######## qosc_power_monitor ########
Figure 1. The metal 3 layer (qosc_power_monitor).
Bar = 50 um.
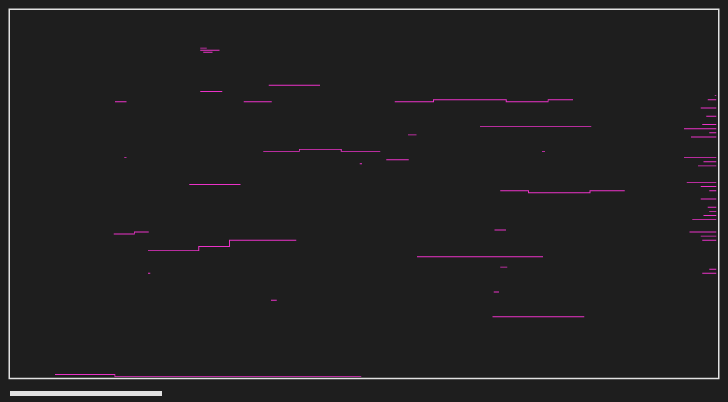
**config.mk**
```make
export PLATFORM = sky130hd
export DESIGN_NAME = qosc_power_monitor
export DESIGN_NICKNAME = d
export VERILOG_FILES = /design/src/rtl/qosc_pkg.sv /design/src/rtl/qosc_seq_squarer.sv /design/src/rtl/qosc_power_monitor.sv
export SDC_FILE = /design/constraint.sdc
export NUM_CORES = 1
export LEC_CHECK = 0
export CELL_PAD_IN_SITES_DETAIL_PLACEMENT = 1
export CELL_PAD_IN_SITES_GLOBAL_PLACEMENT = 1
export CORE_AREA = 2 2 231 119
export DETAILED_ROUTE_END_ITERATION = 6
export DIE_AREA = 0 0 233 121
export PLACE_DENSITY_LB_ADDON = 0.1
export SLEW_MARGIN = 20
export SYNTH_ARGS = -nofsm -noshare
export SYNTH_HDL_FRONTEND = slang
export SYNTH_SLANG_ARGS = --single-unit
```
**constraint.sdc**
```tcl
create_clock -name clk -period 8.4 [get_ports clk]
set_clock_uncertainty 0.15 [all_clocks]
set_input_delay 2.52 -clock clk [delete_from_list [all_inputs] [get_ports clk]]
set_output_delay 2.52 -clock clk [all_outputs]
set_load 0.1 [all_outputs]
```
**src/rtl/qosc_pkg.sv**
```systemverilog
// qosc_pkg -- shared definitions for the quadrature-oscillator power monitor.
//   W_DEF           default I/Q sample width
//   POWER_SHIFT_DEF default left shift from power code to target magnitude
//   TOL_DEF         default in-tolerance window on |err|
//   state_t / IDLE, SQ_RE, SQ_IM, CMP  monitor FSM encoding
package qosc_pkg;

   localparam int W_DEF           = 8;
   localparam int POWER_SHIFT_DEF = 4;
   localparam int TOL_DEF         = 64;

   typedef logic [1:0] state_t;

   localparam logic [1:0] IDLE  = 2'd0;
   localparam logic [1:0] SQ_RE = 2'd1;
   localparam logic [1:0] SQ_IM = 2'd2;
   localparam logic [1:0] CMP   = 2'd3;

endpackage

```
**src/rtl/qosc_seq_squarer.sv**
```systemverilog
// qosc_seq_squarer -- iterative shift-add squarer for a signed W-bit operand.
// The operand magnitude is squared one multiplier bit per clock.
//   clk, rst_n  clock, synchronous active-low reset
//   start       load operand and begin (overrides any run in progress)
//   operand     signed W-bit value to square
//   done        high during the cycle whose closing edge performs the last
//               add; result is final from the following cycle on
//   result      2W-bit unsigned accumulator (operand^2 once finished)
module qosc_seq_squarer #(
   parameter int W = 8
) (
   input  logic           clk,
   input  logic           rst_n,
   input  logic           start,
   input  logic [W-1:0]   operand,
   output logic           done,
   output logic [2*W-1:0] result
);

   localparam int CW = (W > 1) ? $clog2(W) : 1;
   typedef logic [CW-1:0] cnt_t;

   logic [W-1:0]   abs_op;
   logic [2*W-1:0] mcand_reg;
   logic [W-1:0]   mplier_reg;
   logic [2*W-1:0] acc_reg;
   cnt_t           cnt_reg;
   logic           busy_reg;

   // Unary minus wraps -2^(W-1) onto itself, which read unsigned is the
   // correct magnitude 2^(W-1).
   assign abs_op = operand[W-1] ? -operand : operand;

   assign done   = busy_reg && (cnt_reg == cnt_t'(W - 1));
   assign result = acc_reg;

   always_ff @(posedge clk) begin
      if (!rst_n) begin
         mcand_reg  <= '0;
         mplier_reg <= '0;
         acc_reg    <= '0;
         cnt_reg    <= '0;
         busy_reg   <= 1'b0;
      end else if (start) begin
         mcand_reg  <= {{W{1'b0}}, abs_op};
         mplier_reg <= abs_op;
         acc_reg    <= '0;
         cnt_reg    <= '0;
         busy_reg   <= 1'b1;
      end else if (busy_reg) begin
         if (mplier_reg[0])
            acc_reg <= acc_reg + mcand_reg;
         mcand_reg  <= mcand_reg << 1;
         mplier_reg <= mplier_reg >> 1;
         cnt_reg    <= cnt_reg + cnt_t'(1);
         if (done)
            busy_reg <= 1'b0;
      end
   end

endmodule

```
**src/rtl/qosc_power_monitor.sv**
```systemverilog
// qosc_power_monitor -- measures oscillator output power per I/Q sample.
// Each accepted sample is squared (re^2 + im^2) on one shared sequential
// squarer, compared with a programmed target and reported with flags.
//   clk, rst_n          clock, synchronous active-low reset
//   in_valid/in_ready   sample handshake; accu_re, accu_im, power latched on accept
//   out_valid/out_ready result handshake; result fields held until taken
//   mag_sq              re^2 + im^2 (unsigned, 2W bits)
//   err                 mag_sq - (power << POWER_SHIFT), signed 2W+1 bits
//   above/below/in_tol  err > TOL / err < -TOL / |err| <= TOL (only with out_valid)
//   peak, clr_peak      running maximum of mag_sq and its clear
//   drop_cnt            saturating count of samples offered while not ready
module qosc_power_monitor
   import qosc_pkg::*;
#(
   parameter int W           = W_DEF,
   parameter int POWER_SHIFT = POWER_SHIFT_DEF,
   parameter int TOL         = TOL_DEF
) (
   input  logic           clk,
   input  logic           rst_n,
   input  logic           in_valid,
   output logic           in_ready,
   input  logic [W-1:0]   accu_re,
   input  logic [W-1:0]   accu_im,
   input  logic [7:0]     power,
   output logic           out_valid,
   input  logic           out_ready,
   output logic [2*W-1:0] mag_sq,
   output logic [2*W:0]   err,
   output logic           above,
   output logic           below,
   output logic           in_tol,
   output logic [2*W-1:0] peak,
   input  logic           clr_peak,
   output logic [7:0]     drop_cnt
);

   typedef logic signed [2*W:0] err_t;

   localparam err_t TOL_POS = err_t'(TOL);
   localparam err_t TOL_NEG = -TOL_POS;

   state_t         state_reg;
   logic           im_launch_reg;
   logic [W-1:0]   im_reg;
   logic [7:0]     power_reg;
   logic [2*W-1:0] re_sq_reg;
   logic           out_valid_reg;
   logic [2*W-1:0] mag_reg;
   logic [2*W:0]   err_reg;
   logic           above_reg;
   logic           below_reg;
   logic           in_tol_reg;
   logic [2*W-1:0] peak_reg;
   logic [7:0]     drop_reg;

   logic           accept;
   logic           out_take;
   logic           sq_start;
   logic [W-1:0]   sq_operand;
   logic           sq_done;
   logic [2*W-1:0] sq_result;
   logic [2*W-1:0] mag_calc;
   logic [2*W:0]   target;
   err_t           err_calc;

   // rst_n gates ready so nothing is accepted or counted while held in reset.
   assign in_ready = rst_n && (state_reg == IDLE) && (!out_valid_reg || out_ready);
   assign accept   = in_valid && in_ready;
   assign out_take = out_valid_reg && out_ready;

   // The re run is launched straight from the accept edge; the im run is
   // launched one cycle after re finishes, so re^2 can be saved first.
   assign sq_start   = accept || im_launch_reg;
   assign sq_operand = accept ? accu_re : im_reg;

   qosc_seq_squarer #(.W(W)) u_squarer (
      .clk     (clk),
      .rst_n   (rst_n),
      .start   (sq_start),
      .operand (sq_operand),
      .done    (sq_done),
      .result  (sq_result)
   );

   // Valid only in CMP, where the squarer holds the finished im^2.
   assign mag_calc = re_sq_reg + sq_result;
   assign target   = {{(2*W+1-8){1'b0}}, power_reg} << POWER_SHIFT;
   assign err_calc = $signed({1'b0, mag_calc}) - $signed(target);

   always_ff @(posedge clk) begin
      if (!rst_n) begin
         state_reg     <= IDLE;
         im_launch_reg <= 1'b0;
         im_reg        <= '0;
         power_reg     <= '0;
         re_sq_reg     <= '0;
         out_valid_reg <= 1'b0;
         mag_reg       <= '0;
         err_reg       <= '0;
         above_reg     <= 1'b0;
         below_reg     <= 1'b0;
         in_tol_reg    <= 1'b0;
         peak_reg      <= '0;
         drop_reg      <= '0;
      end else begin
         im_launch_reg <= 1'b0;

         if (in_valid && !in_ready && (drop_reg != 8'hFF))
            drop_reg <= drop_reg + 8'd1;

         if (out_take) begin
            out_valid_reg <= 1'b0;
            above_reg     <= 1'b0;
            below_reg     <= 1'b0;
            in_tol_reg    <= 1'b0;
         end

         case (state_reg)
            IDLE: begin
               if (accept) begin
                  im_reg    <= accu_im;
                  power_reg <= power;
                  state_reg <= SQ_RE;
               end
            end
            SQ_RE: begin
               if (sq_done) begin
                  im_launch_reg <= 1'b1;
                  state_reg     <= SQ_IM;
               end
            end
            SQ_IM: begin
               if (im_launch_reg)
                  re_sq_reg <= sq_result;
               else if (sq_done)
                  state_reg <= CMP;
            end
            CMP: begin
               out_valid_reg <= 1'b1;
               mag_reg       <= mag_calc;
               err_reg       <= err_calc;
               above_reg     <= (err_calc > TOL_POS);
               below_reg     <= (err_calc < TOL_NEG);
               in_tol_reg    <= (err_calc <= TOL_POS) && (err_calc >= TOL_NEG);
               state_reg     <= IDLE;
            end
            default: state_reg <= IDLE;
         endcase

         // A clear coinciding with CMP restarts the maximum at the new sample.
         if (state_reg == CMP) begin
            if (clr_peak || (mag_calc > peak_reg))
               peak_reg <= mag_calc;
         end else if (clr_peak) begin
            peak_reg <= '0;
         end
      end
   end

   assign out_valid = out_valid_reg;
   assign mag_sq    = mag_reg;
   assign err       = err_reg;
   assign above     = above_reg;
   assign below     = below_reg;
   assign in_tol    = in_tol_reg;
   assign peak      = peak_reg;
   assign drop_cnt  = drop_reg;

endmodule

```
==> results.yml <==
# yosys + openroad results
outcome:
  status: "finished, final reports clean"
worst_setup_path:
  crit_chain: "clkdlybuf4s50_1, buf_4, and3_1, buf_4"
  cp_top_family: "buffers and inverters"
  endpoint: "in_ready"
  worst-r2r-cell-count: 17
  crit_top_cell: "buf_4"
  slowest_stage: "clkdlybuf4s50_1"
  crit_path_max_fanout: 23
  worstReg2RegStart: "u_squarer.result[0]"
synth:
  topCellsByArea: "dfxtp_1, ha_1, a21oi_1"
  ys_warn_count: 0
  synthDistinctLibCells: 63
  synth_area_per_cell_um2: 8.217
  syn_area_um2: 7732
  synth_nets: 1035
  synth-area-yosys_um2: 7732
pwr:
  clkPwrFrac_pct: 37.2
  peakVddDrop_v: 0.0001496
  cellLeakagePower_nw: 3.638
  p_seq_mw: 0.710
  swShare_pct: 32.77
  power_combinational_mw: 0.421
  pwr-share-comb_pct: 23.4
cells_and_area:
  sh_comb_area_pct: 49.21
  n_antenna_cell: 0
  inv_count: 43
  logic_gates: 716
  nFlopsAndLatches: 136
  clock_cell_area_share_pct: 5.377
  final_common_cell: "dfxtp_1"
  layout.cells.non_filler: 1377
  clkbuf_count: 22
  buffer_area_share_pct: 10.22
cts:
  cts_buffers: 17
  cts.sinks: 136
  clkTransAtPathRegs_ps: 60
  tritoncts: "done"
  ctsLongestPathBuffers: 2
timing:
  max_freq_mhz: 153.6
  finalHoldViolations: 0
  setup_tns_ps: 0
  slew_viol_final: 0
  slew_headroom_pct: 30.96
floorplanning:
  taps: 352
  die_width_um: 233
  chipArea_um2: 28190
hold_path:
  min_to: "re_sq_reg[5]"
routing:
  via_per_inst: 4.914
  wire_per_inst_um: 16.46
  final_antenna_net_count: 0
  via_count: 6766
placed_design:
  pre_cts_ws_ps: 1897
  place_inst: 1346
global_routing:
  grt_antenna_before_repair: 0
  grt_first_pass_wirelength_um: 37090
About Figure 1:
nets with wire on the layer: 36
longest straight run: 81.0 um
share of all routed wire: 2.7%

-- cell families (layout without fill, tap and decap cells) --
family,count (synthesis),after routing,synth area share [%]
AND/OR/NAND/NOR,329,329,19.43
AND-OR/OR-AND,239,239,19.71
flip-flops,136,136,35.21
buffers and inverters,89,173,4.660
adder cells (fa/ha/maj),65,65,10.81
multiplexers,45,45,5.874
XOR/XNOR,38,38,4.304
-- routing by layer --
layer,up-vias,GRT usage (%),routed length [um]
met3,22,3.477,613
met5,-,0,0
li1,3461,-,-
met2,64,26.66,9928
met4,0,5.533,329
met1,3219,23.13,11800

######## bram_rr_arbiter ########
Figure 2. The metal 3 layer (bram_rr_arbiter).
Bar = 100 um.
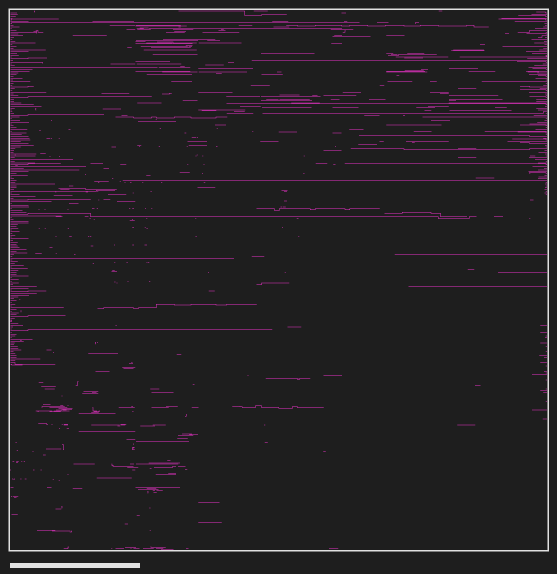
[config.mk]
export PLATFORM = sky130hd
export DESIGN_NAME = bram_rr_arbiter
export DESIGN_NICKNAME = d
export VERILOG_FILES = /design/src/rtl/bram_rr_arbiter.sv
export SDC_FILE = /design/constraint.sdc
export NUM_CORES = 1
export LEC_CHECK = 0
export CAP_MARGIN = 20
export CORE_AREA = 2 2 412 414
export CTS_CLUSTER_SIZE = 28
export DETAILED_ROUTE_END_ITERATION = 12
export DIE_AREA = 0 0 414 416
export PLACE_DENSITY = 0.31
export SYNTH_ARGS = -nofsm -noshare
export SYNTH_HDL_FRONTEND = slang
export SYNTH_SLANG_ARGS = --single-unit
[constraint.sdc]
create_clock -name clk -period 6.8 [get_ports clk]
set_clock_uncertainty 0.05 [all_clocks]
set_input_delay 2.04 -clock clk [delete_from_list [all_inputs] [get_ports clk]]
set_output_delay 2.04 -clock clk [all_outputs]
set_load 0.02 [all_outputs]
[src/rtl/bram_rr_arbiter.sv]
`default_nettype none
// +----------------------------------------------------------------------------+
// | bram_rr_arbiter: round-robin sharing of BRAM port A between NUM_REQ cores  |
// | Revision: 1.0                                                              |
// +----------------------------------------------------------------------------+
module bram_rr_arbiter #(
    parameter int NUM_REQ      = 14,
    parameter int C_SLV_DWIDTH = 32,
    parameter int C_MST_AWIDTH = 32,
    parameter int MAX_HOLD     = 4096
) (
    input  logic                                  clk,
    input  logic                                  rst_n,
    input  logic [NUM_REQ-1:0]                    req,
    input  logic [NUM_REQ*(C_SLV_DWIDTH/8)-1:0]   we_flat,
    input  logic [NUM_REQ*C_MST_AWIDTH-1:0]       addr_flat,
    input  logic [NUM_REQ*C_SLV_DWIDTH-1:0]       wdata_flat,
    output logic [NUM_REQ-1:0]                    gnt,
    output logic [NUM_REQ-1:0]                    rd_valid,
    output logic                                  busy,
    output logic                                  timeout_err,
    output logic                                  BRAM_Rst_A,
    output logic                                  BRAM_Clk_A,
    output logic                                  BRAM_En_A,
    output logic [C_SLV_DWIDTH/8-1:0]             BRAM_WE_A,
    output logic [C_MST_AWIDTH-1:0]               BRAM_Addr_A,
    output logic [C_SLV_DWIDTH-1:0]               BRAM_WrData_A
);

    localparam int WE_W   = C_SLV_DWIDTH / 8;
    localparam int PTR_W  = (NUM_REQ > 1) ? $clog2(NUM_REQ) : 1;
    localparam int HOLD_W = (MAX_HOLD > 1) ? $clog2(MAX_HOLD) : 1;

    localparam logic [1:0] ST_IDLE    = 2'd0;
    localparam logic [1:0] ST_GRANT   = 2'd1;
    localparam logic [1:0] ST_RELEASE = 2'd2;

    localparam logic [PTR_W-1:0]  PTR_RESET = PTR_W'(NUM_REQ - 1);
    localparam logic [HOLD_W-1:0] HOLD_LAST = HOLD_W'(MAX_HOLD - 1);
    localparam logic [PTR_W:0]    NUM_WIDE  = (PTR_W + 1)'(NUM_REQ);

    logic [1:0]              r_state;
    logic [PTR_W-1:0]        r_ptr;
    logic [PTR_W-1:0]        r_cur;
    logic [HOLD_W-1:0]       r_hold;
    logic [NUM_REQ-1:0]      r_gnt;
    logic [NUM_REQ-1:0]      r_rd_pipe;
    logic [NUM_REQ-1:0]      r_rd_valid;
    logic                    r_timeout;
    logic [WE_W-1:0]         r_we;
    logic [C_MST_AWIDTH-1:0] r_addr;
    logic [C_SLV_DWIDTH-1:0] r_wdata;

    logic                    w_found;
    logic [PTR_W-1:0]        w_next;
    logic [PTR_W:0]          w_sum;
    logic                    w_release;
    logic [WE_W-1:0]         w_we;
    logic [C_MST_AWIDTH-1:0] w_addr;
    logic [C_SLV_DWIDTH-1:0] w_wdata;

    // First requester strictly after the pointer, wrapping; the pointer itself is checked last.
    always_comb begin
        w_found = 1'b0;
        w_next  = r_ptr;
        w_sum   = '0;
        for (int off = 1; off <= NUM_REQ; off++) begin
            w_sum = {1'b0, r_ptr} + (PTR_W + 1)'(off);
            if (w_sum >= NUM_WIDE) begin
                w_sum = w_sum - NUM_WIDE;
            end
            if (!w_found && req[w_sum[PTR_W-1:0]]) begin
                w_found = 1'b1;
                w_next  = w_sum[PTR_W-1:0];
            end
        end
    end

    assign w_we      = we_flat[r_cur*WE_W +: WE_W];
    assign w_addr    = addr_flat[r_cur*C_MST_AWIDTH +: C_MST_AWIDTH];
    assign w_wdata   = wdata_flat[r_cur*C_SLV_DWIDTH +: C_SLV_DWIDTH];
    assign w_release = !req[r_cur] || (r_hold == HOLD_LAST);

    always_ff @(posedge clk or negedge rst_n) begin
        if (!rst_n) begin
            r_state    <= ST_IDLE;
            r_ptr      <= PTR_RESET;
            r_cur      <= '0;
            r_hold     <= '0;
            r_gnt      <= '0;
            r_rd_pipe  <= '0;
            r_rd_valid <= '0;
            r_timeout  <= 1'b0;
            r_we       <= '0;
            r_addr     <= '0;
            r_wdata    <= '0;
        end else begin
            r_we       <= '0;
            r_rd_pipe  <= '0;
            r_rd_valid <= r_rd_pipe;
            case (r_state)
                ST_IDLE: begin
                    if (w_found) begin
                        r_gnt   <= NUM_REQ'(1) << w_next;
                        r_cur   <= w_next;
                        r_hold  <= '0;
                        r_state <= ST_GRANT;
                    end
                end
                ST_GRANT: begin
                    if (w_release) begin
                        // Pointer parks on the releasing core so it becomes last in line.
                        r_gnt   <= '0;
                        r_ptr   <= r_cur;
                        r_state <= ST_RELEASE;
                        if (req[r_cur]) begin
                            r_timeout <= 1'b1;
                        end
                    end else begin
                        r_we    <= w_we;
                        r_addr  <= w_addr;
                        r_wdata <= w_wdata;
                        r_hold  <= r_hold + HOLD_W'(1);
                        if (w_we == '0) begin
                            r_rd_pipe <= r_gnt;
                        end
                    end
                end
                ST_RELEASE: begin
                    r_state <= ST_IDLE;
                end
                default: begin
                    r_state <= ST_IDLE;
                end
            endcase
        end
    end

    assign gnt           = r_gnt;
    assign rd_valid      = r_rd_valid;
    assign busy          = (r_state == ST_GRANT) || (r_state == ST_RELEASE);
    assign timeout_err   = r_timeout;
    assign BRAM_Rst_A    = 1'b0;
    assign BRAM_Clk_A    = clk;
    assign BRAM_En_A     = 1'b1;
    assign BRAM_WE_A     = r_we;
    assign BRAM_Addr_A   = r_addr;
    assign BRAM_WrData_A = r_wdata;

endmodule
`default_nettype wire

==> results.yml <==
# yosys + openroad results
synth:
  ys_ff: 133
  mux_area_share_pct: 43.00
  synth_seq_share_pct: 20.44
  topCombFamilyByArea: "multiplexers"
  synth_cells: 1617
  edf_count: 0
  synth-area-yosys_um2: 16300
  synth_dominant_cell_count: "mux4_2"
  topCellsByArea: "mux4_2, dfrtp_1, mux2i_1"
  synth_adder_area_share_pct: 2.119
  ys_warn_count: 0
  flop_cell: "dfrtp_1"
  syn_area_um2: 16300
  synthDistinctLibCells: 101
job:
  drv_cap: 0
  warnings: 43
cells_and_area:
  nFillCells: 18670
  layout_top_cells: "clkdlybuf4s50_1, mux4_2, nor2_1"
  logic_gates: 1317
  comb_area_um2: 12290
  finish.instance_area_um2: 30790
  final_common_cell: "clkdlybuf4s50_1"
  utilization_pct: 18.31
  fin_nets: 3664
  n_antenna_cell: 35
  clkbuf_count: 22
  buffer_area_share_pct: 37.35
pwr:
  cellPowerDensity_nw_per_um2: 473.0
  peakVddDrop_v: 0.0003831
  cellLeakagePower_nw: 10.91
worst_setup_path:
  cp.depth: 3
  worst-r2r-cell-count: 18
  crit_arrival_ps: 4170
  critPathMaxStageDelay_ps: 520
  start_kind: "clock port"
  slowest_stage: "clkdlybuf4s50_1"
  crit_path_max_fanout: 2
  r2r_slack_ps: 1060
  end_kind: "primary output"
  worst-path-buf-inv: 3
floorplanning:
  die_width_um: 414
  rows: 151
  coreArea_um2: 168100
  num_io_pins: 1069
  initial_utilization_pct: 9.693
outcome:
  status: "finished, final reports clean"
routing:
  drc: 0
  dr.max_layer_used: "met5"
  wire_per_inst_um: 35.67
  drt-total-wl_um: 176000
  firstDrtPassIters: 7
  via_per_inst: 3.989
hold_path:
  min_to: "rd_valid[1]"
  hold_class: "reg -> reg"
  hold_depth: 0
  min_from: "r_rd_pipe[1]"
placed_design:
  dp_hpwl_um: 155000
  pre_cts_ws_ps: 514.2
  place_inst: 4865
cts:
  tritoncts: "done"
  post_cts_buffers: 0
timing:
  tightestPinTransition_ps: 1174
  slew_headroom_pct: 21.47
  holdWs_ps: 295.4
  setup_tns_ps: 0
global_routing:
  grt_first_pass_wirelength_um: 220800
  grt.overflow.total: 0
  grtUsageTotal_pct: 19.90
  grt_pass1_vias: 19420
  use_met1_pct: 27.00
About Figure 2:
wire length on this layer: 10,900 um
longest straight run: 327 um
share of all routed wire: 6.2%
nets with wire on the layer: 571

-- kinds of logic after synthesis --
family / Yosys count
AND-OR/OR-AND: 353
XOR/XNOR: 28
flip-flops: 133
adder cells (fa/ha/maj): 27
buffers and inverters: 167
other: 2
AND/OR/NAND/NOR: 480
multiplexers: 427
-- report_power, final --
group          switching (mW)  internal, mW  total, mW
registers               0.353          1.04       1.40
logic                    7.06          4.96       12.0
clock network           0.530         0.615       1.15

######## mem_arbiter_flat ########
Figure 3. Placed cells, one colour a class (mem_arbiter_flat).
Fill, decap, tap and diode cells in grey.
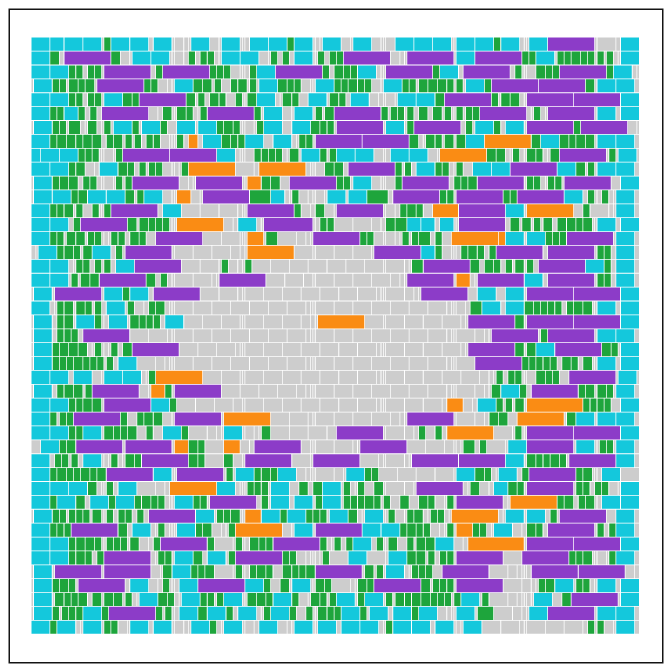
Figure 4. The metal 3 layer (mem_arbiter_flat).
Bar = 50 um.
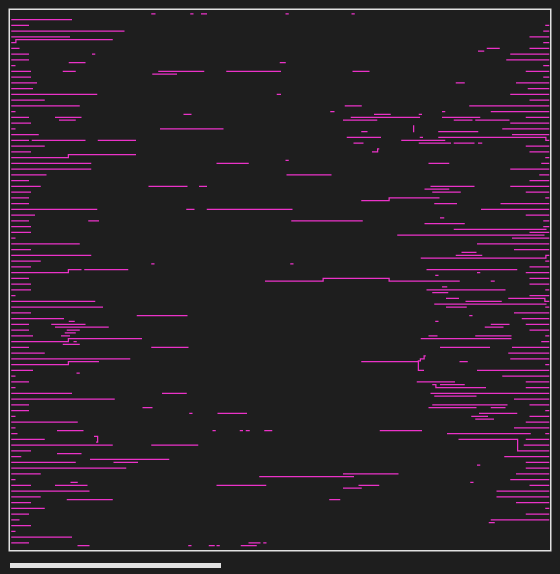
[src/rtl/mem_arbiter_if.sv]
// Bus bundle between the memory arbiter, its two requesters (CPU datapath and
// debug/program loader) and the shared unified memory.
interface mem_arbiter_if #(
  parameter int ADDR_W = 32,
  parameter int DATA_W = 32
);
  logic              cpu_req;
  logic              cpu_we;
  logic [ADDR_W-1:0] cpu_adr;
  logic [DATA_W-1:0] cpu_wdata;
  logic [DATA_W-1:0] cpu_rdata;
  logic              cpu_ack;

  logic              dbg_req;
  logic              dbg_we;
  logic [ADDR_W-1:0] dbg_adr;
  logic [DATA_W-1:0] dbg_wdata;
  logic [DATA_W-1:0] dbg_rdata;
  logic              dbg_ack;

  logic [ADDR_W-1:0] mem_adr;
  logic [DATA_W-1:0] mem_wdata;
  logic              mem_we;
  logic [DATA_W-1:0] mem_rdata;

  logic              busy;
  logic              owner;

  // Arbiter side: takes requests and memory read data, drives everything else.
  modport slave (
    input  cpu_req, cpu_we, cpu_adr, cpu_wdata,
    input  dbg_req, dbg_we, dbg_adr, dbg_wdata,
    input  mem_rdata,
    output cpu_rdata, cpu_ack, dbg_rdata, dbg_ack,
    output mem_adr, mem_wdata, mem_we, busy, owner
  );

  // Environment side: requesters plus the memory itself.
  modport master (
    output cpu_req, cpu_we, cpu_adr, cpu_wdata,
    output dbg_req, dbg_we, dbg_adr, dbg_wdata,
    output mem_rdata,
    input  cpu_rdata, cpu_ack, dbg_rdata, dbg_ack,
    input  mem_adr, mem_wdata, mem_we, busy, owner
  );
endinterface

[src/rtl/mem_arbiter.sv]
// Round-robin arbiter sharing one multi-cycle memory between the CPU datapath
// and the debug port. Each access is IDLE (grant) -> MEM_LAT ACCESS cycles ->
// one RESP cycle carrying the owner's ack pulse.
module mem_arbiter #(
  parameter int ADDR_W  = 32,
  parameter int DATA_W  = 32,
  parameter int MEM_LAT = 2
) (
  input  logic          clk,
  input  logic          rst,
  mem_arbiter_if.slave  bus
);

  // Counter only needs to reach MEM_LAT-1; keep at least one bit for MEM_LAT=1.
  localparam int              CNT_W    = (MEM_LAT > 1) ? $clog2(MEM_LAT) : 1;
  localparam logic [CNT_W-1:0] CNT_LAST = CNT_W'(MEM_LAT - 1);

  typedef enum logic [1:0] {
    IDLE   = 2'd0,
    ACCESS = 2'd1,
    RESP   = 2'd2
  } state_t;

  state_t            state;
  state_t            state_nxt;
  logic [CNT_W-1:0]  cnt;
  logic              last_served;
  logic              owner_q;
  logic              is_write;
  logic [ADDR_W-1:0] adr_q;
  logic [DATA_W-1:0] wdata_q;
  logic [DATA_W-1:0] cpu_rdata_q;
  logic [DATA_W-1:0] dbg_rdata_q;
  logic              cpu_ack_q;
  logic              dbg_ack_q;
  logic              any_req;
  logic              grant_dbg;
  logic              last_cycle;

  // Debug wins when it is the only requester, or on a tie when the CPU was
  // served last; otherwise the CPU gets the grant.
  assign any_req    = bus.cpu_req | bus.dbg_req;
  assign grant_dbg  = bus.dbg_req & (~bus.cpu_req | ~last_served);
  assign last_cycle = (cnt == CNT_LAST);

  // State register; reset aborts any access in flight.
  always_ff @(posedge clk or posedge rst) begin
    if (rst) state <= IDLE;
    else     state <= state_nxt;
  end

  // Next-state logic: grant on any request, hold ACCESS for MEM_LAT cycles.
  always_comb begin
    state_nxt = state;
    case (state)
      IDLE:    if (any_req) state_nxt = ACCESS;
      ACCESS:  if (last_cycle) state_nxt = RESP;
      RESP:    state_nxt = IDLE;
      default: state_nxt = IDLE;
    endcase
  end

  // Datapath: latch the granted request, count latency, capture read data and
  // raise the owner's ack for the RESP cycle.
  always_ff @(posedge clk or posedge rst) begin
    if (rst) begin
      cnt         <= '0;
      last_served <= 1'b1;
      owner_q     <= 1'b0;
      is_write    <= 1'b0;
      adr_q       <= '0;
      wdata_q     <= '0;
      cpu_rdata_q <= '0;
      dbg_rdata_q <= '0;
      cpu_ack_q   <= 1'b0;
      dbg_ack_q   <= 1'b0;
    end else begin
      cpu_ack_q <= 1'b0;
      dbg_ack_q <= 1'b0;
      case (state)
        IDLE: begin
          if (any_req) begin
            adr_q       <= grant_dbg ? bus.dbg_adr   : bus.cpu_adr;
            wdata_q     <= grant_dbg ? bus.dbg_wdata : bus.cpu_wdata;
            is_write    <= grant_dbg ? bus.dbg_we    : bus.cpu_we;
            owner_q     <= grant_dbg;
            last_served <= grant_dbg;
            cnt         <= '0;
          end
        end
        ACCESS: begin
          if (last_cycle) begin
            if (!is_write) begin
              if (owner_q) dbg_rdata_q <= bus.mem_rdata;
              else         cpu_rdata_q <= bus.mem_rdata;
            end
            cpu_ack_q <= ~owner_q;
            dbg_ack_q <= owner_q;
          end else begin
            cnt <= cnt + 1'b1;
          end
        end
        default: ;
      endcase
    end
  end

  // Outputs: write strobe decoded from state so reset kills it immediately.
  always_comb begin
    bus.busy      = (state != IDLE);
    bus.mem_we    = (state == ACCESS) && last_cycle && is_write;
    bus.mem_adr   = adr_q;
    bus.mem_wdata = wdata_q;
    bus.owner     = owner_q;
    bus.cpu_ack   = cpu_ack_q;
    bus.dbg_ack   = dbg_ack_q;
    bus.cpu_rdata = cpu_rdata_q;
    bus.dbg_rdata = dbg_rdata_q;
  end

endmodule

[src/flat_wrapper.sv]
// flat-port wrapper written by rule: the top's interface ports become plain ports
module mem_arbiter_flat 
#(
  parameter int ADDR_W  = 32,
  parameter int DATA_W  = 32,
  parameter int MEM_LAT = 2
)
  (clk, rst, bus_cpu_req, bus_cpu_we, bus_cpu_adr, bus_cpu_wdata, bus_dbg_req, bus_dbg_we, bus_dbg_adr, bus_dbg_wdata, bus_mem_rdata, bus_cpu_rdata, bus_cpu_ack, bus_dbg_rdata, bus_dbg_ack, bus_mem_adr, bus_mem_wdata, bus_mem_we, bus_busy, bus_owner);
  mem_arbiter_if #(.ADDR_W(ADDR_W), .DATA_W(DATA_W)) bus_i ();
  input  logic clk;
  input  logic rst;
  input wire logic [$bits(bus_i.cpu_req)-1:0] bus_cpu_req;
  input wire logic [$bits(bus_i.cpu_we)-1:0] bus_cpu_we;
  input wire logic [$bits(bus_i.cpu_adr)-1:0] bus_cpu_adr;
  input wire logic [$bits(bus_i.cpu_wdata)-1:0] bus_cpu_wdata;
  input wire logic [$bits(bus_i.dbg_req)-1:0] bus_dbg_req;
  input wire logic [$bits(bus_i.dbg_we)-1:0] bus_dbg_we;
  input wire logic [$bits(bus_i.dbg_adr)-1:0] bus_dbg_adr;
  input wire logic [$bits(bus_i.dbg_wdata)-1:0] bus_dbg_wdata;
  input wire logic [$bits(bus_i.mem_rdata)-1:0] bus_mem_rdata;
  output wire logic [$bits(bus_i.cpu_rdata)-1:0] bus_cpu_rdata;
  output wire logic [$bits(bus_i.cpu_ack)-1:0] bus_cpu_ack;
  output wire logic [$bits(bus_i.dbg_rdata)-1:0] bus_dbg_rdata;
  output wire logic [$bits(bus_i.dbg_ack)-1:0] bus_dbg_ack;
  output wire logic [$bits(bus_i.mem_adr)-1:0] bus_mem_adr;
  output wire logic [$bits(bus_i.mem_wdata)-1:0] bus_mem_wdata;
  output wire logic [$bits(bus_i.mem_we)-1:0] bus_mem_we;
  output wire logic [$bits(bus_i.busy)-1:0] bus_busy;
  output wire logic [$bits(bus_i.owner)-1:0] bus_owner;
  assign bus_i.cpu_req = bus_cpu_req;
  assign bus_i.cpu_we = bus_cpu_we;
  assign bus_i.cpu_adr = bus_cpu_adr;
  assign bus_i.cpu_wdata = bus_cpu_wdata;
  assign bus_i.dbg_req = bus_dbg_req;
  assign bus_i.dbg_we = bus_dbg_we;
  assign bus_i.dbg_adr = bus_dbg_adr;
  assign bus_i.dbg_wdata = bus_dbg_wdata;
  assign bus_i.mem_rdata = bus_mem_rdata;
  assign bus_cpu_rdata = bus_i.cpu_rdata;
  assign bus_cpu_ack = bus_i.cpu_ack;
  assign bus_dbg_rdata = bus_i.dbg_rdata;
  assign bus_dbg_ack = bus_i.dbg_ack;
  assign bus_mem_adr = bus_i.mem_adr;
  assign bus_mem_wdata = bus_i.mem_wdata;
  assign bus_mem_we = bus_i.mem_we;
  assign bus_busy = bus_i.busy;
  assign bus_owner = bus_i.owner;
  mem_arbiter #(.ADDR_W(ADDR_W), .DATA_W(DATA_W), .MEM_LAT(MEM_LAT)) u_core (.clk(clk), .rst(rst), .bus(bus_i));
endmodule
[config.mk]
export PLATFORM = sky130hd
export DESIGN_NAME = mem_arbiter_flat
export DESIGN_NICKNAME = d
export VERILOG_FILES = /design/src/rtl/mem_arbiter_if.sv /design/src/rtl/mem_arbiter.sv /design/src/flat_wrapper.sv
export SDC_FILE = /design/constraint.sdc
export NUM_CORES = 1
export LEC_CHECK = 0
export ABC_AREA = 1
export CAP_MARGIN = 20
export CORE_MARGIN = 4
export CORE_UTILIZATION = 45
export DETAILED_ROUTE_END_ITERATION = 8
export PLACE_DENSITY = 0.95
export SLEW_MARGIN = 20
export SYNTH_ARGS = -nofsm -noshare
export SYNTH_HDL_FRONTEND = slang
export SYNTH_SLANG_ARGS = --single-unit
[constraint.sdc]
create_clock -name clk -period 12.39 [get_ports clk]
set_input_delay 1.8585 -clock clk [delete_from_list [all_inputs] [get_ports clk]]
set_output_delay 1.8585 -clock clk [all_outputs]
set_load 0.02 [all_outputs]
==> results.yml <==
# yosys + openroad results
outcome:
  status: "finished, final reports clean"
routing:
  via_per_inst: 5.165
  m1WireLength_um: 7816
  wl_met2_um: 10400
  drtIter0Drc: 610
worst_setup_path:
  end_kind: "primary output"
  crit_required_ps: 10530
  start_kind: "flop"
  crit_path_max_fanout: 5
  rr_endpoint: "u_core.bus.mem_wdata[11]"
  crit_arrival_ps: 1900
timing:
  slew_viol_final: 0
  holdWs_ps: 472.2
  finalHoldViolations: 0
  max_freq_mhz: 266.1
cts:
  cts.sinks: 136
  cts_buffers: 17
  post_cts_buffers: 0
synth:
  ys_ff: 136
  synth_adder_area_share_pct: 0
  synth_cells: 866
  ys_sh_simple_pct: 35.14
  synthDistinctLibCells: 13
global_routing:
  grt_pass1_vias: 6809
  met2_usage_pct: 43.41
  grt_max_degree: 82
placed_design:
  placed_cell_area_um2: 9488
  place_inst: 1299
cells_and_area:
  clock_cell_area_share_pct: 5.845
  logic_gates: 539
  final_common_cell: "nand2_1"
  seq_area_um2: 3405
pwr:
  swShare_pct: 42.04
  p_seq_mw: 0.807
  p_switching_mw: 1.109
  clkPwrFrac_pct: 19.0
  cellPowerDensity_nw_per_um2: 261.7
hold_path:
  hold_class: "reg -> reg"
  min_to: "u_core.bus.cpu_rdata[31]"
job:
  drv_cap: 0
## Picture notes: Figure 3
legend:
  purple:
    class: flip-flops
    cells: 136
    share_of_their_area: 35%
  orange:
    class: clock drivers and dummy loads
    cells: 32
    share_of_their_area: 6.0%
  green:
    class: all other logic
    cells: 677
    share_of_their_area: 29%
  cyan:
    class: other buffers and delay cells
    cells: 306
    share_of_their_area: 31%
num rows: 43
final instance area: 10,080 um2
core area: 13,930 um2
final core utilization: 72.35%
flop share of the area: 33.77%

## Picture notes: Figure 4
wire length on this layer: 2,340 um
nets with wire on the layer: 248
longest straight run: 34.5 um
final wirelength: 21,460 um
vias: 6,874
grt met3 use: 8.333%

[critical path, cell delays in order, from the launching register on]
cell	delay (ps)
dfrtp_1	360
inv_1	60
nand2_1	120
nor2_2	120
inv_1	60
nor2_1	100
clkdlybuf4s50_1	650
[cell usage after synthesis]
master	instances	share of area, %
buf_4	4	0.47
dfrtp_1	135	52
inv_2	1	0.058
clkbuf_1	16	0.93
nand2_1	334	19
buf_1	3	0.17
buf_2	30	2.3
nand3_1	195	15
inv_1	137	8.0
o21ai_0	2	0.16
nor2_2	3	0.29
nor2_1	5	0.29
dfstp_2	1	0.41

######## forwarding_hazard_unit ########
Figure 5. Placed cells, one colour a class (forwarding_hazard_unit).
Fill, decap, tap and diode cells in grey.
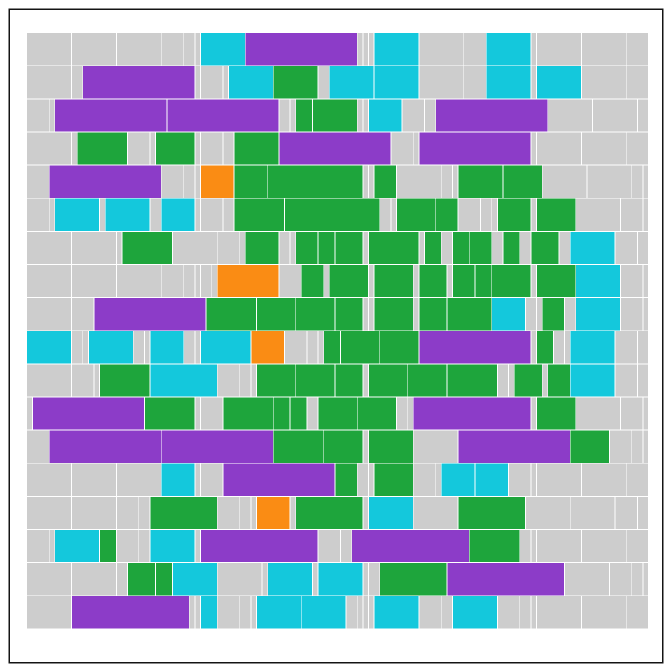
Figure 6. The clock network (forwarding_hazard_unit).
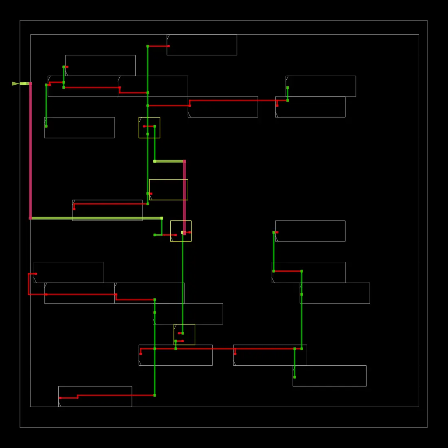
Figure 7. Signal metal coverage by tile (forwarding_hazard_unit).
Bar = 20 um. The die is cut into 11 by 11 equal tiles; dark blue is low, red is high, scaled to the fullest tile. Values are wire area over tile area, all layers added.
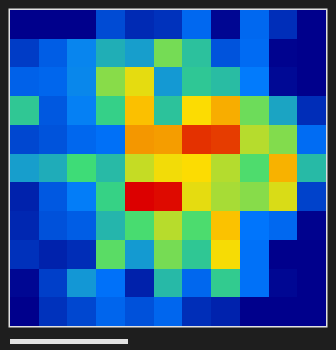
<file path="src/rtl/forwarding_hazard_unit.sv">
// Operand forwarding select generation and load-use stall detection for the ID stage.
// Tracks the EX and MEM destinations and registers the mux4 selects used during EX.
module forwarding_hazard_unit #(
  parameter int NB_REG    = 5,
  parameter int NB_SELECT = 2
) (
  input  logic                 i_clk,
  input  logic                 i_reset,
  input  logic                 i_enable,
  input  logic                 i_id_valid,
  input  logic [NB_REG-1:0]    i_id_rs,
  input  logic [NB_REG-1:0]    i_id_rt,
  input  logic                 i_id_rs_used,
  input  logic                 i_id_rt_used,
  input  logic [NB_REG-1:0]    i_id_rd,
  input  logic                 i_id_reg_write,
  input  logic                 i_id_mem_read,
  input  logic                 i_flush,
  output logic                 o_stall,
  output logic [NB_SELECT-1:0] o_fwd_a_sel,
  output logic [NB_SELECT-1:0] o_fwd_b_sel,
  output logic                 o_ex_bubble
);

  localparam logic [NB_SELECT-1:0] SEL_RF    = NB_SELECT'(0);
  localparam logic [NB_SELECT-1:0] SEL_EXMEM = NB_SELECT'(1);
  localparam logic [NB_SELECT-1:0] SEL_MEMWB = NB_SELECT'(2);
  localparam logic [NB_SELECT-1:0] SEL_ZERO  = NB_SELECT'(3);

  logic              ex_valid, ex_rw, ex_mr;
  logic [NB_REG-1:0] ex_rd;
  logic              mem_valid, mem_rw;
  logic [NB_REG-1:0] mem_rd;

  logic [NB_SELECT-1:0] sel_a, sel_b;
  logic                 hazard, advance;

  // A load still in EX has no result yet, so it can only be forwarded from MEM/WB.
  function automatic logic [NB_SELECT-1:0] src_sel(
    input logic              used,
    input logic [NB_REG-1:0] s,
    input logic              exv,
    input logic              exw,
    input logic              exm,
    input logic [NB_REG-1:0] exd,
    input logic              memv,
    input logic              memw,
    input logic [NB_REG-1:0] memd
  );
    logic [NB_SELECT-1:0] r;
    r = SEL_RF;
    if (!used)
      r = SEL_RF;
    else if (s == '0)
      r = SEL_ZERO;
    else if (exv && exw && !exm && exd == s)
      r = SEL_EXMEM;
    else if (memv && memw && memd == s)
      r = SEL_MEMWB;
    return r;
  endfunction

  always_comb begin
    sel_a = src_sel(i_id_rs_used, i_id_rs, ex_valid, ex_rw, ex_mr, ex_rd,
                    mem_valid, mem_rw, mem_rd);
    sel_b = src_sel(i_id_rt_used, i_id_rt, ex_valid, ex_rw, ex_mr, ex_rd,
                    mem_valid, mem_rw, mem_rd);
    hazard = ex_valid && ex_mr && ex_rw && (ex_rd != '0) && i_id_valid &&
             ((i_id_rs_used && (i_id_rs != '0) && (i_id_rs == ex_rd)) ||
              (i_id_rt_used && (i_id_rt != '0) && (i_id_rt == ex_rd)));
    o_stall = hazard && !i_flush;
    advance = i_id_valid && !o_stall && !i_flush;
  end

  always_ff @(posedge i_clk or posedge i_reset) begin
    if (i_reset) begin
      ex_valid    <= 1'b0;
      ex_rw       <= 1'b0;
      ex_mr       <= 1'b0;
      ex_rd       <= '0;
      mem_valid   <= 1'b0;
      mem_rw      <= 1'b0;
      mem_rd      <= '0;
      o_fwd_a_sel <= SEL_RF;
      o_fwd_b_sel <= SEL_RF;
      o_ex_bubble <= 1'b1;
    end else if (i_enable) begin
      mem_valid <= ex_valid;
      mem_rw    <= ex_rw;
      mem_rd    <= ex_rd;
      if (advance) begin
        ex_valid    <= 1'b1;
        ex_rw       <= i_id_reg_write;
        ex_mr       <= i_id_mem_read;
        ex_rd       <= i_id_rd;
        o_fwd_a_sel <= sel_a;
        o_fwd_b_sel <= sel_b;
        o_ex_bubble <= 1'b0;
      end else begin
        ex_valid    <= 1'b0;
        o_fwd_a_sel <= SEL_RF;
        o_fwd_b_sel <= SEL_RF;
        o_ex_bubble <= 1'b1;
      end
    end
  end

endmodule

</file>
<file path="config.mk">
export PLATFORM = sky130hd
export DESIGN_NAME = forwarding_hazard_unit
export DESIGN_NICKNAME = d
export VERILOG_FILES = /design/src/rtl/forwarding_hazard_unit.sv
export SDC_FILE = /design/constraint.sdc
export NUM_CORES = 1
export LEC_CHECK = 0
export CAP_MARGIN = 25
export CORE_UTILIZATION = 43
export CTS_CLUSTER_DIAMETER = 200
export CTS_CLUSTER_SIZE = 10
export DETAILED_ROUTE_END_ITERATION = 6
export GPL_TIMING_DRIVEN = 0
export PLACE_DENSITY_LB_ADDON = 0.3
export SYNTH_ARGS = -nofsm -noshare
export SYNTH_HDL_FRONTEND = slang
export SYNTH_SLANG_ARGS = --single-unit
</file>
<file path="constraint.sdc">
create_clock -name i_clk -period 2.12 [get_ports i_clk]
set_clock_uncertainty 0.2 [all_clocks]
set_input_delay 0.318 -clock i_clk [delete_from_list [all_inputs] [get_ports i_clk]]
set_output_delay 0.318 -clock i_clk [all_outputs]
set_load 0.02 [all_outputs]
</file>
==> results.yml <==
# yosys + openroad results
outcome:
  status: "complete, but fails checks"
  violations: "setup timing"
worst_setup_path:
  cp.depth: 6
  r2r_slack_ps: -190
  start_kind: "flop"
  worst-path-buf-inv: 1
  rr_endpoint: "ex_rd[1]"
  end_kind: "flop"
  endpoint: "ex_rd[1]"
synth:
  synthTopCellsByCount: "dfrtp_1, xor2_1, mux2_2, nor2_1, xnor2_1"
  synth_nets: 124
  async_reset_ff_share_pct: 100.0
  yosysCellCount: 100
routing:
  drtIter0Drc: 24
  wl_met3_um: 106
pwr:
  cellPowerDensity_nw_per_um2: 659.9
  clkPwrFrac_pct: 21.2
cts:
  cts-root-buf: "clkbuf_4"
  cts_max_level: 1
cells_and_area:
  layout_top_cells: "clkdlybuf4s50_1, xor2_1, dfrtp_1"
  n_all_buffers: 37
  seq_area_um2: 506.7
  logic_gates: 76
job:
  drv_cap: 0
global_routing:
  grt_antenna_before_repair: 0
timing:
  setup_viol: 13
  setup_ws_ps: -186.9
  rsz0062_at_grt: "true"
placed_design:
  placed_cell_area_um2: 1460
  port_buffers: 28
hold_path:
  hold_class: "in -> async"
floorplanning:
  rows: 18
Notes on Figure 5 above:
legend:
  orange:
    class: clock drivers and dummy loads
    cells: 4
    share_of_their_area: 2.3%
  green:
    class: all other logic
    cells: 78
    share_of_their_area: 42%
  purple:
    class: flip-flops
    cells: 20
    share_of_their_area: 33%
  cyan:
    class: other buffers and delay cells
    cells: 37
    share_of_their_area: 23%
final core utilization: 63.36%
flop share of the area: 31.99%
final instance area: 1584 um2
core area: 2500 um2

Notes on Figure 6 above:
flip-flops: 20
# clk buffers: 4
CTS Buf Count: 3

Notes on Figure 7 above:
tiles over half the peak: 27%
fullest tile: 0.44
densest ninth of the die: centre

-- metal layers --
layer | vias up | track usage (%)
met3 | 4 | 3.390
li1 | 440 | -
met4 | 0 | 9.649
met5 | - | 0
met1 | 477 | 24.56
met2 | 23 | 36.25
-- power by group through the flow --
stage	Sequential, mW	Clock (mW)	Combinational [mW]
6_report	0.523	0.222	0.300
5_1_grt	0.531	0.244	0.324
4_1_cts	0.517	0.229	0.296
3_5_place_dp	0.528	0	0.263
3_3_place_gp	0.525	0	0.251
2_1_floorplan	0.503	0	0.180

######## lfsr_prng ########
==> src/rtl/lfsr_prng.sv <==
// 16-bit Fibonacci LFSR pseudo-random generator.
// Polynomial x^16+x^14+x^13+x^11+1 (taps on bits 0, 2, 3 and 5 of a right-shifting
// register), maximal length 65535. The state steps on every clock edge while rst is
// low. On a reset edge it loads either INIT_SEED or ext_seed. A zero seed is replaced
// by 16'h0001 so the register can never lock up in the all-zero state.
module lfsr_prng #(
  parameter logic [15:0] INIT_SEED = 16'hACE1
) (
  input  logic        clk,
  input  logic        rst,
  input  logic        use_ext_seed,
  input  logic [15:0] ext_seed,
  output logic [15:0] random
);

  logic [15:0] state_reg;
  logic [15:0] state_next;
  logic [15:0] step_next;
  logic [15:0] seed_sel;
  logic [15:0] seed_safe;
  logic        feedback;

  // Feedback bit from the four taps of the polynomial.
  assign feedback = state_reg[0] ^ state_reg[2] ^ state_reg[3] ^ state_reg[5];

  // Shift right by one; each lower bit takes its upper neighbour.
  generate
    for (genvar gi = 0; gi < 15; gi++) begin : g_shift
      assign step_next[gi] = state_reg[gi + 1];
    end
  endgenerate

  // The feedback enters at the top of the register.
  assign step_next[15] = feedback;

  // Seed selection is only consumed on reset edges, so these inputs are inert
  // otherwise.
  assign seed_sel  = use_ext_seed ? ext_seed : INIT_SEED;
  assign seed_safe = (seed_sel == 16'h0000) ? 16'h0001 : seed_sel;

  // Next-state choice: reload the guarded seed during reset, otherwise step once.
  always_comb begin
    state_next = step_next;
    if (rst) begin
      state_next = seed_safe;
    end
  end

  // State register. It has no asynchronous init, so it is X until the first reset edge.
  always_ff @(posedge clk) begin
    state_reg <= state_next;
  end

  // The output comes straight from the flop, with no logic after it.
  assign random = state_reg;

endmodule

==> config.mk <==
export PLATFORM = sky130hd
export DESIGN_NAME = lfsr_prng
export DESIGN_NICKNAME = d
export VERILOG_FILES = /design/src/rtl/lfsr_prng.sv
export SDC_FILE = /design/constraint.sdc
export NUM_CORES = 1
export LEC_CHECK = 0
export ABC_CLOCK_PERIOD_IN_PS = 1000
export CAP_MARGIN = 40
export CORE_MARGIN = 4
export CORE_UTILIZATION = 37
export CTS_CLUSTER_SIZE = 12
export DETAILED_ROUTE_END_ITERATION = 16
export GPL_TIMING_DRIVEN = 0
export PLACE_DENSITY_LB_ADDON = 0.25
export SYNTH_ARGS = -nofsm -noshare
export SYNTH_HDL_FRONTEND = slang
export SYNTH_SLANG_ARGS = --single-unit
==> constraint.sdc <==
create_clock -name clk -period 1 [get_ports clk]
set_input_delay 0.1 -clock clk [delete_from_list [all_inputs] [get_ports clk]]
set_output_delay 0.1 -clock clk [all_outputs]
set_load 0.01 [all_outputs]
Figure 8. The clock network (lfsr_prng).
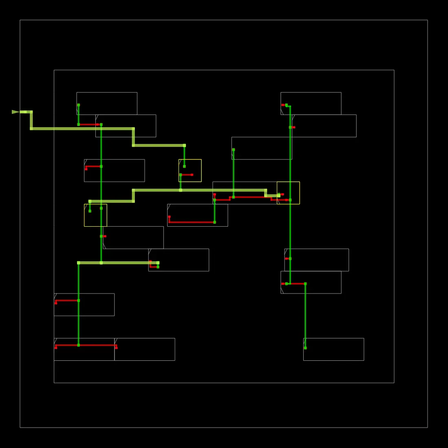
CTS sink count: 16
flip-flops: 16
CTS Buf Count: 3
clk latency of the worst-skew pair: 280 ps
# clk buffers: 3

Figure 9. The metal 3 layer (lfsr_prng).
Bar = 10 um.
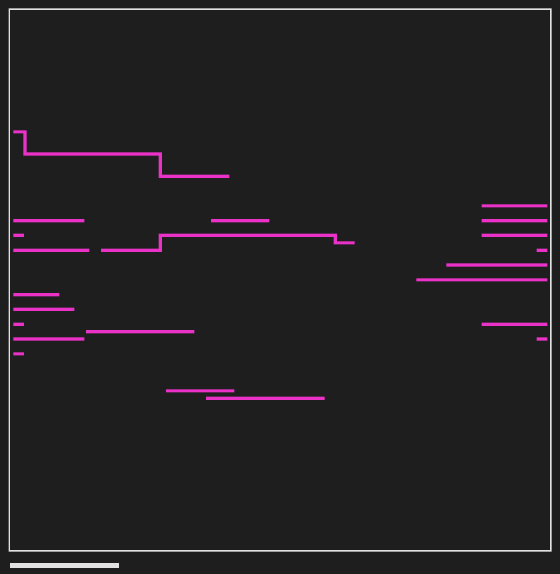
share of all routed wire: 9.4%
main direction: horizontal
nets with wire on the layer: 22
wire length on this layer: 155 um

==> results.yml <==
# yosys + openroad results
floorplanning:
  rows: 14
  taps: 16
placed_design:
  pre_cts_ws_ps: -203.4
  dp_hpwl_um: 1301
outcome:
  status: "finished, final reports clean"
pwr:
  p_seq_share_pct: 52.9
  top_power_group: "sequential cells"
worst_setup_path:
  critPathMaxStageDelay_ps: 340
  r2r_slack_ps: 80
job:
  drv_cap: 0
cells_and_area:
  seq_area_um2: 324.1
cts:
  cts_max_level: 1
timing:
  holdWs_ps: 99.45
  fin_crit_ps: 959.9
synth:
  topCellsByArea: "dfxtp_1, inv_1, nand3_1"
  ys_ff: 16
  mux_area_share_pct: 0
Figure 10. Signal metal coverage by tile (lfsr_prng).
Bar = 10 um. The die is cut into 10 by 10 equal tiles; dark blue is low, red is high, scaled to the fullest tile. Values are wire area over tile area, all layers added.
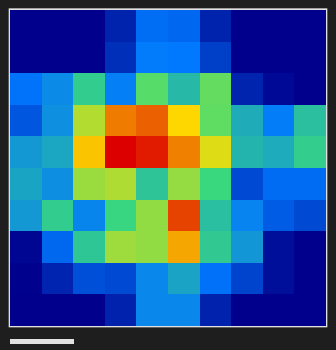
densest ninth of the die: centre
fullest tile: 0.37
mean over tiles: 0.11
nearly empty tiles: 24%
tiles over half the peak: 20%
vias: 640
global-route usage over all layers: 13.86%
final wirelength: 1655 um
routed length per placed instance: 12.83 um

-- timing repair --
item                                    in CTS  in global routing
resized                                     28                 18
pin swaps                                    0                  1
endpoints found under the setup margin      16                 16
-- how the worst max path moves through the flow --
| stage | startpoint | to | slack [ps] | depth (start not counted) |
|---|---|---|---|---|
| after floorplan | random[2] | random[15] | 90 | 3 |
| after global placement | use_ext_seed | random[9] | -190 | 4 |
| after detailed placement | ext_seed[5] | random[0] | -200 | 4 |
| after CTS | random[12] | random[12] | 1 | 1 |
| after global routing | random[2] | random[15] | -9 | 3 |
| final | random[14] | random[14] | 40 | 1 |

######## periodic_pipe_register ########
Figure 11. Signal metal coverage by tile (periodic_pipe_register).
Bar = 20 um. The die is cut into 11 by 11 equal tiles; dark blue is low, red is high, scaled to the fullest tile. Values are wire area over tile area, all layers added.
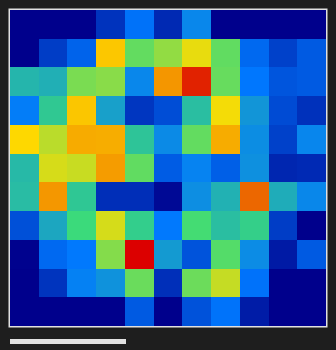
Figure 12. Placed cells, one colour a class (periodic_pipe_register).
Fill, decap, tap and diode cells in grey.
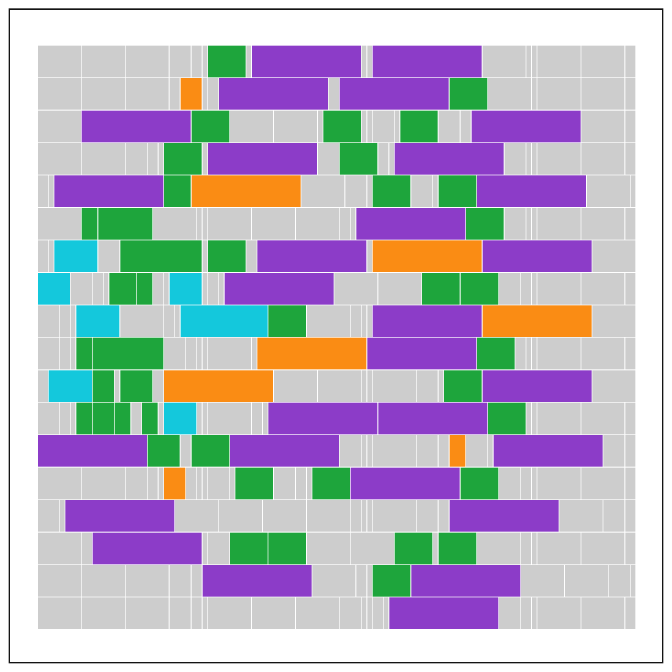
Figure 13. The clock network (periodic_pipe_register).
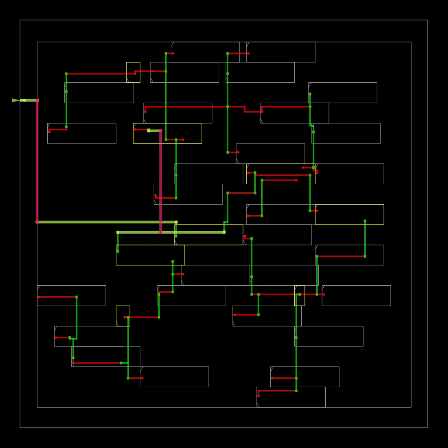
`src/rtl/periodic_pipe_register.sv`:
```
// Decimated delay line: DEPTH-stage register advancing once every PERIOD enabled cycles.
// Latency is DEPTH ticks including the capturing one; no backpressure, en/sync only gate the tick.
module periodic_pipe_register #(
    parameter int             W         = 8,
    parameter int             DEPTH     = 3,
    parameter int             PERIOD    = 3,
    parameter logic [W-1:0]   RESET_VAL = '0
) (
    input  logic          clk,
    input  logic          rst,
    input  logic          en,
    input  logic          sync,
    input  logic          flush,
    input  logic [W-1:0]  d,
    output logic          tick,
    output logic [W-1:0]  q,
    output logic          q_valid
);

    localparam int            CW   = $clog2((PERIOD > 1) ? PERIOD : 2);
    localparam logic [CW-1:0] LAST = CW'(PERIOD - 1);

    logic [CW-1:0]    r_cnt;
    logic [W-1:0]     r_stage [DEPTH];
    logic [DEPTH-1:0] r_vld;
    logic             w_wrap;

    assign w_wrap = (r_cnt == LAST);
    assign tick   = en & ~sync & ~rst & w_wrap;

    always_ff @(posedge clk or posedge rst) begin
        if (rst) begin
            r_cnt <= '0;
        end else if (sync) begin
            r_cnt <= '0;
        end else if (en) begin
            r_cnt <= w_wrap ? '0 : r_cnt + 1'b1;
        end
    end

    // Flush wins over a coincident tick so the sample on d is dropped.
    always_ff @(posedge clk or posedge rst) begin
        if (rst) begin
            for (int i = 0; i < DEPTH; i++) begin
                r_stage[i] <= RESET_VAL;
                r_vld[i]   <= 1'b0;
            end
        end else if (flush) begin
            for (int i = 0; i < DEPTH; i++) begin
                r_stage[i] <= RESET_VAL;
                r_vld[i]   <= 1'b0;
            end
        end else if (tick) begin
            r_stage[0] <= d;
            r_vld[0]   <= 1'b1;
            for (int i = 1; i < DEPTH; i++) begin
                r_stage[i] <= r_stage[i-1];
                r_vld[i]   <= r_vld[i-1];
            end
        end
    end

    assign q       = r_stage[DEPTH-1];
    assign q_valid = r_vld[DEPTH-1];

endmodule
```
`config.mk`:
```
export PLATFORM = sky130hd
export DESIGN_NAME = periodic_pipe_register
export DESIGN_NICKNAME = d
export VERILOG_FILES = /design/src/rtl/periodic_pipe_register.sv
export SDC_FILE = /design/constraint.sdc
export NUM_CORES = 1
export LEC_CHECK = 0
export CORE_MARGIN = 2
export CORE_UTILIZATION = 45
export CTS_BUF_LIST = sky130_fd_sc_hd__clkbuf_16
export DETAILED_ROUTE_END_ITERATION = 8
export DONT_BUFFER_PORTS = 1
export GPL_ROUTABILITY_DRIVEN = 1
export PLACE_DENSITY = 0.68
export SYNTH_ARGS = -nofsm -noshare
export SYNTH_HDL_FRONTEND = slang
export SYNTH_SLANG_ARGS = --single-unit
export TNS_END_PERCENT = 5
```
`constraint.sdc`:
```
create_clock -name clk -period 1.5 [get_ports clk]
set_input_delay 0.15 -clock clk [delete_from_list [all_inputs] [get_ports clk]]
set_output_delay 0.15 -clock clk [all_outputs]
set_load 0.03 [all_outputs]
```
==> results.yml <==
# yosys + openroad results
outcome:
  status: "finished, final reports clean"
global_routing:
  grt_first_pass_wirelength_um: 2808
  top_usage_layer: "met2"
  met3_usage_pct: 9.563
  grt_antenna_before_repair: 0
  grt_pass1_vias: 595
floorplanning:
  chipArea_um2: 2984
  rows: 18
timing:
  setup_tns_ps: 0
  fin_crit_ps: 1428
  slew_viol_final: 0
  finalHoldViolations: 0
synth:
  synth_adder_area_share_pct: 0
  flop_cell: "dfrtp_1"
  topCellsByArea: "dfrtp_1, a22o_1, buf_4"
  synth_cells: 82
  ys_ff: 29
  mux_area_share_pct: 0
  syn_area_um2: 1154
  yosysCellCount: 82
placed_design:
  dp_hpwl_um: 1212
  place.gp.congestion: 0.6790
  port_buffers: 0
  pre_cts_ws_ps: 146.3
cells_and_area:
  comb_area_um2: 327.8
  n_antenna_cell: 0
  syn2layout_area_growth_pct: 13.56
  n_all_buffers: 7
routing:
  wl_met2_um: 817
  final_antenna_net_count: 0
  dr.max_layer_used: "met4"
pwr:
  cell_internal_pwr_mw: 1.407
  p_seq_share_pct: 45.5
job:
  drv_cap: 0
worst_setup_path:
  worst-r2r-cell-count: 4
  worst-path-buf-inv: 1
hold_path:
  hold_depth: 1
Notes on Figure 11 above:
densest ninth of the die: middle left
mean over tiles: 0.099
fullest tile: 0.31
nearly empty tiles: 17%
routed length per placed instance: 15.86 um
final wirelength: 1824 um
vias: 676
global-route usage over all layers: 14.05%

Notes on Figure 12 above:
legend:
  cyan:
    class: other buffers and delay cells
    cells: 7
    share_of_their_area: 5.7%
  orange:
    class: clock drivers and dummy loads
    cells: 8
    share_of_their_area: 11%
  green:
    class: all other logic
    cells: 41
    share_of_their_area: 26%
  purple:
    class: flip-flops
    cells: 29
    share_of_their_area: 57%
flop share of the area: 55.40%
final core utilization: 53.36%
core area: 2455 um2
final instance area: 1310 um2

Notes on Figure 13 above:
clk latency of the worst-skew pair: 260 ps
# clk buffers: 5
flip-flops: 29
Clock Power: 0.895 mW

-- worst paths after layout --
| check | from | slack, ps | to |
|---|---|---|---|
| min in group asynchronous | rst | 400 | r_stage[18] |
| worst min-delay path | d[1] | 20 | r_stage[17] |
| worst max register to register | r_cnt[0] | 140 | r_stage[19] |
| worst max-delay path | r_cnt[0] | 70 | tick |
| max in group asynchronous | rst | 830 | q[7] |
| worst min register to register | r_stage[23] | 490 | r_stage[15] |

######## lsu_align_ctrl ########
### src/rtl/lsu_align_ctrl.sv
// Load/store initiator: splits misaligned CPU accesses into word-aligned memory
// accesses with byte-lane enables, then aligns and extends the returned load data.
module lsu_align_ctrl #(
    parameter int DM_ADDRESS = 9,
    parameter int DATA_W     = 32
) (
    input  logic                  clk,
    input  logic                  reset,
    input  logic                  req_valid,
    output logic                  req_ready,
    input  logic                  MemRead,
    input  logic                  MemWrite,
    input  logic [2:0]            Funct3,
    input  logic [DM_ADDRESS-1:0] a,
    input  logic [DATA_W-1:0]     wd,
    output logic                  rsp_valid,
    output logic [DATA_W-1:0]     rd,
    output logic [DM_ADDRESS-1:0] mem_addr,
    output logic                  mem_re,
    output logic [3:0]            mem_wr,
    output logic [DATA_W-1:0]     mem_wdata,
    input  logic [DATA_W-1:0]     mem_rdata
);

    // IDLE accepts, ISSUE0 first word, ISSUE1 second word of a split, DONE responds
    typedef enum logic [1:0] {IDLE, ISSUE0, ISSUE1, DONE} state_t;

    localparam logic [DM_ADDRESS-3:0] WORD_ONE = 1;

    state_t                  state_q, state_d;
    logic [DM_ADDRESS-1:0]   addr_q, addr_d;
    logic [DATA_W-1:0]       wd_q, wd_d;
    logic [2:0]              f3_q, f3_d;
    logic                    load_q, load_d;
    logic [DATA_W-1:0]       lo_q, lo_d;
    logic [DATA_W-1:0]       rd_q, rd_d;

    logic [1:0]              offset;
    logic [2:0]              size;
    logic [2:0]              inv_off;
    logic                    split;
    logic [3:0]              lane_mask;
    logic [DM_ADDRESS-3:0]   word_next;
    logic [DM_ADDRESS-1:0]   w0, w1;
    logic [DATA_W-1:0]       hi, lo, raw, ext;

    always_comb begin
        offset = addr_q[1:0];
        case (f3_q[1:0])
            2'b00:   begin size = 3'd1; lane_mask = 4'b0001; end
            2'b01:   begin size = 3'd2; lane_mask = 4'b0011; end
            default: begin size = 3'd4; lane_mask = 4'b1111; end
        endcase
        split     = ({1'b0, offset} + size) > 3'd4;
        inv_off   = 3'd4 - {1'b0, offset};
        word_next = addr_q[DM_ADDRESS-1:2] + WORD_ONE;
        w0        = {addr_q[DM_ADDRESS-1:2], 2'b00};
        w1        = {word_next, 2'b00};

        // Aligned accesses see their only word as lo; split ones get hi in DONE
        hi  = split ? mem_rdata : '0;
        lo  = split ? lo_q : mem_rdata;
        raw = DATA_W'({hi, lo} >> {offset, 3'b000});
        case (f3_q)
            3'b000:  ext = {{(DATA_W-8){raw[7]}}, raw[7:0]};
            3'b100:  ext = {{(DATA_W-8){1'b0}}, raw[7:0]};
            3'b001:  ext = {{(DATA_W-16){raw[15]}}, raw[15:0]};
            3'b101:  ext = {{(DATA_W-16){1'b0}}, raw[15:0]};
            default: ext = raw;
        endcase
    end

    always_comb begin
        state_d   = state_q;
        addr_d    = addr_q;
        wd_d      = wd_q;
        f3_d      = f3_q;
        load_d    = load_q;
        lo_d      = lo_q;
        rd_d      = rd_q;
        req_ready = 1'b0;
        rsp_valid = 1'b0;
        rd        = rd_q;
        mem_addr  = '0;
        mem_re    = 1'b0;
        mem_wr    = 4'b0000;
        mem_wdata = '0;

        case (state_q)
            IDLE: begin
                req_ready = 1'b1;
                if (req_valid && (MemRead || MemWrite)) begin
                    addr_d  = a;
                    wd_d    = wd;
                    f3_d    = Funct3;
                    load_d  = MemRead;
                    state_d = ISSUE0;
                end
            end
            ISSUE0: begin
                mem_addr = w0;
                if (load_q) begin
                    mem_re = 1'b1;
                end else begin
                    mem_wr    = lane_mask << offset;
                    mem_wdata = wd_q << {offset, 3'b000};
                end
                state_d = split ? ISSUE1 : DONE;
            end
            ISSUE1: begin
                mem_addr = w1;
                if (load_q) begin
                    mem_re = 1'b1;
                    lo_d   = mem_rdata;
                end else begin
                    mem_wr    = lane_mask >> inv_off;
                    mem_wdata = wd_q >> {inv_off, 3'b000};
                end
                state_d = DONE;
            end
            DONE: begin
                rsp_valid = 1'b1;
                if (load_q) begin
                    rd   = ext;
                    rd_d = ext;
                end
                state_d = IDLE;
            end
            default: state_d = IDLE;
        endcase
    end

    always_ff @(posedge clk) begin
        if (reset) begin
            state_q <= IDLE;
            addr_q  <= '0;
            wd_q    <= '0;
            f3_q    <= '0;
            load_q  <= 1'b0;
            lo_q    <= '0;
            rd_q    <= '0;
        end else begin
            state_q <= state_d;
            addr_q  <= addr_d;
            wd_q    <= wd_d;
            f3_q    <= f3_d;
            load_q  <= load_d;
            lo_q    <= lo_d;
            rd_q    <= rd_d;
        end
    end

endmodule
### config.mk
export PLATFORM = sky130hd
export DESIGN_NAME = lsu_align_ctrl
export DESIGN_NICKNAME = d
export VERILOG_FILES = /design/src/rtl/lsu_align_ctrl.sv
export SDC_FILE = /design/constraint.sdc
export NUM_CORES = 1
export LEC_CHECK = 0
export CORE_MARGIN = 2
export CORE_UTILIZATION = 40
export CTS_CLUSTER_DIAMETER = 40
export CTS_CLUSTER_SIZE = 20
export DETAILED_ROUTE_END_ITERATION = 10
export PLACE_DENSITY = 0.65
export SYNTH_ARGS = -nofsm -noshare
export SYNTH_HDL_FRONTEND = slang
export SYNTH_SLANG_ARGS = --single-unit
export TNS_END_PERCENT = 1
### constraint.sdc
create_clock -name clk -period 5.8 [get_ports clk]
set_clock_uncertainty 0.05 [all_clocks]
set_input_delay 0.58 -clock clk [delete_from_list [all_inputs] [get_ports clk]]
set_output_delay 0.58 -clock clk [all_outputs]
set_load 0.01 [all_outputs]
==> results.yml <==
# yosys + openroad results
pwr:
  p_seq_share_pct: 33.7
  top_power_group: "combinational logic"
  clkPwrFrac_pct: 22.5
  p_switching_mw: 1.143
  cellLeakagePower_nw: 3.102
synth:
  mux_area_share_pct: 15.13
  xor_share_pct: 0.5796
  ys_sh_simple_pct: 24.29
  synth_area_per_cell_um2: 7.511
  synth_top_area_share_pct: 29.41
  synth_cells: 1006
worst_setup_path:
  cp.depth: 11
  crit_path_start: "f3_q[1]"
  crit_path_max_fanout: 32
  critPathMaxStageDelay_ps: 900
  rr_endpoint: "rd_q[28]"
global_routing:
  grt_max_degree: 94
  grt_antenna_before_repair: 1
  grt.overflow.total: 0
  grt_first_pass_wirelength_um: 39900
cells_and_area:
  seq_area_um2: 2227
  drive_above_1_share_pct: 8.770
  fin_nets: 1191
  final_common_cell: "nand2_1"
timing:
  setup_ws_ps: 421.4
  max_freq_mhz: 185.9
  fin_crit_ps: 5379
  holdWs_ps: 408.7
  rsz0062_at_grt: "false"
  slew_headroom_pct: 19.01
  period_used_pct: 92.74
floorplanning:
  chipArea_um2: 20010
  die_width_um: 141.4
  taps: 234
job:
  warnings: 30
cts:
  cts-root-buf: "clkbuf_16"
  post_cts_buffers: 0
  post_cts_resized: 0
hold_path:
  min_from: "lo_q[0]"
  hold_depth: 2
routing:
  drtIter0Drc: 735
placed_design:
  place_inst: 1324
  placed_cell_area_um2: 9155
outcome:
  status: "finished, final reports clean"
-- sequential cells by signal, summed over array words and instances, names as in the netlist --
name / flops
addr_q: 9
f3_q: 3
lo_q: 32
load_q: 1
rd_q: 32
state_q: 2
wd_q: 32
-- layer usage --
layer / routed length, um / global-route usage, %
met1: 10960 / 31.37
met2: 11950 / 41.59
met3: 1678 / 4.826
met4: 1084 / 12.42
met5: 15 / 0
Figure 14. The metal 3 layer (lsu_align_ctrl).
Bar = 50 um.
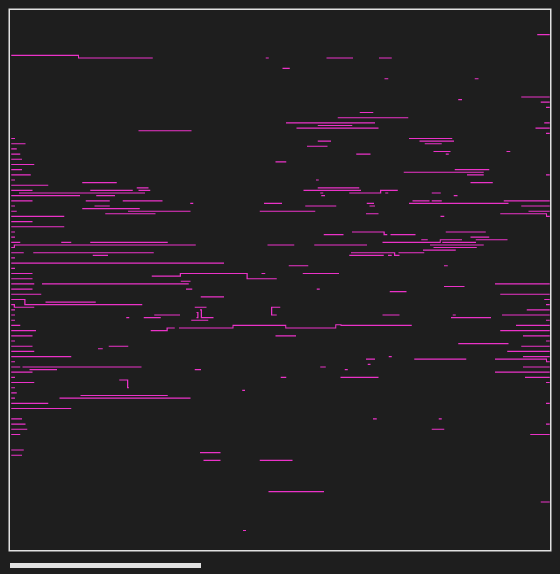
wire length on this layer: 1,680 um
share of all routed wire: 6.5%
main direction: horizontal
grt met3 use: 4.826%
vias: 7,875
final wirelength: 25,690 um

Figure 15. Placed cells, one colour a class (lsu_align_ctrl).
Fill, decap, tap and diode cells in grey.
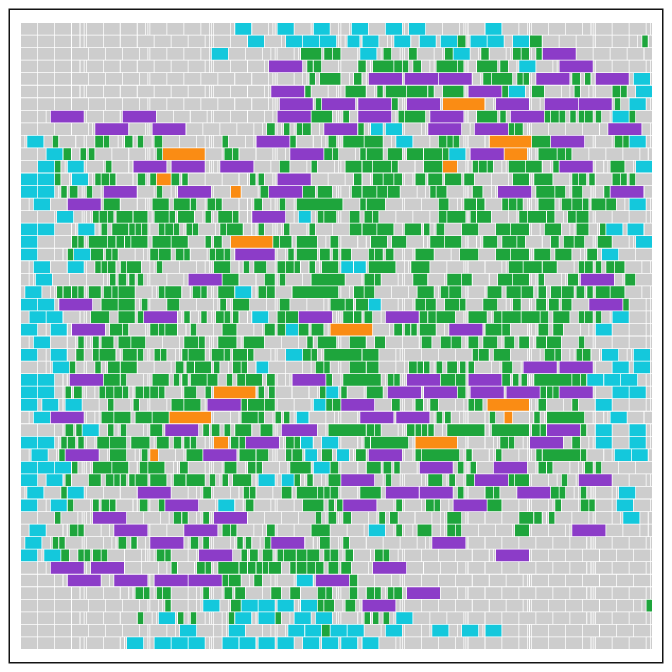
legend:
  green:
    class: all other logic
    cells: 807
    share_of_their_area: 54%
  purple:
    class: flip-flops
    cells: 111
    share_of_their_area: 24%
  cyan:
    class: other buffers and delay cells
    cells: 172
    share_of_their_area: 18%
  orange:
    class: clock drivers and dummy loads
    cells: 16
    share_of_their_area: 3.1%
core area: 18,640 um2
final core utilization: 50.62%
num rows: 50
final instance area: 9437 um2

Figure 16. The clock network (lsu_align_ctrl).
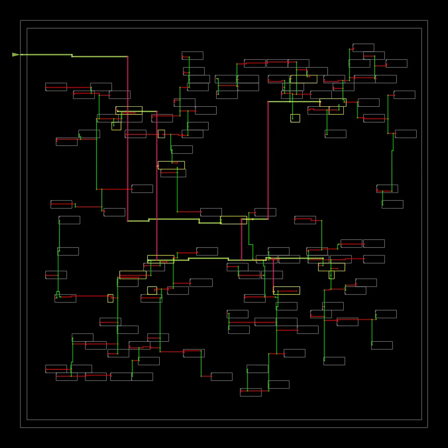
CTS Buf Count: 9
CTS sink count: 111
clk latency of the worst-skew pair: 360 ps
# clk buffers: 10


######## round_sequencer_flat ########
### config.mk
export PLATFORM = sky130hd
export DESIGN_NAME = round_sequencer_flat
export DESIGN_NICKNAME = d
export VERILOG_FILES = /design/src/rtl/round_sequencer_if.sv /design/src/rtl/round_sequencer.sv /design/src/flat_wrapper.sv
export SDC_FILE = /design/constraint.sdc
export NUM_CORES = 1
export LEC_CHECK = 0
export CAP_MARGIN = 40
export CORE_MARGIN = 2
export CORE_UTILIZATION = 50
export DETAILED_ROUTE_END_ITERATION = 7
export HOLD_SLACK_MARGIN = 0.15
export PLACE_DENSITY = 0.84
export SETUP_SLACK_MARGIN = 0.02
export SLEW_MARGIN = 20
export SYNTH_ARGS = -nofsm -noshare
export SYNTH_HDL_FRONTEND = slang
export SYNTH_SLANG_ARGS = --single-unit
### constraint.sdc
create_clock -name clock -period 2.2 [get_ports clock]
set_clock_uncertainty 0.05 [all_clocks]
set_input_delay 0.66 -clock clock [delete_from_list [all_inputs] [get_ports clock]]
set_output_delay 0.66 -clock clock [all_outputs]
set_load 0.005 [all_outputs]
### src/rtl/round_sequencer_if.sv
// round_sequencer_if
//   Bundles the game-flow signals between the ball/paddle datapath and the
//   round sequencer. Clock and reset are not part of the bundle.
//
//   master : environment side (drives strobes/levels, observes controls)
//   slave  : round_sequencer side
//
//   tick        1            one-cycle ball refresh strobe
//   start       1            start button level (edge detected by sequencer)
//   pause       1            pause level
//   ballX       X_WIDTH      current ball X position
//   paddleHit   1            paddle collision flag
//   ballReset   1            ball held at centre
//   ballEnable  1            ball mover may advance
//   serveDir    1            0 = serve left, 1 = serve right
//   leftScore   SCORE_WIDTH  left player score
//   rightScore  SCORE_WIDTH  right player score
//   winner      2            00 none, 01 left, 10 right
//   phase       3            sequencer state
//   rallyCount  8            (ROUND_SEQUENCER_RALLY_EN only) hits this rally
//   bestRally   8            (ROUND_SEQUENCER_RALLY_EN only) longest rally
interface round_sequencer_if #(
  parameter int unsigned X_WIDTH     = 8,
  parameter int unsigned SCORE_WIDTH = 4
);

  logic                   tick;
  logic                   start;
  logic                   pause;
  logic [X_WIDTH-1:0]     ballX;
  logic                   paddleHit;
  logic                   ballReset;
  logic                   ballEnable;
  logic                   serveDir;
  logic [SCORE_WIDTH-1:0] leftScore;
  logic [SCORE_WIDTH-1:0] rightScore;
  logic [1:0]             winner;
  logic [2:0]             phase;
`ifdef ROUND_SEQUENCER_RALLY_EN
  logic [7:0]             rallyCount;
  logic [7:0]             bestRally;
`endif

  modport master (
    output tick, start, pause, ballX, paddleHit,
`ifdef ROUND_SEQUENCER_RALLY_EN
    input  rallyCount, bestRally,
`endif
    input  ballReset, ballEnable, serveDir, leftScore, rightScore, winner, phase
  );

  modport slave (
    input  tick, start, pause, ballX, paddleHit,
`ifdef ROUND_SEQUENCER_RALLY_EN
    output rallyCount, bestRally,
`endif
    output ballReset, ballEnable, serveDir, leftScore, rightScore, winner, phase
  );

endinterface

### src/rtl/round_sequencer.sv
// round_sequencer
//   Game-flow controller for the ball/paddle game. Walks each match through
//   IDLE -> SERVE -> PLAY -> POINT -> (SERVE | OVER) -> IDLE, gates the ball
//   mover (ballReset / ballEnable), owns both score registers and declares
//   the winner. All outputs are registered.
//
//   Ports:
//     clock    system clock
//     reset_n  synchronous active-low reset
//     bus      round_sequencer_if.slave (tick/start/pause/ballX/paddleHit in;
//              ballReset/ballEnable/serveDir/scores/winner/phase out)
//
//   Optional feature macro: ROUND_SEQUENCER_RALLY_EN
//     Adds rallyCount (paddle hits in the current rally, saturating) and
//     bestRally (longest rally since reset) to the interface.
module round_sequencer #(
  parameter int unsigned X_WIDTH      = 8,
  parameter int unsigned SCORE_WIDTH  = 4,
  parameter int unsigned WIN_SCORE    = 7,
  parameter int unsigned LEFT_GOAL_X  = 5,
  parameter int unsigned RIGHT_GOAL_X = 230,
  parameter int unsigned SERVE_TICKS  = 60,
  parameter int unsigned OVER_TICKS   = 255
) (
  input  logic             clock,
  input  logic             reset_n,
  round_sequencer_if.slave bus
);

  typedef enum logic [2:0] {
    IDLE  = 3'd0,
    SERVE = 3'd1,
    PLAY  = 3'd2,
    POINT = 3'd3,
    OVER  = 3'd4
  } state_e;

  // One shared tick counter serves both the SERVE hold and the OVER hold.
  localparam int unsigned MAX_TICKS = (SERVE_TICKS > OVER_TICKS) ? SERVE_TICKS : OVER_TICKS;
  localparam int unsigned CNT_W     = (MAX_TICKS > 1) ? $clog2(MAX_TICKS) : 1;

  localparam logic [CNT_W-1:0]       SERVE_LAST = CNT_W'(SERVE_TICKS - 1);
  localparam logic [CNT_W-1:0]       OVER_LAST  = CNT_W'(OVER_TICKS - 1);
  localparam logic [SCORE_WIDTH-1:0] WIN_VAL    = SCORE_WIDTH'(WIN_SCORE);
  localparam logic [X_WIDTH-1:0]     LEFT_X     = X_WIDTH'(LEFT_GOAL_X);
  localparam logic [X_WIDTH-1:0]     RIGHT_X    = X_WIDTH'(RIGHT_GOAL_X);

  localparam logic [1:0] WIN_NONE  = 2'b00;
  localparam logic [1:0] WIN_LEFT  = 2'b01;
  localparam logic [1:0] WIN_RIGHT = 2'b10;

  state_e                 state_q, state_d;
  logic [CNT_W-1:0]       cnt_q, cnt_d;
  logic                   start_q;
  logic [SCORE_WIDTH-1:0] lscore_q, lscore_d;
  logic [SCORE_WIDTH-1:0] rscore_q, rscore_d;
  logic [1:0]             winner_q, winner_d;
  logic                   ball_reset_q, ball_reset_d;
  logic                   ball_enable_q, ball_enable_d;
  logic                   serve_dir_q, serve_dir_d;
  // Remembers which side scored in PLAY so POINT knows which register to bump.
  logic                   scorer_left_q, scorer_left_d;

  logic                   start_edge;
  logic                   tick_run;
  logic [SCORE_WIDTH-1:0] lscore_inc;
  logic [SCORE_WIDTH-1:0] rscore_inc;

  assign start_edge = bus.start & ~start_q;
  assign tick_run   = bus.tick & ~bus.pause;
  assign lscore_inc = lscore_q + SCORE_WIDTH'(1);
  assign rscore_inc = rscore_q + SCORE_WIDTH'(1);

  // ---------------------------------------------------------------------------
  // Next-state and registered-output logic
  // ---------------------------------------------------------------------------
  always_comb begin
    state_d       = state_q;
    cnt_d         = cnt_q;
    lscore_d      = lscore_q;
    rscore_d      = rscore_q;
    winner_d      = winner_q;
    serve_dir_d   = serve_dir_q;
    scorer_left_d = scorer_left_q;
    ball_reset_d  = 1'b1;
    ball_enable_d = 1'b0;

    unique case (state_q)
      IDLE: begin
        if (start_edge) begin
          state_d  = SERVE;
          cnt_d    = '0;
          lscore_d = '0;
          rscore_d = '0;
          winner_d = WIN_NONE;
        end
      end

      SERVE: begin
        if (tick_run) begin
          if (cnt_q == SERVE_LAST) begin
            state_d = PLAY;
            cnt_d   = '0;
          end else begin
            cnt_d = cnt_q + CNT_W'(1);
          end
        end
      end

      PLAY: begin
        // Left goal is tested first so it wins if both thresholds overlap.
        if (tick_run) begin
          if (bus.ballX <= LEFT_X) begin
            state_d       = POINT;
            scorer_left_d = 1'b0;
          end else if (bus.ballX >= RIGHT_X) begin
            state_d       = POINT;
            scorer_left_d = 1'b1;
          end
        end
      end

      POINT: begin
        cnt_d = '0;
        if (scorer_left_q) begin
          lscore_d    = lscore_inc;
          serve_dir_d = 1'b1;
          if (lscore_inc == WIN_VAL) begin
            state_d  = OVER;
            winner_d = WIN_LEFT;
          end else begin
            state_d = SERVE;
          end
        end else begin
          rscore_d    = rscore_inc;
          serve_dir_d = 1'b0;
          if (rscore_inc == WIN_VAL) begin
            state_d  = OVER;
            winner_d = WIN_RIGHT;
          end else begin
            state_d = SERVE;
          end
        end
      end

      OVER: begin
        // A start edge exits regardless of the tick in the same cycle.
        if (start_edge || (tick_run && (cnt_q == OVER_LAST))) begin
          state_d  = IDLE;
          cnt_d    = '0;
          lscore_d = '0;
          rscore_d = '0;
          winner_d = WIN_NONE;
        end else if (tick_run) begin
          cnt_d = cnt_q + CNT_W'(1);
        end
      end

      default: begin
        state_d = IDLE;
        cnt_d   = '0;
      end
    endcase

    // Outputs are registered from the next state so they change together
    // with phase, one clock after the deciding inputs are sampled.
    if (state_d == PLAY) begin
      ball_reset_d  = 1'b0;
      ball_enable_d = ~bus.pause;
    end
  end

  // ---------------------------------------------------------------------------
  // State registers
  // ---------------------------------------------------------------------------
  always_ff @(posedge clock) begin
    if (!reset_n) begin
      state_q       <= IDLE;
      cnt_q         <= '0;
      start_q       <= 1'b0;
      lscore_q      <= '0;
      rscore_q      <= '0;
      winner_q      <= WIN_NONE;
      ball_reset_q  <= 1'b1;
      ball_enable_q <= 1'b0;
      serve_dir_q   <= 1'b0;
      scorer_left_q <= 1'b0;
    end else begin
      state_q       <= state_d;
      cnt_q         <= cnt_d;
      start_q       <= bus.start;
      lscore_q      <= lscore_d;
      rscore_q      <= rscore_d;
      winner_q      <= winner_d;
      ball_reset_q  <= ball_reset_d;
      ball_enable_q <= ball_enable_d;
      serve_dir_q   <= serve_dir_d;
      scorer_left_q <= scorer_left_d;
    end
  end

  assign bus.ballReset  = ball_reset_q;
  assign bus.ballEnable = ball_enable_q;
  assign bus.serveDir   = serve_dir_q;
  assign bus.leftScore  = lscore_q;
  assign bus.rightScore = rscore_q;
  assign bus.winner     = winner_q;
  assign bus.phase      = state_q;

`ifdef ROUND_SEQUENCER_RALLY_EN
  // ---------------------------------------------------------------------------
  // Rally statistics
  // ---------------------------------------------------------------------------
  logic [7:0] rally_q, rally_d;
  logic [7:0] best_q, best_d;

  always_comb begin
    rally_d = rally_q;
    best_d  = best_q;
    if ((state_q == PLAY) && tick_run && bus.paddleHit && (rally_q != 8'hFF)) begin
      rally_d = rally_q + 8'd1;
    end
    if ((state_q == POINT) && (rally_q > best_q)) begin
      best_d = rally_q;
    end
    if ((state_d == SERVE) && (state_q != SERVE)) begin
      rally_d = '0;
    end
  end

  always_ff @(posedge clock) begin
    if (!reset_n) begin
      rally_q <= '0;
      best_q  <= '0;
    end else begin
      rally_q <= rally_d;
      best_q  <= best_d;
    end
  end

  assign bus.rallyCount = rally_q;
  assign bus.bestRally  = best_q;
`else
  // paddleHit only feeds the rally statistics.
  logic unused_paddle_hit;
  assign unused_paddle_hit = bus.paddleHit;
`endif

endmodule

### src/flat_wrapper.sv
// flat-port wrapper written by rule: the top's interface ports become plain ports
module round_sequencer_flat 
#(
  parameter int unsigned X_WIDTH      = 8,
  parameter int unsigned SCORE_WIDTH  = 4,
  parameter int unsigned WIN_SCORE    = 7,
  parameter int unsigned LEFT_GOAL_X  = 5,
  parameter int unsigned RIGHT_GOAL_X = 230,
  parameter int unsigned SERVE_TICKS  = 60,
  parameter int unsigned OVER_TICKS   = 255
)
  (clock, reset_n, bus_tick, bus_start, bus_pause, bus_ballX, bus_paddleHit, bus_ballReset, bus_ballEnable, bus_serveDir, bus_leftScore, bus_rightScore, bus_winner, bus_phase);
  round_sequencer_if #(.X_WIDTH(X_WIDTH), .SCORE_WIDTH(SCORE_WIDTH)) bus_i ();
  input  logic clock;
  input  logic reset_n;
  input wire logic [$bits(bus_i.tick)-1:0] bus_tick;
  input wire logic [$bits(bus_i.start)-1:0] bus_start;
  input wire logic [$bits(bus_i.pause)-1:0] bus_pause;
  input wire logic [$bits(bus_i.ballX)-1:0] bus_ballX;
  input wire logic [$bits(bus_i.paddleHit)-1:0] bus_paddleHit;
  output wire logic [$bits(bus_i.ballReset)-1:0] bus_ballReset;
  output wire logic [$bits(bus_i.ballEnable)-1:0] bus_ballEnable;
  output wire logic [$bits(bus_i.serveDir)-1:0] bus_serveDir;
  output wire logic [$bits(bus_i.leftScore)-1:0] bus_leftScore;
  output wire logic [$bits(bus_i.rightScore)-1:0] bus_rightScore;
  output wire logic [$bits(bus_i.winner)-1:0] bus_winner;
  output wire logic [$bits(bus_i.phase)-1:0] bus_phase;
  assign bus_i.tick = bus_tick;
  assign bus_i.start = bus_start;
  assign bus_i.pause = bus_pause;
  assign bus_i.ballX = bus_ballX;
  assign bus_i.paddleHit = bus_paddleHit;
  assign bus_ballReset = bus_i.ballReset;
  assign bus_ballEnable = bus_i.ballEnable;
  assign bus_serveDir = bus_i.serveDir;
  assign bus_leftScore = bus_i.leftScore;
  assign bus_rightScore = bus_i.rightScore;
  assign bus_winner = bus_i.winner;
  assign bus_phase = bus_i.phase;
  round_sequencer #(.X_WIDTH(X_WIDTH), .SCORE_WIDTH(SCORE_WIDTH), .WIN_SCORE(WIN_SCORE), .LEFT_GOAL_X(LEFT_GOAL_X), .RIGHT_GOAL_X(RIGHT_GOAL_X), .SERVE_TICKS(SERVE_TICKS), .OVER_TICKS(OVER_TICKS)) u_core (.clock(clock), .reset_n(reset_n), .bus(bus_i));
endmodule
==> results.yml <==
# yosys + openroad results
cts:
  post_cts_resized: 2
  cts_buffers: 3
outcome:
  violations: "DRC"
  status: "complete, but fails checks"
routing:
  final_antenna_net_count: 0
  drt-total-wl_um: 3737
  firstDrtPassIters: 6
  drc: 2
  via_per_inst: 6.142
synth:
  syn_area_um2: 1499
  synth_cells: 180
  synth_top_area_share_pct: 34.72
  ys_warn_count: 0
worst_setup_path:
  criticalPathCategory: "in -> reg"
  crit_path_max_fanout: 3
  rr_endpoint: "u_core.bus.ballEnable"
hold_path:
  hold_depth: 2
pwr:
  p_total_mw: 0.8432
  clkPwrFrac_pct: 30.5
floorplanning:
  initial_utilization_pct: 53.43
timing:
  setup_viol: 0
  slew_viol_final: 0
  finalHoldViolations: 0
placed_design:
  placed_cell_area_um2: 1848
  place_inst: 243
## layout make-up
type / count / area [um2] / share of cell area [%]
timing repair buffer: 39 / 360.3 / 19.09
inverter: 6 / 22.52 / 1.193
clock buffer: 4 / 36.28 / 1.922
tap: 31 / 38.79 / 2.054
multi-input combinational: 141 / 905.9 / 47.98
sequential: 26 / 524.3 / 27.77
## cell families after synthesis
kind of cell | synth area share, %
fa+ha+maj | 5.008
xor+xnor | 2.337
mux | 0.6678
flops | 34.72
simple gates | 31.64
buf+inv | 4.841
compound gates | 20.78
Figure 17. Signal wires on met1 (round_sequencer_flat).
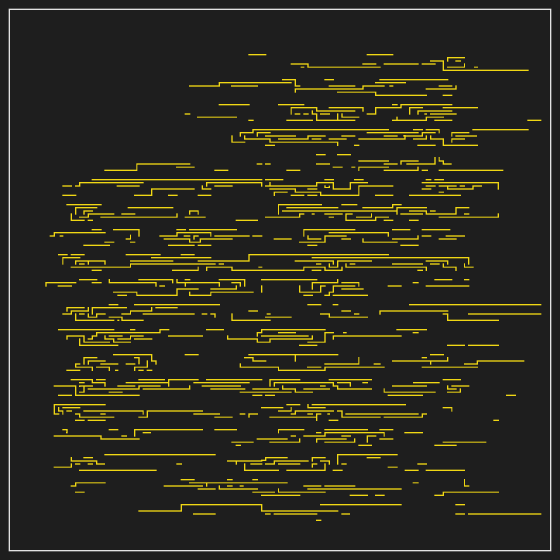
wire length on this layer: 1,580 um
share of all routed wire: 42%

Figure 18. Placed cells, one colour a class (round_sequencer_flat).
Fill, decap, tap and diode cells in grey.
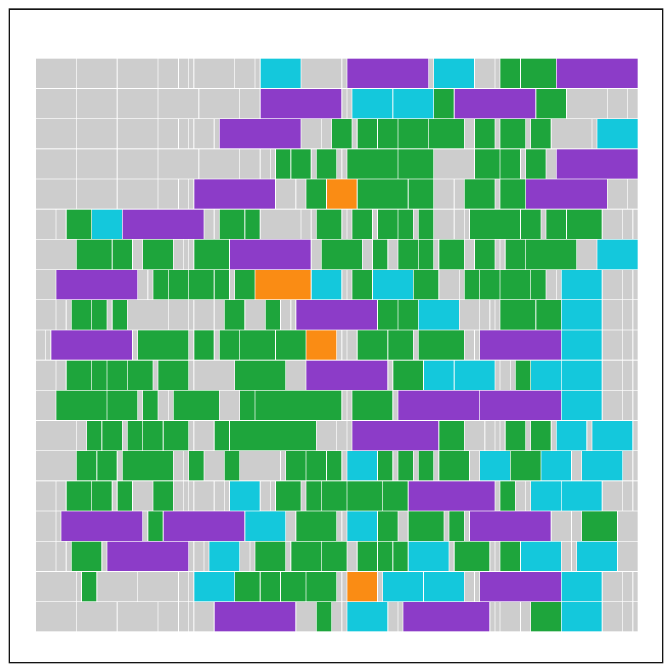
legend:
  purple:
    class: flip-flops
    cells: 26
    share_of_their_area: 28%
  orange:
    class: clock drivers and dummy loads
    cells: 4
    share_of_their_area: 2.0%
  cyan:
    class: other buffers and delay cells
    cells: 39
    share_of_their_area: 19%
  green:
    class: all other logic
    cells: 147
    share_of_their_area: 50%
final core utilization: 67.31%
core area: 2805 um2
final instance area: 1888 um2
flop share of the area: 27.77%
num rows: 19

Figure 19. Signal metal coverage by tile (round_sequencer_flat).
Bar = 20 um. The die is cut into 12 by 12 equal tiles; dark blue is low, red is high, scaled to the fullest tile. Values are wire area over tile area, all layers added.
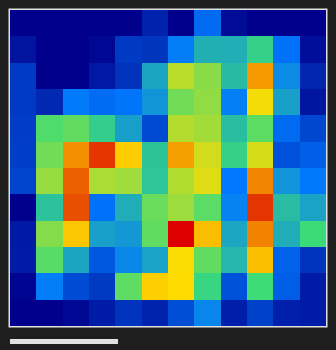
mean over tiles: 0.17
emptiest ninth of the die: upper left
tiles over half the peak: 31%
fullest tile: 0.51
densest ninth of the die: centre
nearly empty tiles: 13%
routed length per placed instance: 15.13 um
vias: 1,517
global-route usage over all layers: 23.40%


######## atm_pin_entry ########
Figure 20. Signal metal coverage by tile (atm_pin_entry).
Bar = 20 um. The die is cut into 12 by 13 equal tiles; dark blue is low, red is high, scaled to the fullest tile. Values are wire area over tile area, all layers added.
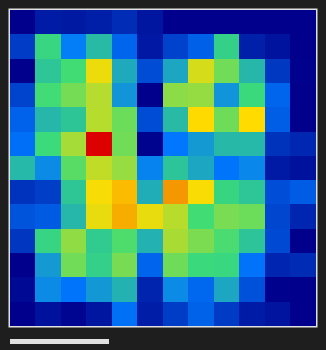
[src/rtl/atm_pkg.sv]
// Shared types and constants for the ATM keypad front-end.
package atm_pkg;

  typedef enum logic [2:0] {
    ST_IDLE,
    ST_COLLECT,
    ST_CONFIRM,
    ST_GRANTED,
    ST_LOCKED
  } atm_state_t;

  localparam logic [3:0] KEY_CLEAR  = 4'hA;
  localparam logic [3:0] KEY_BACK   = 4'hB;
  localparam logic [3:0] KEY_ENTER  = 4'hC;
  localparam logic [3:0] KEY_CANCEL = 4'hD;

  localparam int unsigned DEF_DIGITS    = 3;
  localparam int unsigned DEF_MAX_TRIES = 3;

endpackage

[src/rtl/atm_idle_timer.sv]
// Inactivity counter: held clear while not running, reloaded by activity,
// saturates at its last value and flags expiry unless reloaded that cycle.
module atm_idle_timer #(
  parameter int unsigned TIMEOUT_CYCLES = 1024
) (
  input  logic clk,
  input  logic rst,
  input  logic run,
  input  logic reload,
  output logic expire
);
  localparam int unsigned W = $clog2(TIMEOUT_CYCLES);
  localparam logic [W-1:0] LAST = W'(TIMEOUT_CYCLES - 1);

  logic [W-1:0] cnt;

  always_ff @(posedge clk) begin
    if (rst || !run || reload) begin
      cnt <= '0;
    end else if (cnt != LAST) begin
      cnt <= cnt + W'(1);
    end
  end

  assign expire = run && !reload && (cnt == LAST);

endmodule

[src/rtl/atm_pin_entry.sv]
// Keypad PIN collector: gathers BCD digits, presents them with LC, tracks
// controller verdicts, failed attempts, lockout and inactivity timeout.
module atm_pin_entry
  import atm_pkg::*;
#(
  parameter int unsigned DIGITS         = DEF_DIGITS,
  parameter int unsigned MAX_TRIES      = DEF_MAX_TRIES,
  parameter int unsigned TIMEOUT_CYCLES = 1024
) (
  input  logic                               clk,
  input  logic                               rst,
  input  logic                               card_in,
  input  logic                               key_valid,
  input  logic [3:0]                         key_code,
  input  logic                               auth_done,
  input  logic                               auth_ok,
  output logic [4*DIGITS-1:0]                PIN,
  output logic                               LC,
  output logic [$clog2(DIGITS+1)-1:0]        digit_count,
  output logic [$clog2(MAX_TRIES+1)-1:0]     tries_left,
  output logic                               timeout,
  output logic                               auth_failed,
  output logic                               granted,
  output logic                               card_locked
);
  localparam int unsigned PW = 4 * DIGITS;
  localparam int unsigned CW = $clog2(DIGITS + 1);
  localparam int unsigned TW = $clog2(MAX_TRIES + 1);
  localparam logic [CW-1:0] DIG_C = CW'(DIGITS);
  localparam logic [TW-1:0] MAX_T = TW'(MAX_TRIES);

  atm_state_t state_q, state_n;
  logic [PW-1:0] pin_q, pin_n;
  logic [CW-1:0] cnt_q, cnt_n;
  logic [TW-1:0] tries_q, tries_n;
  logic          timeout_q, timeout_n;
  logic          failed_q, failed_n;
  logic          lc_q, granted_q, locked_q;
  logic          expire;

  atm_idle_timer #(.TIMEOUT_CYCLES(TIMEOUT_CYCLES)) u_timer (
    .clk    (clk),
    .rst    (rst),
    .run    (state_q == ST_COLLECT),
    .reload (key_valid),
    .expire (expire)
  );

  always_comb begin
    state_n   = state_q;
    pin_n     = pin_q;
    cnt_n     = cnt_q;
    tries_n   = tries_q;
    timeout_n = 1'b0;
    failed_n  = 1'b0;
    case (state_q)
      ST_IDLE: begin
        pin_n   = '0;
        cnt_n   = '0;
        tries_n = MAX_T;
        if (card_in) state_n = ST_COLLECT;
      end
      ST_COLLECT: begin
        if (!card_in) begin
          state_n = ST_IDLE;
        end else if (key_valid) begin
          if (key_code <= 4'd9) begin
            if (cnt_q < DIG_C) begin
              pin_n = {pin_q[PW-5:0], key_code};
              cnt_n = cnt_q + CW'(1);
            end
          end else begin
            case (key_code)
              KEY_CLEAR: begin
                pin_n = '0;
                cnt_n = '0;
              end
              KEY_BACK: begin
                if (cnt_q != '0) begin
                  pin_n = pin_q >> 4;
                  cnt_n = cnt_q - CW'(1);
                end
              end
              KEY_ENTER:  if (cnt_q == DIG_C) state_n = ST_CONFIRM;
              KEY_CANCEL: state_n = ST_IDLE;
              default: ;
            endcase
          end
        end else if (expire) begin
          timeout_n = 1'b1;
          state_n   = ST_IDLE;
        end
      end
      ST_CONFIRM: begin
        if (!card_in) begin
          state_n = ST_IDLE;
        end else if (auth_done) begin
          if (auth_ok) begin
            state_n = ST_GRANTED;
          end else begin
            failed_n = 1'b1;
            tries_n  = tries_q - TW'(1);
            if (tries_q == TW'(1)) begin
              state_n = ST_LOCKED;
            end else begin
              state_n = ST_COLLECT;
              pin_n   = '0;
              cnt_n   = '0;
            end
          end
        end
      end
      ST_GRANTED: if (!card_in) state_n = ST_IDLE;
      ST_LOCKED:  ;
      default:    state_n = ST_IDLE;
    endcase
    // Every path into IDLE clears the session so outputs drop on the same edge.
    if (state_n == ST_IDLE) begin
      pin_n   = '0;
      cnt_n   = '0;
      tries_n = MAX_T;
    end
  end

  always_ff @(posedge clk) begin
    if (rst) begin
      state_q   <= ST_IDLE;
      pin_q     <= '0;
      cnt_q     <= '0;
      tries_q   <= MAX_T;
      timeout_q <= 1'b0;
      failed_q  <= 1'b0;
      lc_q      <= 1'b0;
      granted_q <= 1'b0;
      locked_q  <= 1'b0;
    end else begin
      state_q   <= state_n;
      pin_q     <= pin_n;
      cnt_q     <= cnt_n;
      tries_q   <= tries_n;
      timeout_q <= timeout_n;
      failed_q  <= failed_n;
      lc_q      <= (state_n == ST_CONFIRM);
      granted_q <= (state_n == ST_GRANTED);
      locked_q  <= (state_n == ST_LOCKED);
    end
  end

  assign PIN         = pin_q;
  assign LC          = lc_q;
  assign digit_count = cnt_q;
  assign tries_left  = tries_q;
  assign timeout     = timeout_q;
  assign auth_failed = failed_q;
  assign granted     = granted_q;
  assign card_locked = locked_q;

endmodule

[config.mk]
export PLATFORM = sky130hd
export DESIGN_NAME = atm_pin_entry
export DESIGN_NICKNAME = d
export VERILOG_FILES = /design/src/rtl/atm_pkg.sv /design/src/rtl/atm_idle_timer.sv /design/src/rtl/atm_pin_entry.sv
export SDC_FILE = /design/constraint.sdc
export NUM_CORES = 1
export LEC_CHECK = 0
export CORE_AREA = 2 2 60 62
export CTS_BUF_LIST = sky130_fd_sc_hd__clkbuf_8 sky130_fd_sc_hd__clkbuf_16
export CTS_CLUSTER_DIAMETER = 150
export DETAILED_ROUTE_END_ITERATION = 8
export DIE_AREA = 0 0 62 64
export PLACE_DENSITY_LB_ADDON = 0.15
export RECOVER_POWER = 100
export SYNTH_ARGS = -nofsm -noshare
export SYNTH_HDL_FRONTEND = slang
export SYNTH_SLANG_ARGS = --single-unit
[constraint.sdc]
create_clock -name clk -period 1.9 [get_ports clk]
set_input_delay 0.19 -clock clk [delete_from_list [all_inputs] [get_ports clk]]
set_output_delay 0.19 -clock clk [all_outputs]
set_load 0.01 [all_outputs]
==> results.yml <==
# yosys + openroad results
cts:
  cts_buffers: 5
  clk_latency_ps: 290
pwr:
  p_total_mw: 1.526
  peakVddDrop_v: 0.0004850
synth:
  synth_nets: 209
  largest_area_cell: "dfxtp_1"
  ys_warn_count: 0
  synth_area_per_cell_um2: 8.457
  synth_top_area_share_pct: 41.27
  synth_dominant_cell_count: "dfxtp_1"
  edf_count: 0
  flop_cell: "dfxtp_1"
  mux_area_share_pct: 1.214
global_routing:
  grt.overflow.total: 0
  grt_antenna_before_repair: 0
  grtUsageTotal_pct: 23.97
routing:
  final_antenna_net_count: 0
worst_setup_path:
  r2r_slack_ps: 140
  cp_top_family: "simple AND/OR/NAND/NOR gates"
outcome:
  status: "finished, final reports clean"
timing:
  tightestPinTransition_ps: 339.9
  skew_ps: 7.795
  holdWs_ps: 331.2
cells_and_area:
  fin_nets: 263
  inv_count: 5
  n_antenna_cell: 0
  seq_share_pct: 30.13
floorplanning:
  die_width_um: 62
  taps: 46
placed_design:
  pre_cts_ws_ps: -181.3
  placed_cell_area_um2: 2152
## Picture notes: Figure 20
fullest tile: 0.54
tiles over half the peak: 25%
nearly empty tiles: 14%
densest ninth of the die: centre
mean over tiles: 0.17
final wirelength: 4220 um
routed length per placed instance: 14.26 um
vias: 1,666

[power by group]
part	internal [mW]	total (mW)	switching [mW]
Sequential	0.715	0.717	0.00230
Combinational	0.0677	0.141	0.0738
Clock	0.390	0.667	0.277
Total	1.17	1.53	0.353
[final timing paths]
| check | start | to | cells past startpoint |
|---|---|---|---|
| max | key_code[1] | state_q[0] | 6 |
| max reg2reg | state_q[2] | digit_count[0] | 4 |
| min reg2reg | u_timer.cnt[4] | u_timer.cnt[4] | 1 |
| min | key_code[3] | PIN[3] | 3 |

######## clarvi_fetch ########
$ cat src/rtl/clarvi_fetch_pkg.sv
// Shared types for the CLARVI instruction-fetch stage.
package clarvi_fetch_pkg;

    typedef enum logic [1:0] {
        F_IDLE,
        F_REQ,
        F_RESP
    } fetch_state_t;

    localparam logic [31:0] NOP_INSTR = 32'h00000013;

    typedef struct packed {
        logic [31:0] instr;
        logic [63:0] pc;
        logic        fault;
        logic        valid;
    } fetch_buf_t;

endpackage

$ cat src/rtl/clarvi_fetch.sv
// Instruction fetch: owns the fetch PC, one outstanding Avalon read, one-entry buffer to decode.
// Latency: read accepted -> data_valid -> instruction presented the following cycle.
// Backpressure: a new read issues only when the buffer is empty or being consumed; waitrequest holds the request.
module clarvi_fetch
    import clarvi_fetch_pkg::*;
#(
    parameter logic [63:0] RESET_VECTOR = 64'h0,
    parameter int          ADDR_WIDTH   = 16
) (
    input  logic                  clock,
    input  logic                  reset_n,
    output logic [ADDR_WIDTH-1:0] instr_address,
    output logic                  instr_read_enable,
    input  logic                  instr_wait,
    input  logic [31:0]           instr_read_data,
    input  logic                  instr_read_data_valid,
    input  logic                  stall_stage,
    input  logic                  redirect_valid,
    input  logic [63:0]           redirect_pc,
    output logic [31:0]           if_de_instr,
    output logic [63:0]           if_de_pc,
    output logic                  if_de_invalid,
    output logic                  if_de_fault
);

    fetch_state_t state, state_nxt;
    logic [63:0]  fetch_pc, fetch_pc_nxt;
    logic [63:0]  req_pc, req_pc_nxt;
    logic         discard, discard_nxt;
    fetch_buf_t   ibuf, ibuf_nxt;

    logic consume;
    logic idle_go;
    logic aligned;

    always_comb begin
        consume = ibuf.valid && !stall_stage;
        aligned = (fetch_pc[1:0] == 2'b00);
        // Gating with reset_n keeps the request low while the stage is held in reset.
        idle_go = (state == F_IDLE) && (!ibuf.valid || consume) && !redirect_valid && reset_n;
        instr_read_enable = (state == F_REQ) || (idle_go && aligned);
        // While waiting for acceptance the address must not follow a redirect.
        instr_address = (state == F_REQ) ? req_pc[ADDR_WIDTH+1:2] : fetch_pc[ADDR_WIDTH+1:2];
    end

    always_comb begin
        state_nxt    = state;
        fetch_pc_nxt = fetch_pc;
        req_pc_nxt   = req_pc;
        discard_nxt  = discard;
        ibuf_nxt     = ibuf;
        if (consume) ibuf_nxt.valid = 1'b0;

        case (state)
            F_IDLE: begin
                if (idle_go) begin
                    if (aligned) begin
                        req_pc_nxt = fetch_pc;
                        if (!instr_wait) begin
                            state_nxt    = F_RESP;
                            fetch_pc_nxt = fetch_pc + 64'd4;
                        end else begin
                            state_nxt = F_REQ;
                        end
                    end else begin
                        ibuf_nxt = '{instr: NOP_INSTR, pc: fetch_pc, fault: 1'b1, valid: 1'b1};
                    end
                end
            end
            F_REQ: begin
                if (!instr_wait) begin
                    state_nxt = F_RESP;
                    // A pending discard means fetch_pc already holds a redirect target.
                    if (!discard) fetch_pc_nxt = fetch_pc + 64'd4;
                end
            end
            F_RESP: begin
                if (instr_read_data_valid) begin
                    state_nxt = F_IDLE;
                    if (discard) discard_nxt = 1'b0;
                    else ibuf_nxt = '{instr: instr_read_data, pc: req_pc, fault: 1'b0, valid: 1'b1};
                end
            end
            default: state_nxt = F_IDLE;
        endcase

        if (redirect_valid) begin
            fetch_pc_nxt   = redirect_pc;
            ibuf_nxt.valid = 1'b0;
            if (state == F_REQ || (state == F_RESP && !instr_read_data_valid))
                discard_nxt = 1'b1;
        end
    end

    always_ff @(posedge clock or negedge reset_n) begin
        if (!reset_n) begin
            state    <= F_IDLE;
            fetch_pc <= RESET_VECTOR;
            req_pc   <= '0;
            discard  <= 1'b0;
            ibuf     <= '0;
        end else begin
            state    <= state_nxt;
            fetch_pc <= fetch_pc_nxt;
            req_pc   <= req_pc_nxt;
            discard  <= discard_nxt;
            ibuf     <= ibuf_nxt;
        end
    end

    assign if_de_instr   = ibuf.instr;
    assign if_de_pc      = ibuf.pc;
    assign if_de_fault   = ibuf.fault;
    assign if_de_invalid = !ibuf.valid;

endmodule

$ cat config.mk
export PLATFORM = sky130hd
export DESIGN_NAME = clarvi_fetch
export DESIGN_NICKNAME = d
export VERILOG_FILES = /design/src/rtl/clarvi_fetch_pkg.sv /design/src/rtl/clarvi_fetch.sv
export SDC_FILE = /design/constraint.sdc
export NUM_CORES = 1
export LEC_CHECK = 0
export ABC_AREA = 1
export CELL_PAD_IN_SITES_DETAIL_PLACEMENT = 2
export CELL_PAD_IN_SITES_GLOBAL_PLACEMENT = 2
export CORE_UTILIZATION = 33
export CTS_CLUSTER_SIZE = 30
export DETAILED_ROUTE_END_ITERATION = 7
export DONT_BUFFER_PORTS = 1
export PLACE_DENSITY_LB_ADDON = 0.08
export REMOVE_ABC_BUFFERS = 1
export SYNTH_ARGS = -nofsm -noshare
export SYNTH_HDL_FRONTEND = slang
export SYNTH_SLANG_ARGS = --single-unit
$ cat constraint.sdc
create_clock -name clock -period 1.9 [get_ports clock]
set_clock_uncertainty 0.2 [all_clocks]
set_input_delay 0.38 -clock clock [delete_from_list [all_inputs] [get_ports clock]]
set_output_delay 0.38 -clock clock [all_outputs]
set_load 0.02 [all_outputs]
Figure 21. The metal 3 layer (clarvi_fetch).
Bar = 50 um.
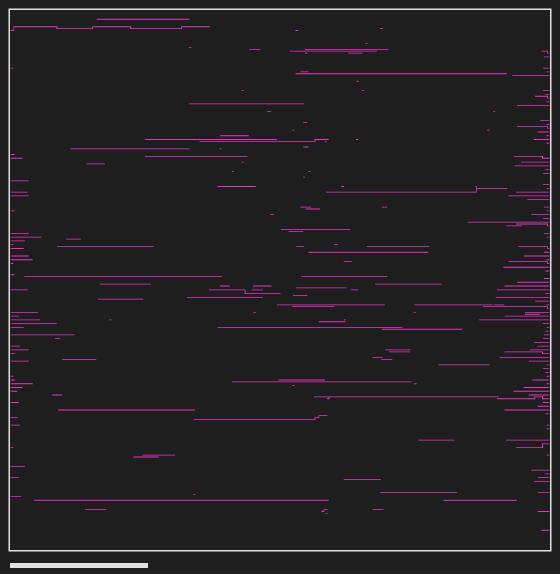
wire length on this layer: 2,510 um
share of all routed wire: 4.3%
main direction: horizontal
longest straight run: 106 um
nets with wire on the layer: 184
vias: 12,290
grt met3 use: 4.162%
final wirelength: 58,130 um

==> results.yml <==
# yosys + openroad results
cts:
  cts_buffers: 29
  post_cts_resized: 157
timing:
  holdWs_ps: -691.7
  setup_tns_ps: -69370
  tightestPinTransition_ps: 834.6
  setup_ws_ps: -563.5
  slew_headroom_pct: 44.36
  finalHoldViolations: 229
  setup_viol: 225
cells_and_area:
  nFillCells: 3940
  utilization_pct: 48.58
global_routing:
  grt_antenna_before_repair: 1
  top_usage_layer: "met2"
synth:
  synth_top_area_share_pct: 46.40
  edf_count: 0
  async_reset_ff_share_pct: 100.0
  synth_seq_share_pct: 46.40
  syn_area_um2: 12350
  ys_warn_count: 0
  synth_cells: 1614
  mux_area_share_pct: 0
placed_design:
  place_inst: 2125
worst_setup_path:
  endpoint: "fetch_pc[33]"
routing:
  final_antenna_net_count: 0
outcome:
  status: "complete, but fails checks"
  violations: "hold timing, setup timing"
Figure 22. Signal metal coverage by tile (clarvi_fetch).
Bar = 50 um. The die is cut into 39 by 39 equal tiles; dark blue is low, red is high, scaled to the fullest tile. Values are wire area over tile area, all layers added.
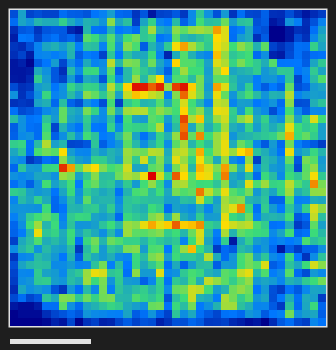
fullest tile: 0.60
mean over tiles: 0.24
tiles over half the peak: 25%
nearly empty tiles: 0.90%
emptiest ninth of the die: upper left
global-route usage over all layers: 28.97%
routed length per placed instance: 24.80 um

cell type report:
type                            instances  area, um2  area share (%)
Inverter                              129      501.7           2.814
Sequential cell                       229       5732           32.15
Antenna cell                            1      2.502         0.01404
Timing Repair Buffer                  373       3995           22.41
Clock buffer                           39      803.3           4.506
Clock inverter                         11      210.2           1.179
Multi-Input combinational cell       1094       5998           33.64
Tap cell                              468      585.6           3.284
worst max-delay path, delay by kind of cell, from the launching register on:
family / cells / cell delay, ps
buf+inv: 7 / 1020
flops: 1 / 420
compound gates: 1 / 270
simple gates: 4 / 410

######## seq_divider ########
Figure 23. The metal 3 layer (seq_divider).
Bar = 20 um.
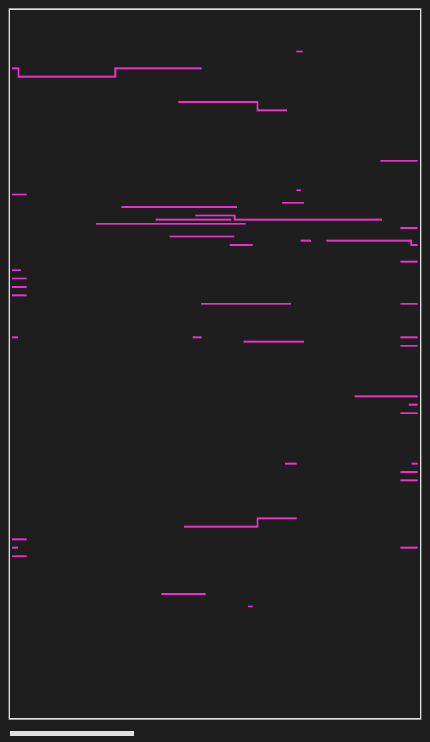
Figure 24. Signal wires on met1 (seq_divider).
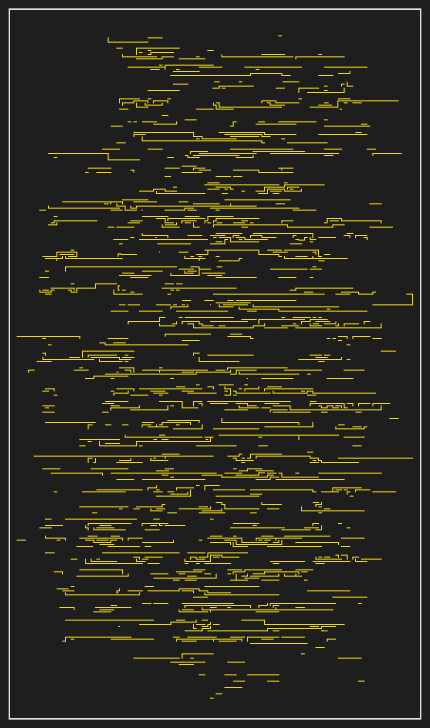
==> src/rtl/seq_divider.sv <==
// seq_divider: multi-cycle restoring divider, one quotient bit per clock.
// Results are held stable until the next accepted start.
// Optional feature macro: SEQ_DIVIDER_SIGNED_EN (two's-complement operands,
// extra SIGN cycle applies the result signs).
module seq_divider #(
  parameter int WIDTH = 8
) (
  input  logic             clk,
  input  logic             reset,
  input  logic             start,
  input  logic [WIDTH-1:0] dividend,
  input  logic [WIDTH-1:0] divisor,
  output logic [WIDTH-1:0] quotient,
  output logic [WIDTH-1:0] remainder,
  output logic             busy,
  output logic             div_done,
  output logic             div_by_zero
);

  localparam int CW = $clog2(WIDTH + 1);

  typedef enum logic [1:0] {
    IDLE = 2'd0,
    RUN  = 2'd1,
`ifdef SEQ_DIVIDER_SIGNED_EN
    SIGN = 2'd2,
`endif
    DONE = 2'd3
  } state_t;

  state_t           state, state_nx;
  logic [WIDTH-1:0] q_sh, r_sh, dvs;
  logic [CW-1:0]    count;
  logic             dz_pend;
  logic             accept, last_step;
  logic [WIDTH:0]   r_shift, r_diff;
  logic [WIDTH-1:0] q_step, r_step;
  logic [WIDTH-1:0] a_mag, b_mag;

`ifdef SEQ_DIVIDER_SIGNED_EN
  logic neg_q, neg_r;

  // Magnitudes of the signed operands; the core divides them unsigned.
  always_comb begin
    a_mag = dividend[WIDTH-1] ? ('0 - dividend) : dividend;
    b_mag = divisor[WIDTH-1]  ? ('0 - divisor)  : divisor;
  end
`else
  // Unsigned operands feed the core directly.
  always_comb begin
    a_mag = dividend;
    b_mag = divisor;
  end
`endif

  // One restoring step: shift, trial subtract at WIDTH+1 bits, restore on borrow.
  always_comb begin
    accept    = start && ((state == IDLE) || (state == DONE));
    last_step = (state == RUN) && !dz_pend && (count == CW'(WIDTH - 1));
    r_shift   = {r_sh, q_sh[WIDTH-1]};
    r_diff    = r_shift - {1'b0, dvs};
    r_step    = r_diff[WIDTH] ? r_shift[WIDTH-1:0] : r_diff[WIDTH-1:0];
    q_step    = {q_sh[WIDTH-2:0], ~r_diff[WIDTH]};
  end

  // Next-state logic.
  always_comb begin
    state_nx = state;
    case (state)
      IDLE, DONE: if (start) state_nx = RUN;
      RUN: begin
        if (dz_pend) begin
          state_nx = DONE;
        end else if (last_step) begin
`ifdef SEQ_DIVIDER_SIGNED_EN
          state_nx = SIGN;
`else
          state_nx = DONE;
`endif
        end
      end
`ifdef SEQ_DIVIDER_SIGNED_EN
      SIGN: state_nx = DONE;
`endif
      default: state_nx = IDLE;
    endcase
  end

  // State register.
  always_ff @(posedge clk or posedge reset) begin
    if (reset) state <= IDLE;
    else       state <= state_nx;
  end

  // Datapath: operand capture, shift/subtract iterations and result registers.
  // A zero divisor parks the raw dividend in r_sh so the single RUN cycle can
  // publish it as the remainder without a separate holding register.
  always_ff @(posedge clk or posedge reset) begin
    if (reset) begin
      q_sh        <= '0;
      r_sh        <= '0;
      dvs         <= '0;
      count       <= '0;
      dz_pend     <= 1'b0;
      quotient    <= '0;
      remainder   <= '0;
      busy        <= 1'b0;
      div_done    <= 1'b0;
      div_by_zero <= 1'b0;
`ifdef SEQ_DIVIDER_SIGNED_EN
      neg_q       <= 1'b0;
      neg_r       <= 1'b0;
`endif
    end else if (accept) begin
      dvs         <= b_mag;
      dz_pend     <= (divisor == '0);
      r_sh        <= (divisor == '0) ? dividend : '0;
      q_sh        <= (divisor == '0) ? '0 : a_mag;
      count       <= '0;
      busy        <= (divisor != '0);
      div_done    <= 1'b0;
      div_by_zero <= 1'b0;
`ifdef SEQ_DIVIDER_SIGNED_EN
      neg_q       <= dividend[WIDTH-1] ^ divisor[WIDTH-1];
      neg_r       <= dividend[WIDTH-1];
`endif
    end else if (state == RUN) begin
      if (dz_pend) begin
        quotient    <= '1;
        remainder   <= r_sh;
        div_by_zero <= 1'b1;
        div_done    <= 1'b1;
        busy        <= 1'b0;
        dz_pend     <= 1'b0;
      end else begin
        r_sh  <= r_step;
        q_sh  <= q_step;
        count <= count + 1'b1;
`ifndef SEQ_DIVIDER_SIGNED_EN
        if (last_step) begin
          quotient  <= q_step;
          remainder <= r_step;
          busy      <= 1'b0;
          div_done  <= 1'b1;
        end
`endif
      end
`ifdef SEQ_DIVIDER_SIGNED_EN
    end else if (state == SIGN) begin
      quotient  <= neg_q ? ('0 - q_sh) : q_sh;
      remainder <= neg_r ? ('0 - r_sh) : r_sh;
      busy      <= 1'b0;
      div_done  <= 1'b1;
`endif
    end
  end

endmodule
==> config.mk <==
export PLATFORM = sky130hd
export DESIGN_NAME = seq_divider
export DESIGN_NICKNAME = d
export VERILOG_FILES = /design/src/rtl/seq_divider.sv
export SDC_FILE = /design/constraint.sdc
export NUM_CORES = 1
export LEC_CHECK = 0
export ABC_CLOCK_PERIOD_IN_PS = 2400
export CORE_ASPECT_RATIO = 1.75
export CORE_UTILIZATION = 38
export DETAILED_ROUTE_END_ITERATION = 8
export SYNTH_ARGS = -nofsm -noshare
export SYNTH_HDL_FRONTEND = slang
export SYNTH_SLANG_ARGS = --single-unit
export TNS_END_PERCENT = 100
==> constraint.sdc <==
create_clock -name clk -period 2.4 [get_ports clk]
set_input_delay 0.36 -clock clk [delete_from_list [all_inputs] [get_ports clk]]
set_output_delay 0.36 -clock clk [all_outputs]
set_load 0.05 [all_outputs]
==> results.yml <==
# yosys + openroad results
timing:
  holdWs_ps: 426.7
  tightestPinTransition_ps: 659.2
  period_used_pct: 96.47
  rsz0062_at_grt: "false"
  slew_headroom_pct: 55.89
  setup_viol: 0
  fin_crit_ps: 2315
worst_setup_path:
  r2r_slack_ps: 80
  crit_arrival_ps: 2530
  crit_path_max_fanout: 5
  cp_top_family: "simple AND/OR/NAND/NOR gates"
  slowest_stage: "dfrtp_1"
cells_and_area:
  logic_gates: 224
  buffer_area_share_pct: 15.42
  clkbuf_count: 5
  utilization_pct: 51.47
global_routing:
  grtUsageTotal_pct: 21.18
  grt_pass1_vias: 2406
  grt.overflow.total: 0
synth:
  synth_cells: 306
  synthTopCellsByCount: "dfrtp_1, nand2_1, o21ai_0, nor2_1, a21oi_1"
  synth_area_per_cell_um2: 8.979
  async_reset_ff_share_pct: 100.0
  edf_count: 0
  synthDistinctLibCells: 54
  synth-area-yosys_um2: 2748
cts:
  cts.sinks: 50
  post_cts_resized: 4
  cts_buffers: 5
  post_cts_buffers: 1
routing:
  final_antenna_net_count: 0
  wire_per_inst_um: 16.38
  firstDrtPassIters: 4
floorplanning:
  die_h_um: 114.5
  initial_utilization_pct: 39.78
  rows: 40
  chipArea_um2: 7588
pwr:
  pwr-share-comb_pct: 62.6
  p_clk_mw: 0.812
  p_seq_mw: 1.48
  p_switching_mw: 2.744
  cellLeakagePower_nw: 1.585
  power_combinational_mw: 3.84
outcome:
  status: "finished, final reports clean"
placed_design:
  place.gp.congestion: 0.8376
## Picture notes: Figure 23
longest straight run: 23.9 um
main direction: horizontal
wire length on this layer: 279 um
share of all routed wire: 3.9%
vias: 2,420
grt met3 use: 3.486%
final wirelength: 7223 um

## Picture notes: Figure 24
main direction: horizontal
share of all routed wire: 40%
wire length on this layer: 2,900 um
longest straight run: 29.0 um
nets with wire on the layer: 344
met1 usage: 24.98%

-- path summary, 6_finish.rpt --
path,from,end,depth (start not counted)
setup / recovery,r_sh[6],remainder[1],8
hold / removal,reset,q_sh[7],2
setup reg to reg,r_sh[6],remainder[1],8
hold reg to reg,quotient[7],quotient[7],2
max in group asynchronous,reset,remainder[5],3
min in group clk,quotient[7],quotient[7],2
-- routing by layer --
metal  track usage (%)  share of wire [%]  up-vias
met5                 0                  0        -
met4             9.362                2.5        0
met3             3.486                3.8       12
met2             36.80                 53       52
met1             24.98                 40     1182
li1                  -                  -     1174


==> layout pictures side by side <==
The clock network.
shot_01.png
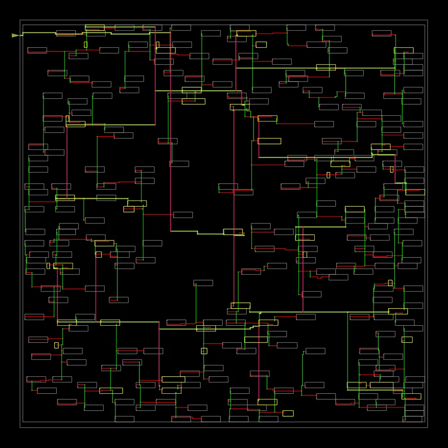
shot_02.png
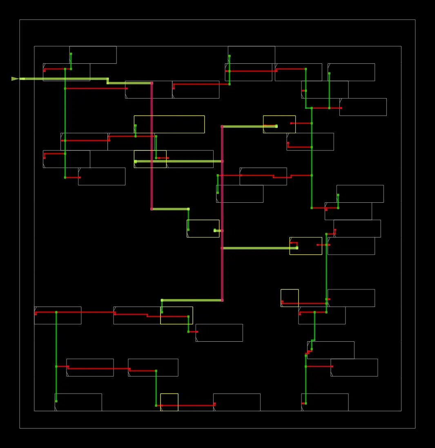
shot_03.png
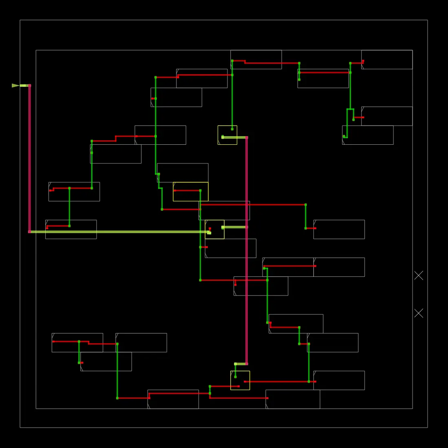
shot_04.png
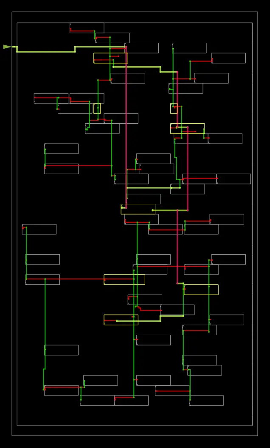
shot_05.png
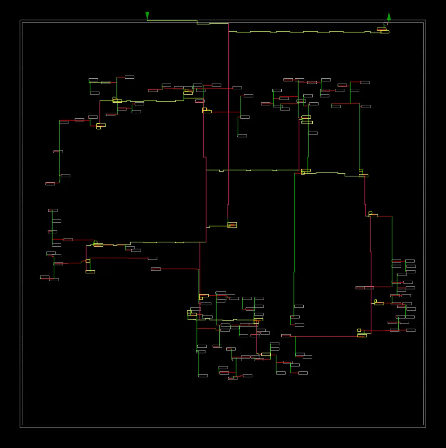
shot_06.png
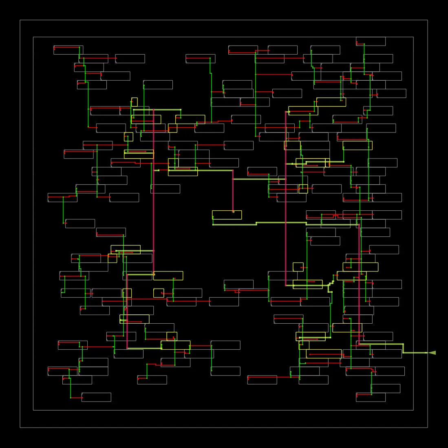
- most sequential cells: shot_01.png
- shot_06.png = mem_arbiter_flat
- shot_04.png = seq_divider
- shot_03.png = round_sequencer_flat
- shot_02.png = atm_pin_entry
- shot_05.png = bram_rr_arbiter
- shot_01.png = clarvi_fetch


==> notes/layouts.md <==
Pictures saved along the way, in no particular order.

Signal metal coverage by tile.
image #1
Bar = 50 um. The die is cut into 26 by 26 equal tiles; dark blue is low, red is high, scaled to the fullest tile. Values are wire area over tile area, all layers added.
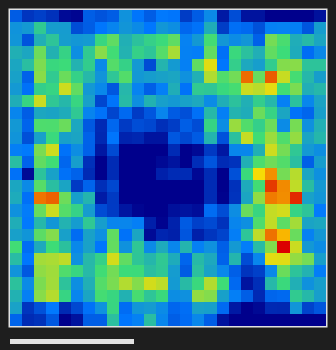
image #2
Bar = 50 um. The die is cut into 23 by 12 equal tiles; dark blue is low, red is high, scaled to the fullest tile. Values are wire area over tile area, all layers added.
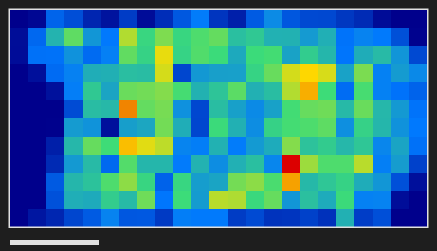
image #3
Bar = 100 um. The die is cut into 21 by 21 equal tiles; dark blue is low, red is high, scaled to the fullest tile. Values are wire area over tile area, all layers added.
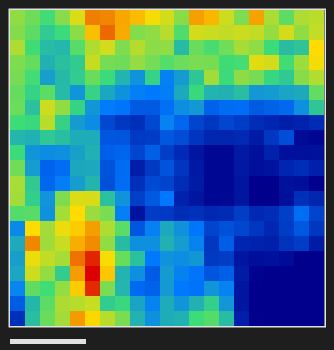
image #4
Bar = 50 um. The die is cut into 28 by 28 equal tiles; dark blue is low, red is high, scaled to the fullest tile. Values are wire area over tile area, all layers added.
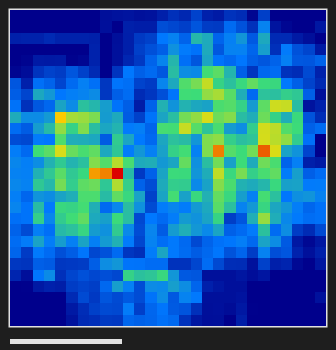
image #5
Bar = 20 um. The die is cut into 13 by 23 equal tiles; dark blue is low, red is high, scaled to the fullest tile. Values are wire area over tile area, all layers added.
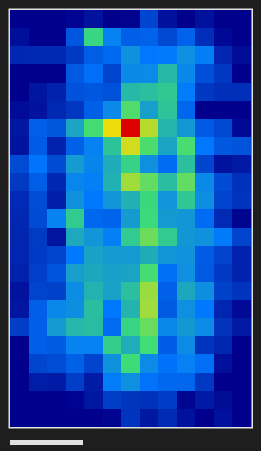
Of these, smallest die: image #5
Of these, largest die: image #3
image #1: mem_arbiter_flat
image #3: bram_rr_arbiter
image #4: lsu_align_ctrl
image #2: qosc_power_monitor
image #5: seq_divider

No activity file was given, so power comes from the tool's default toggle rates.
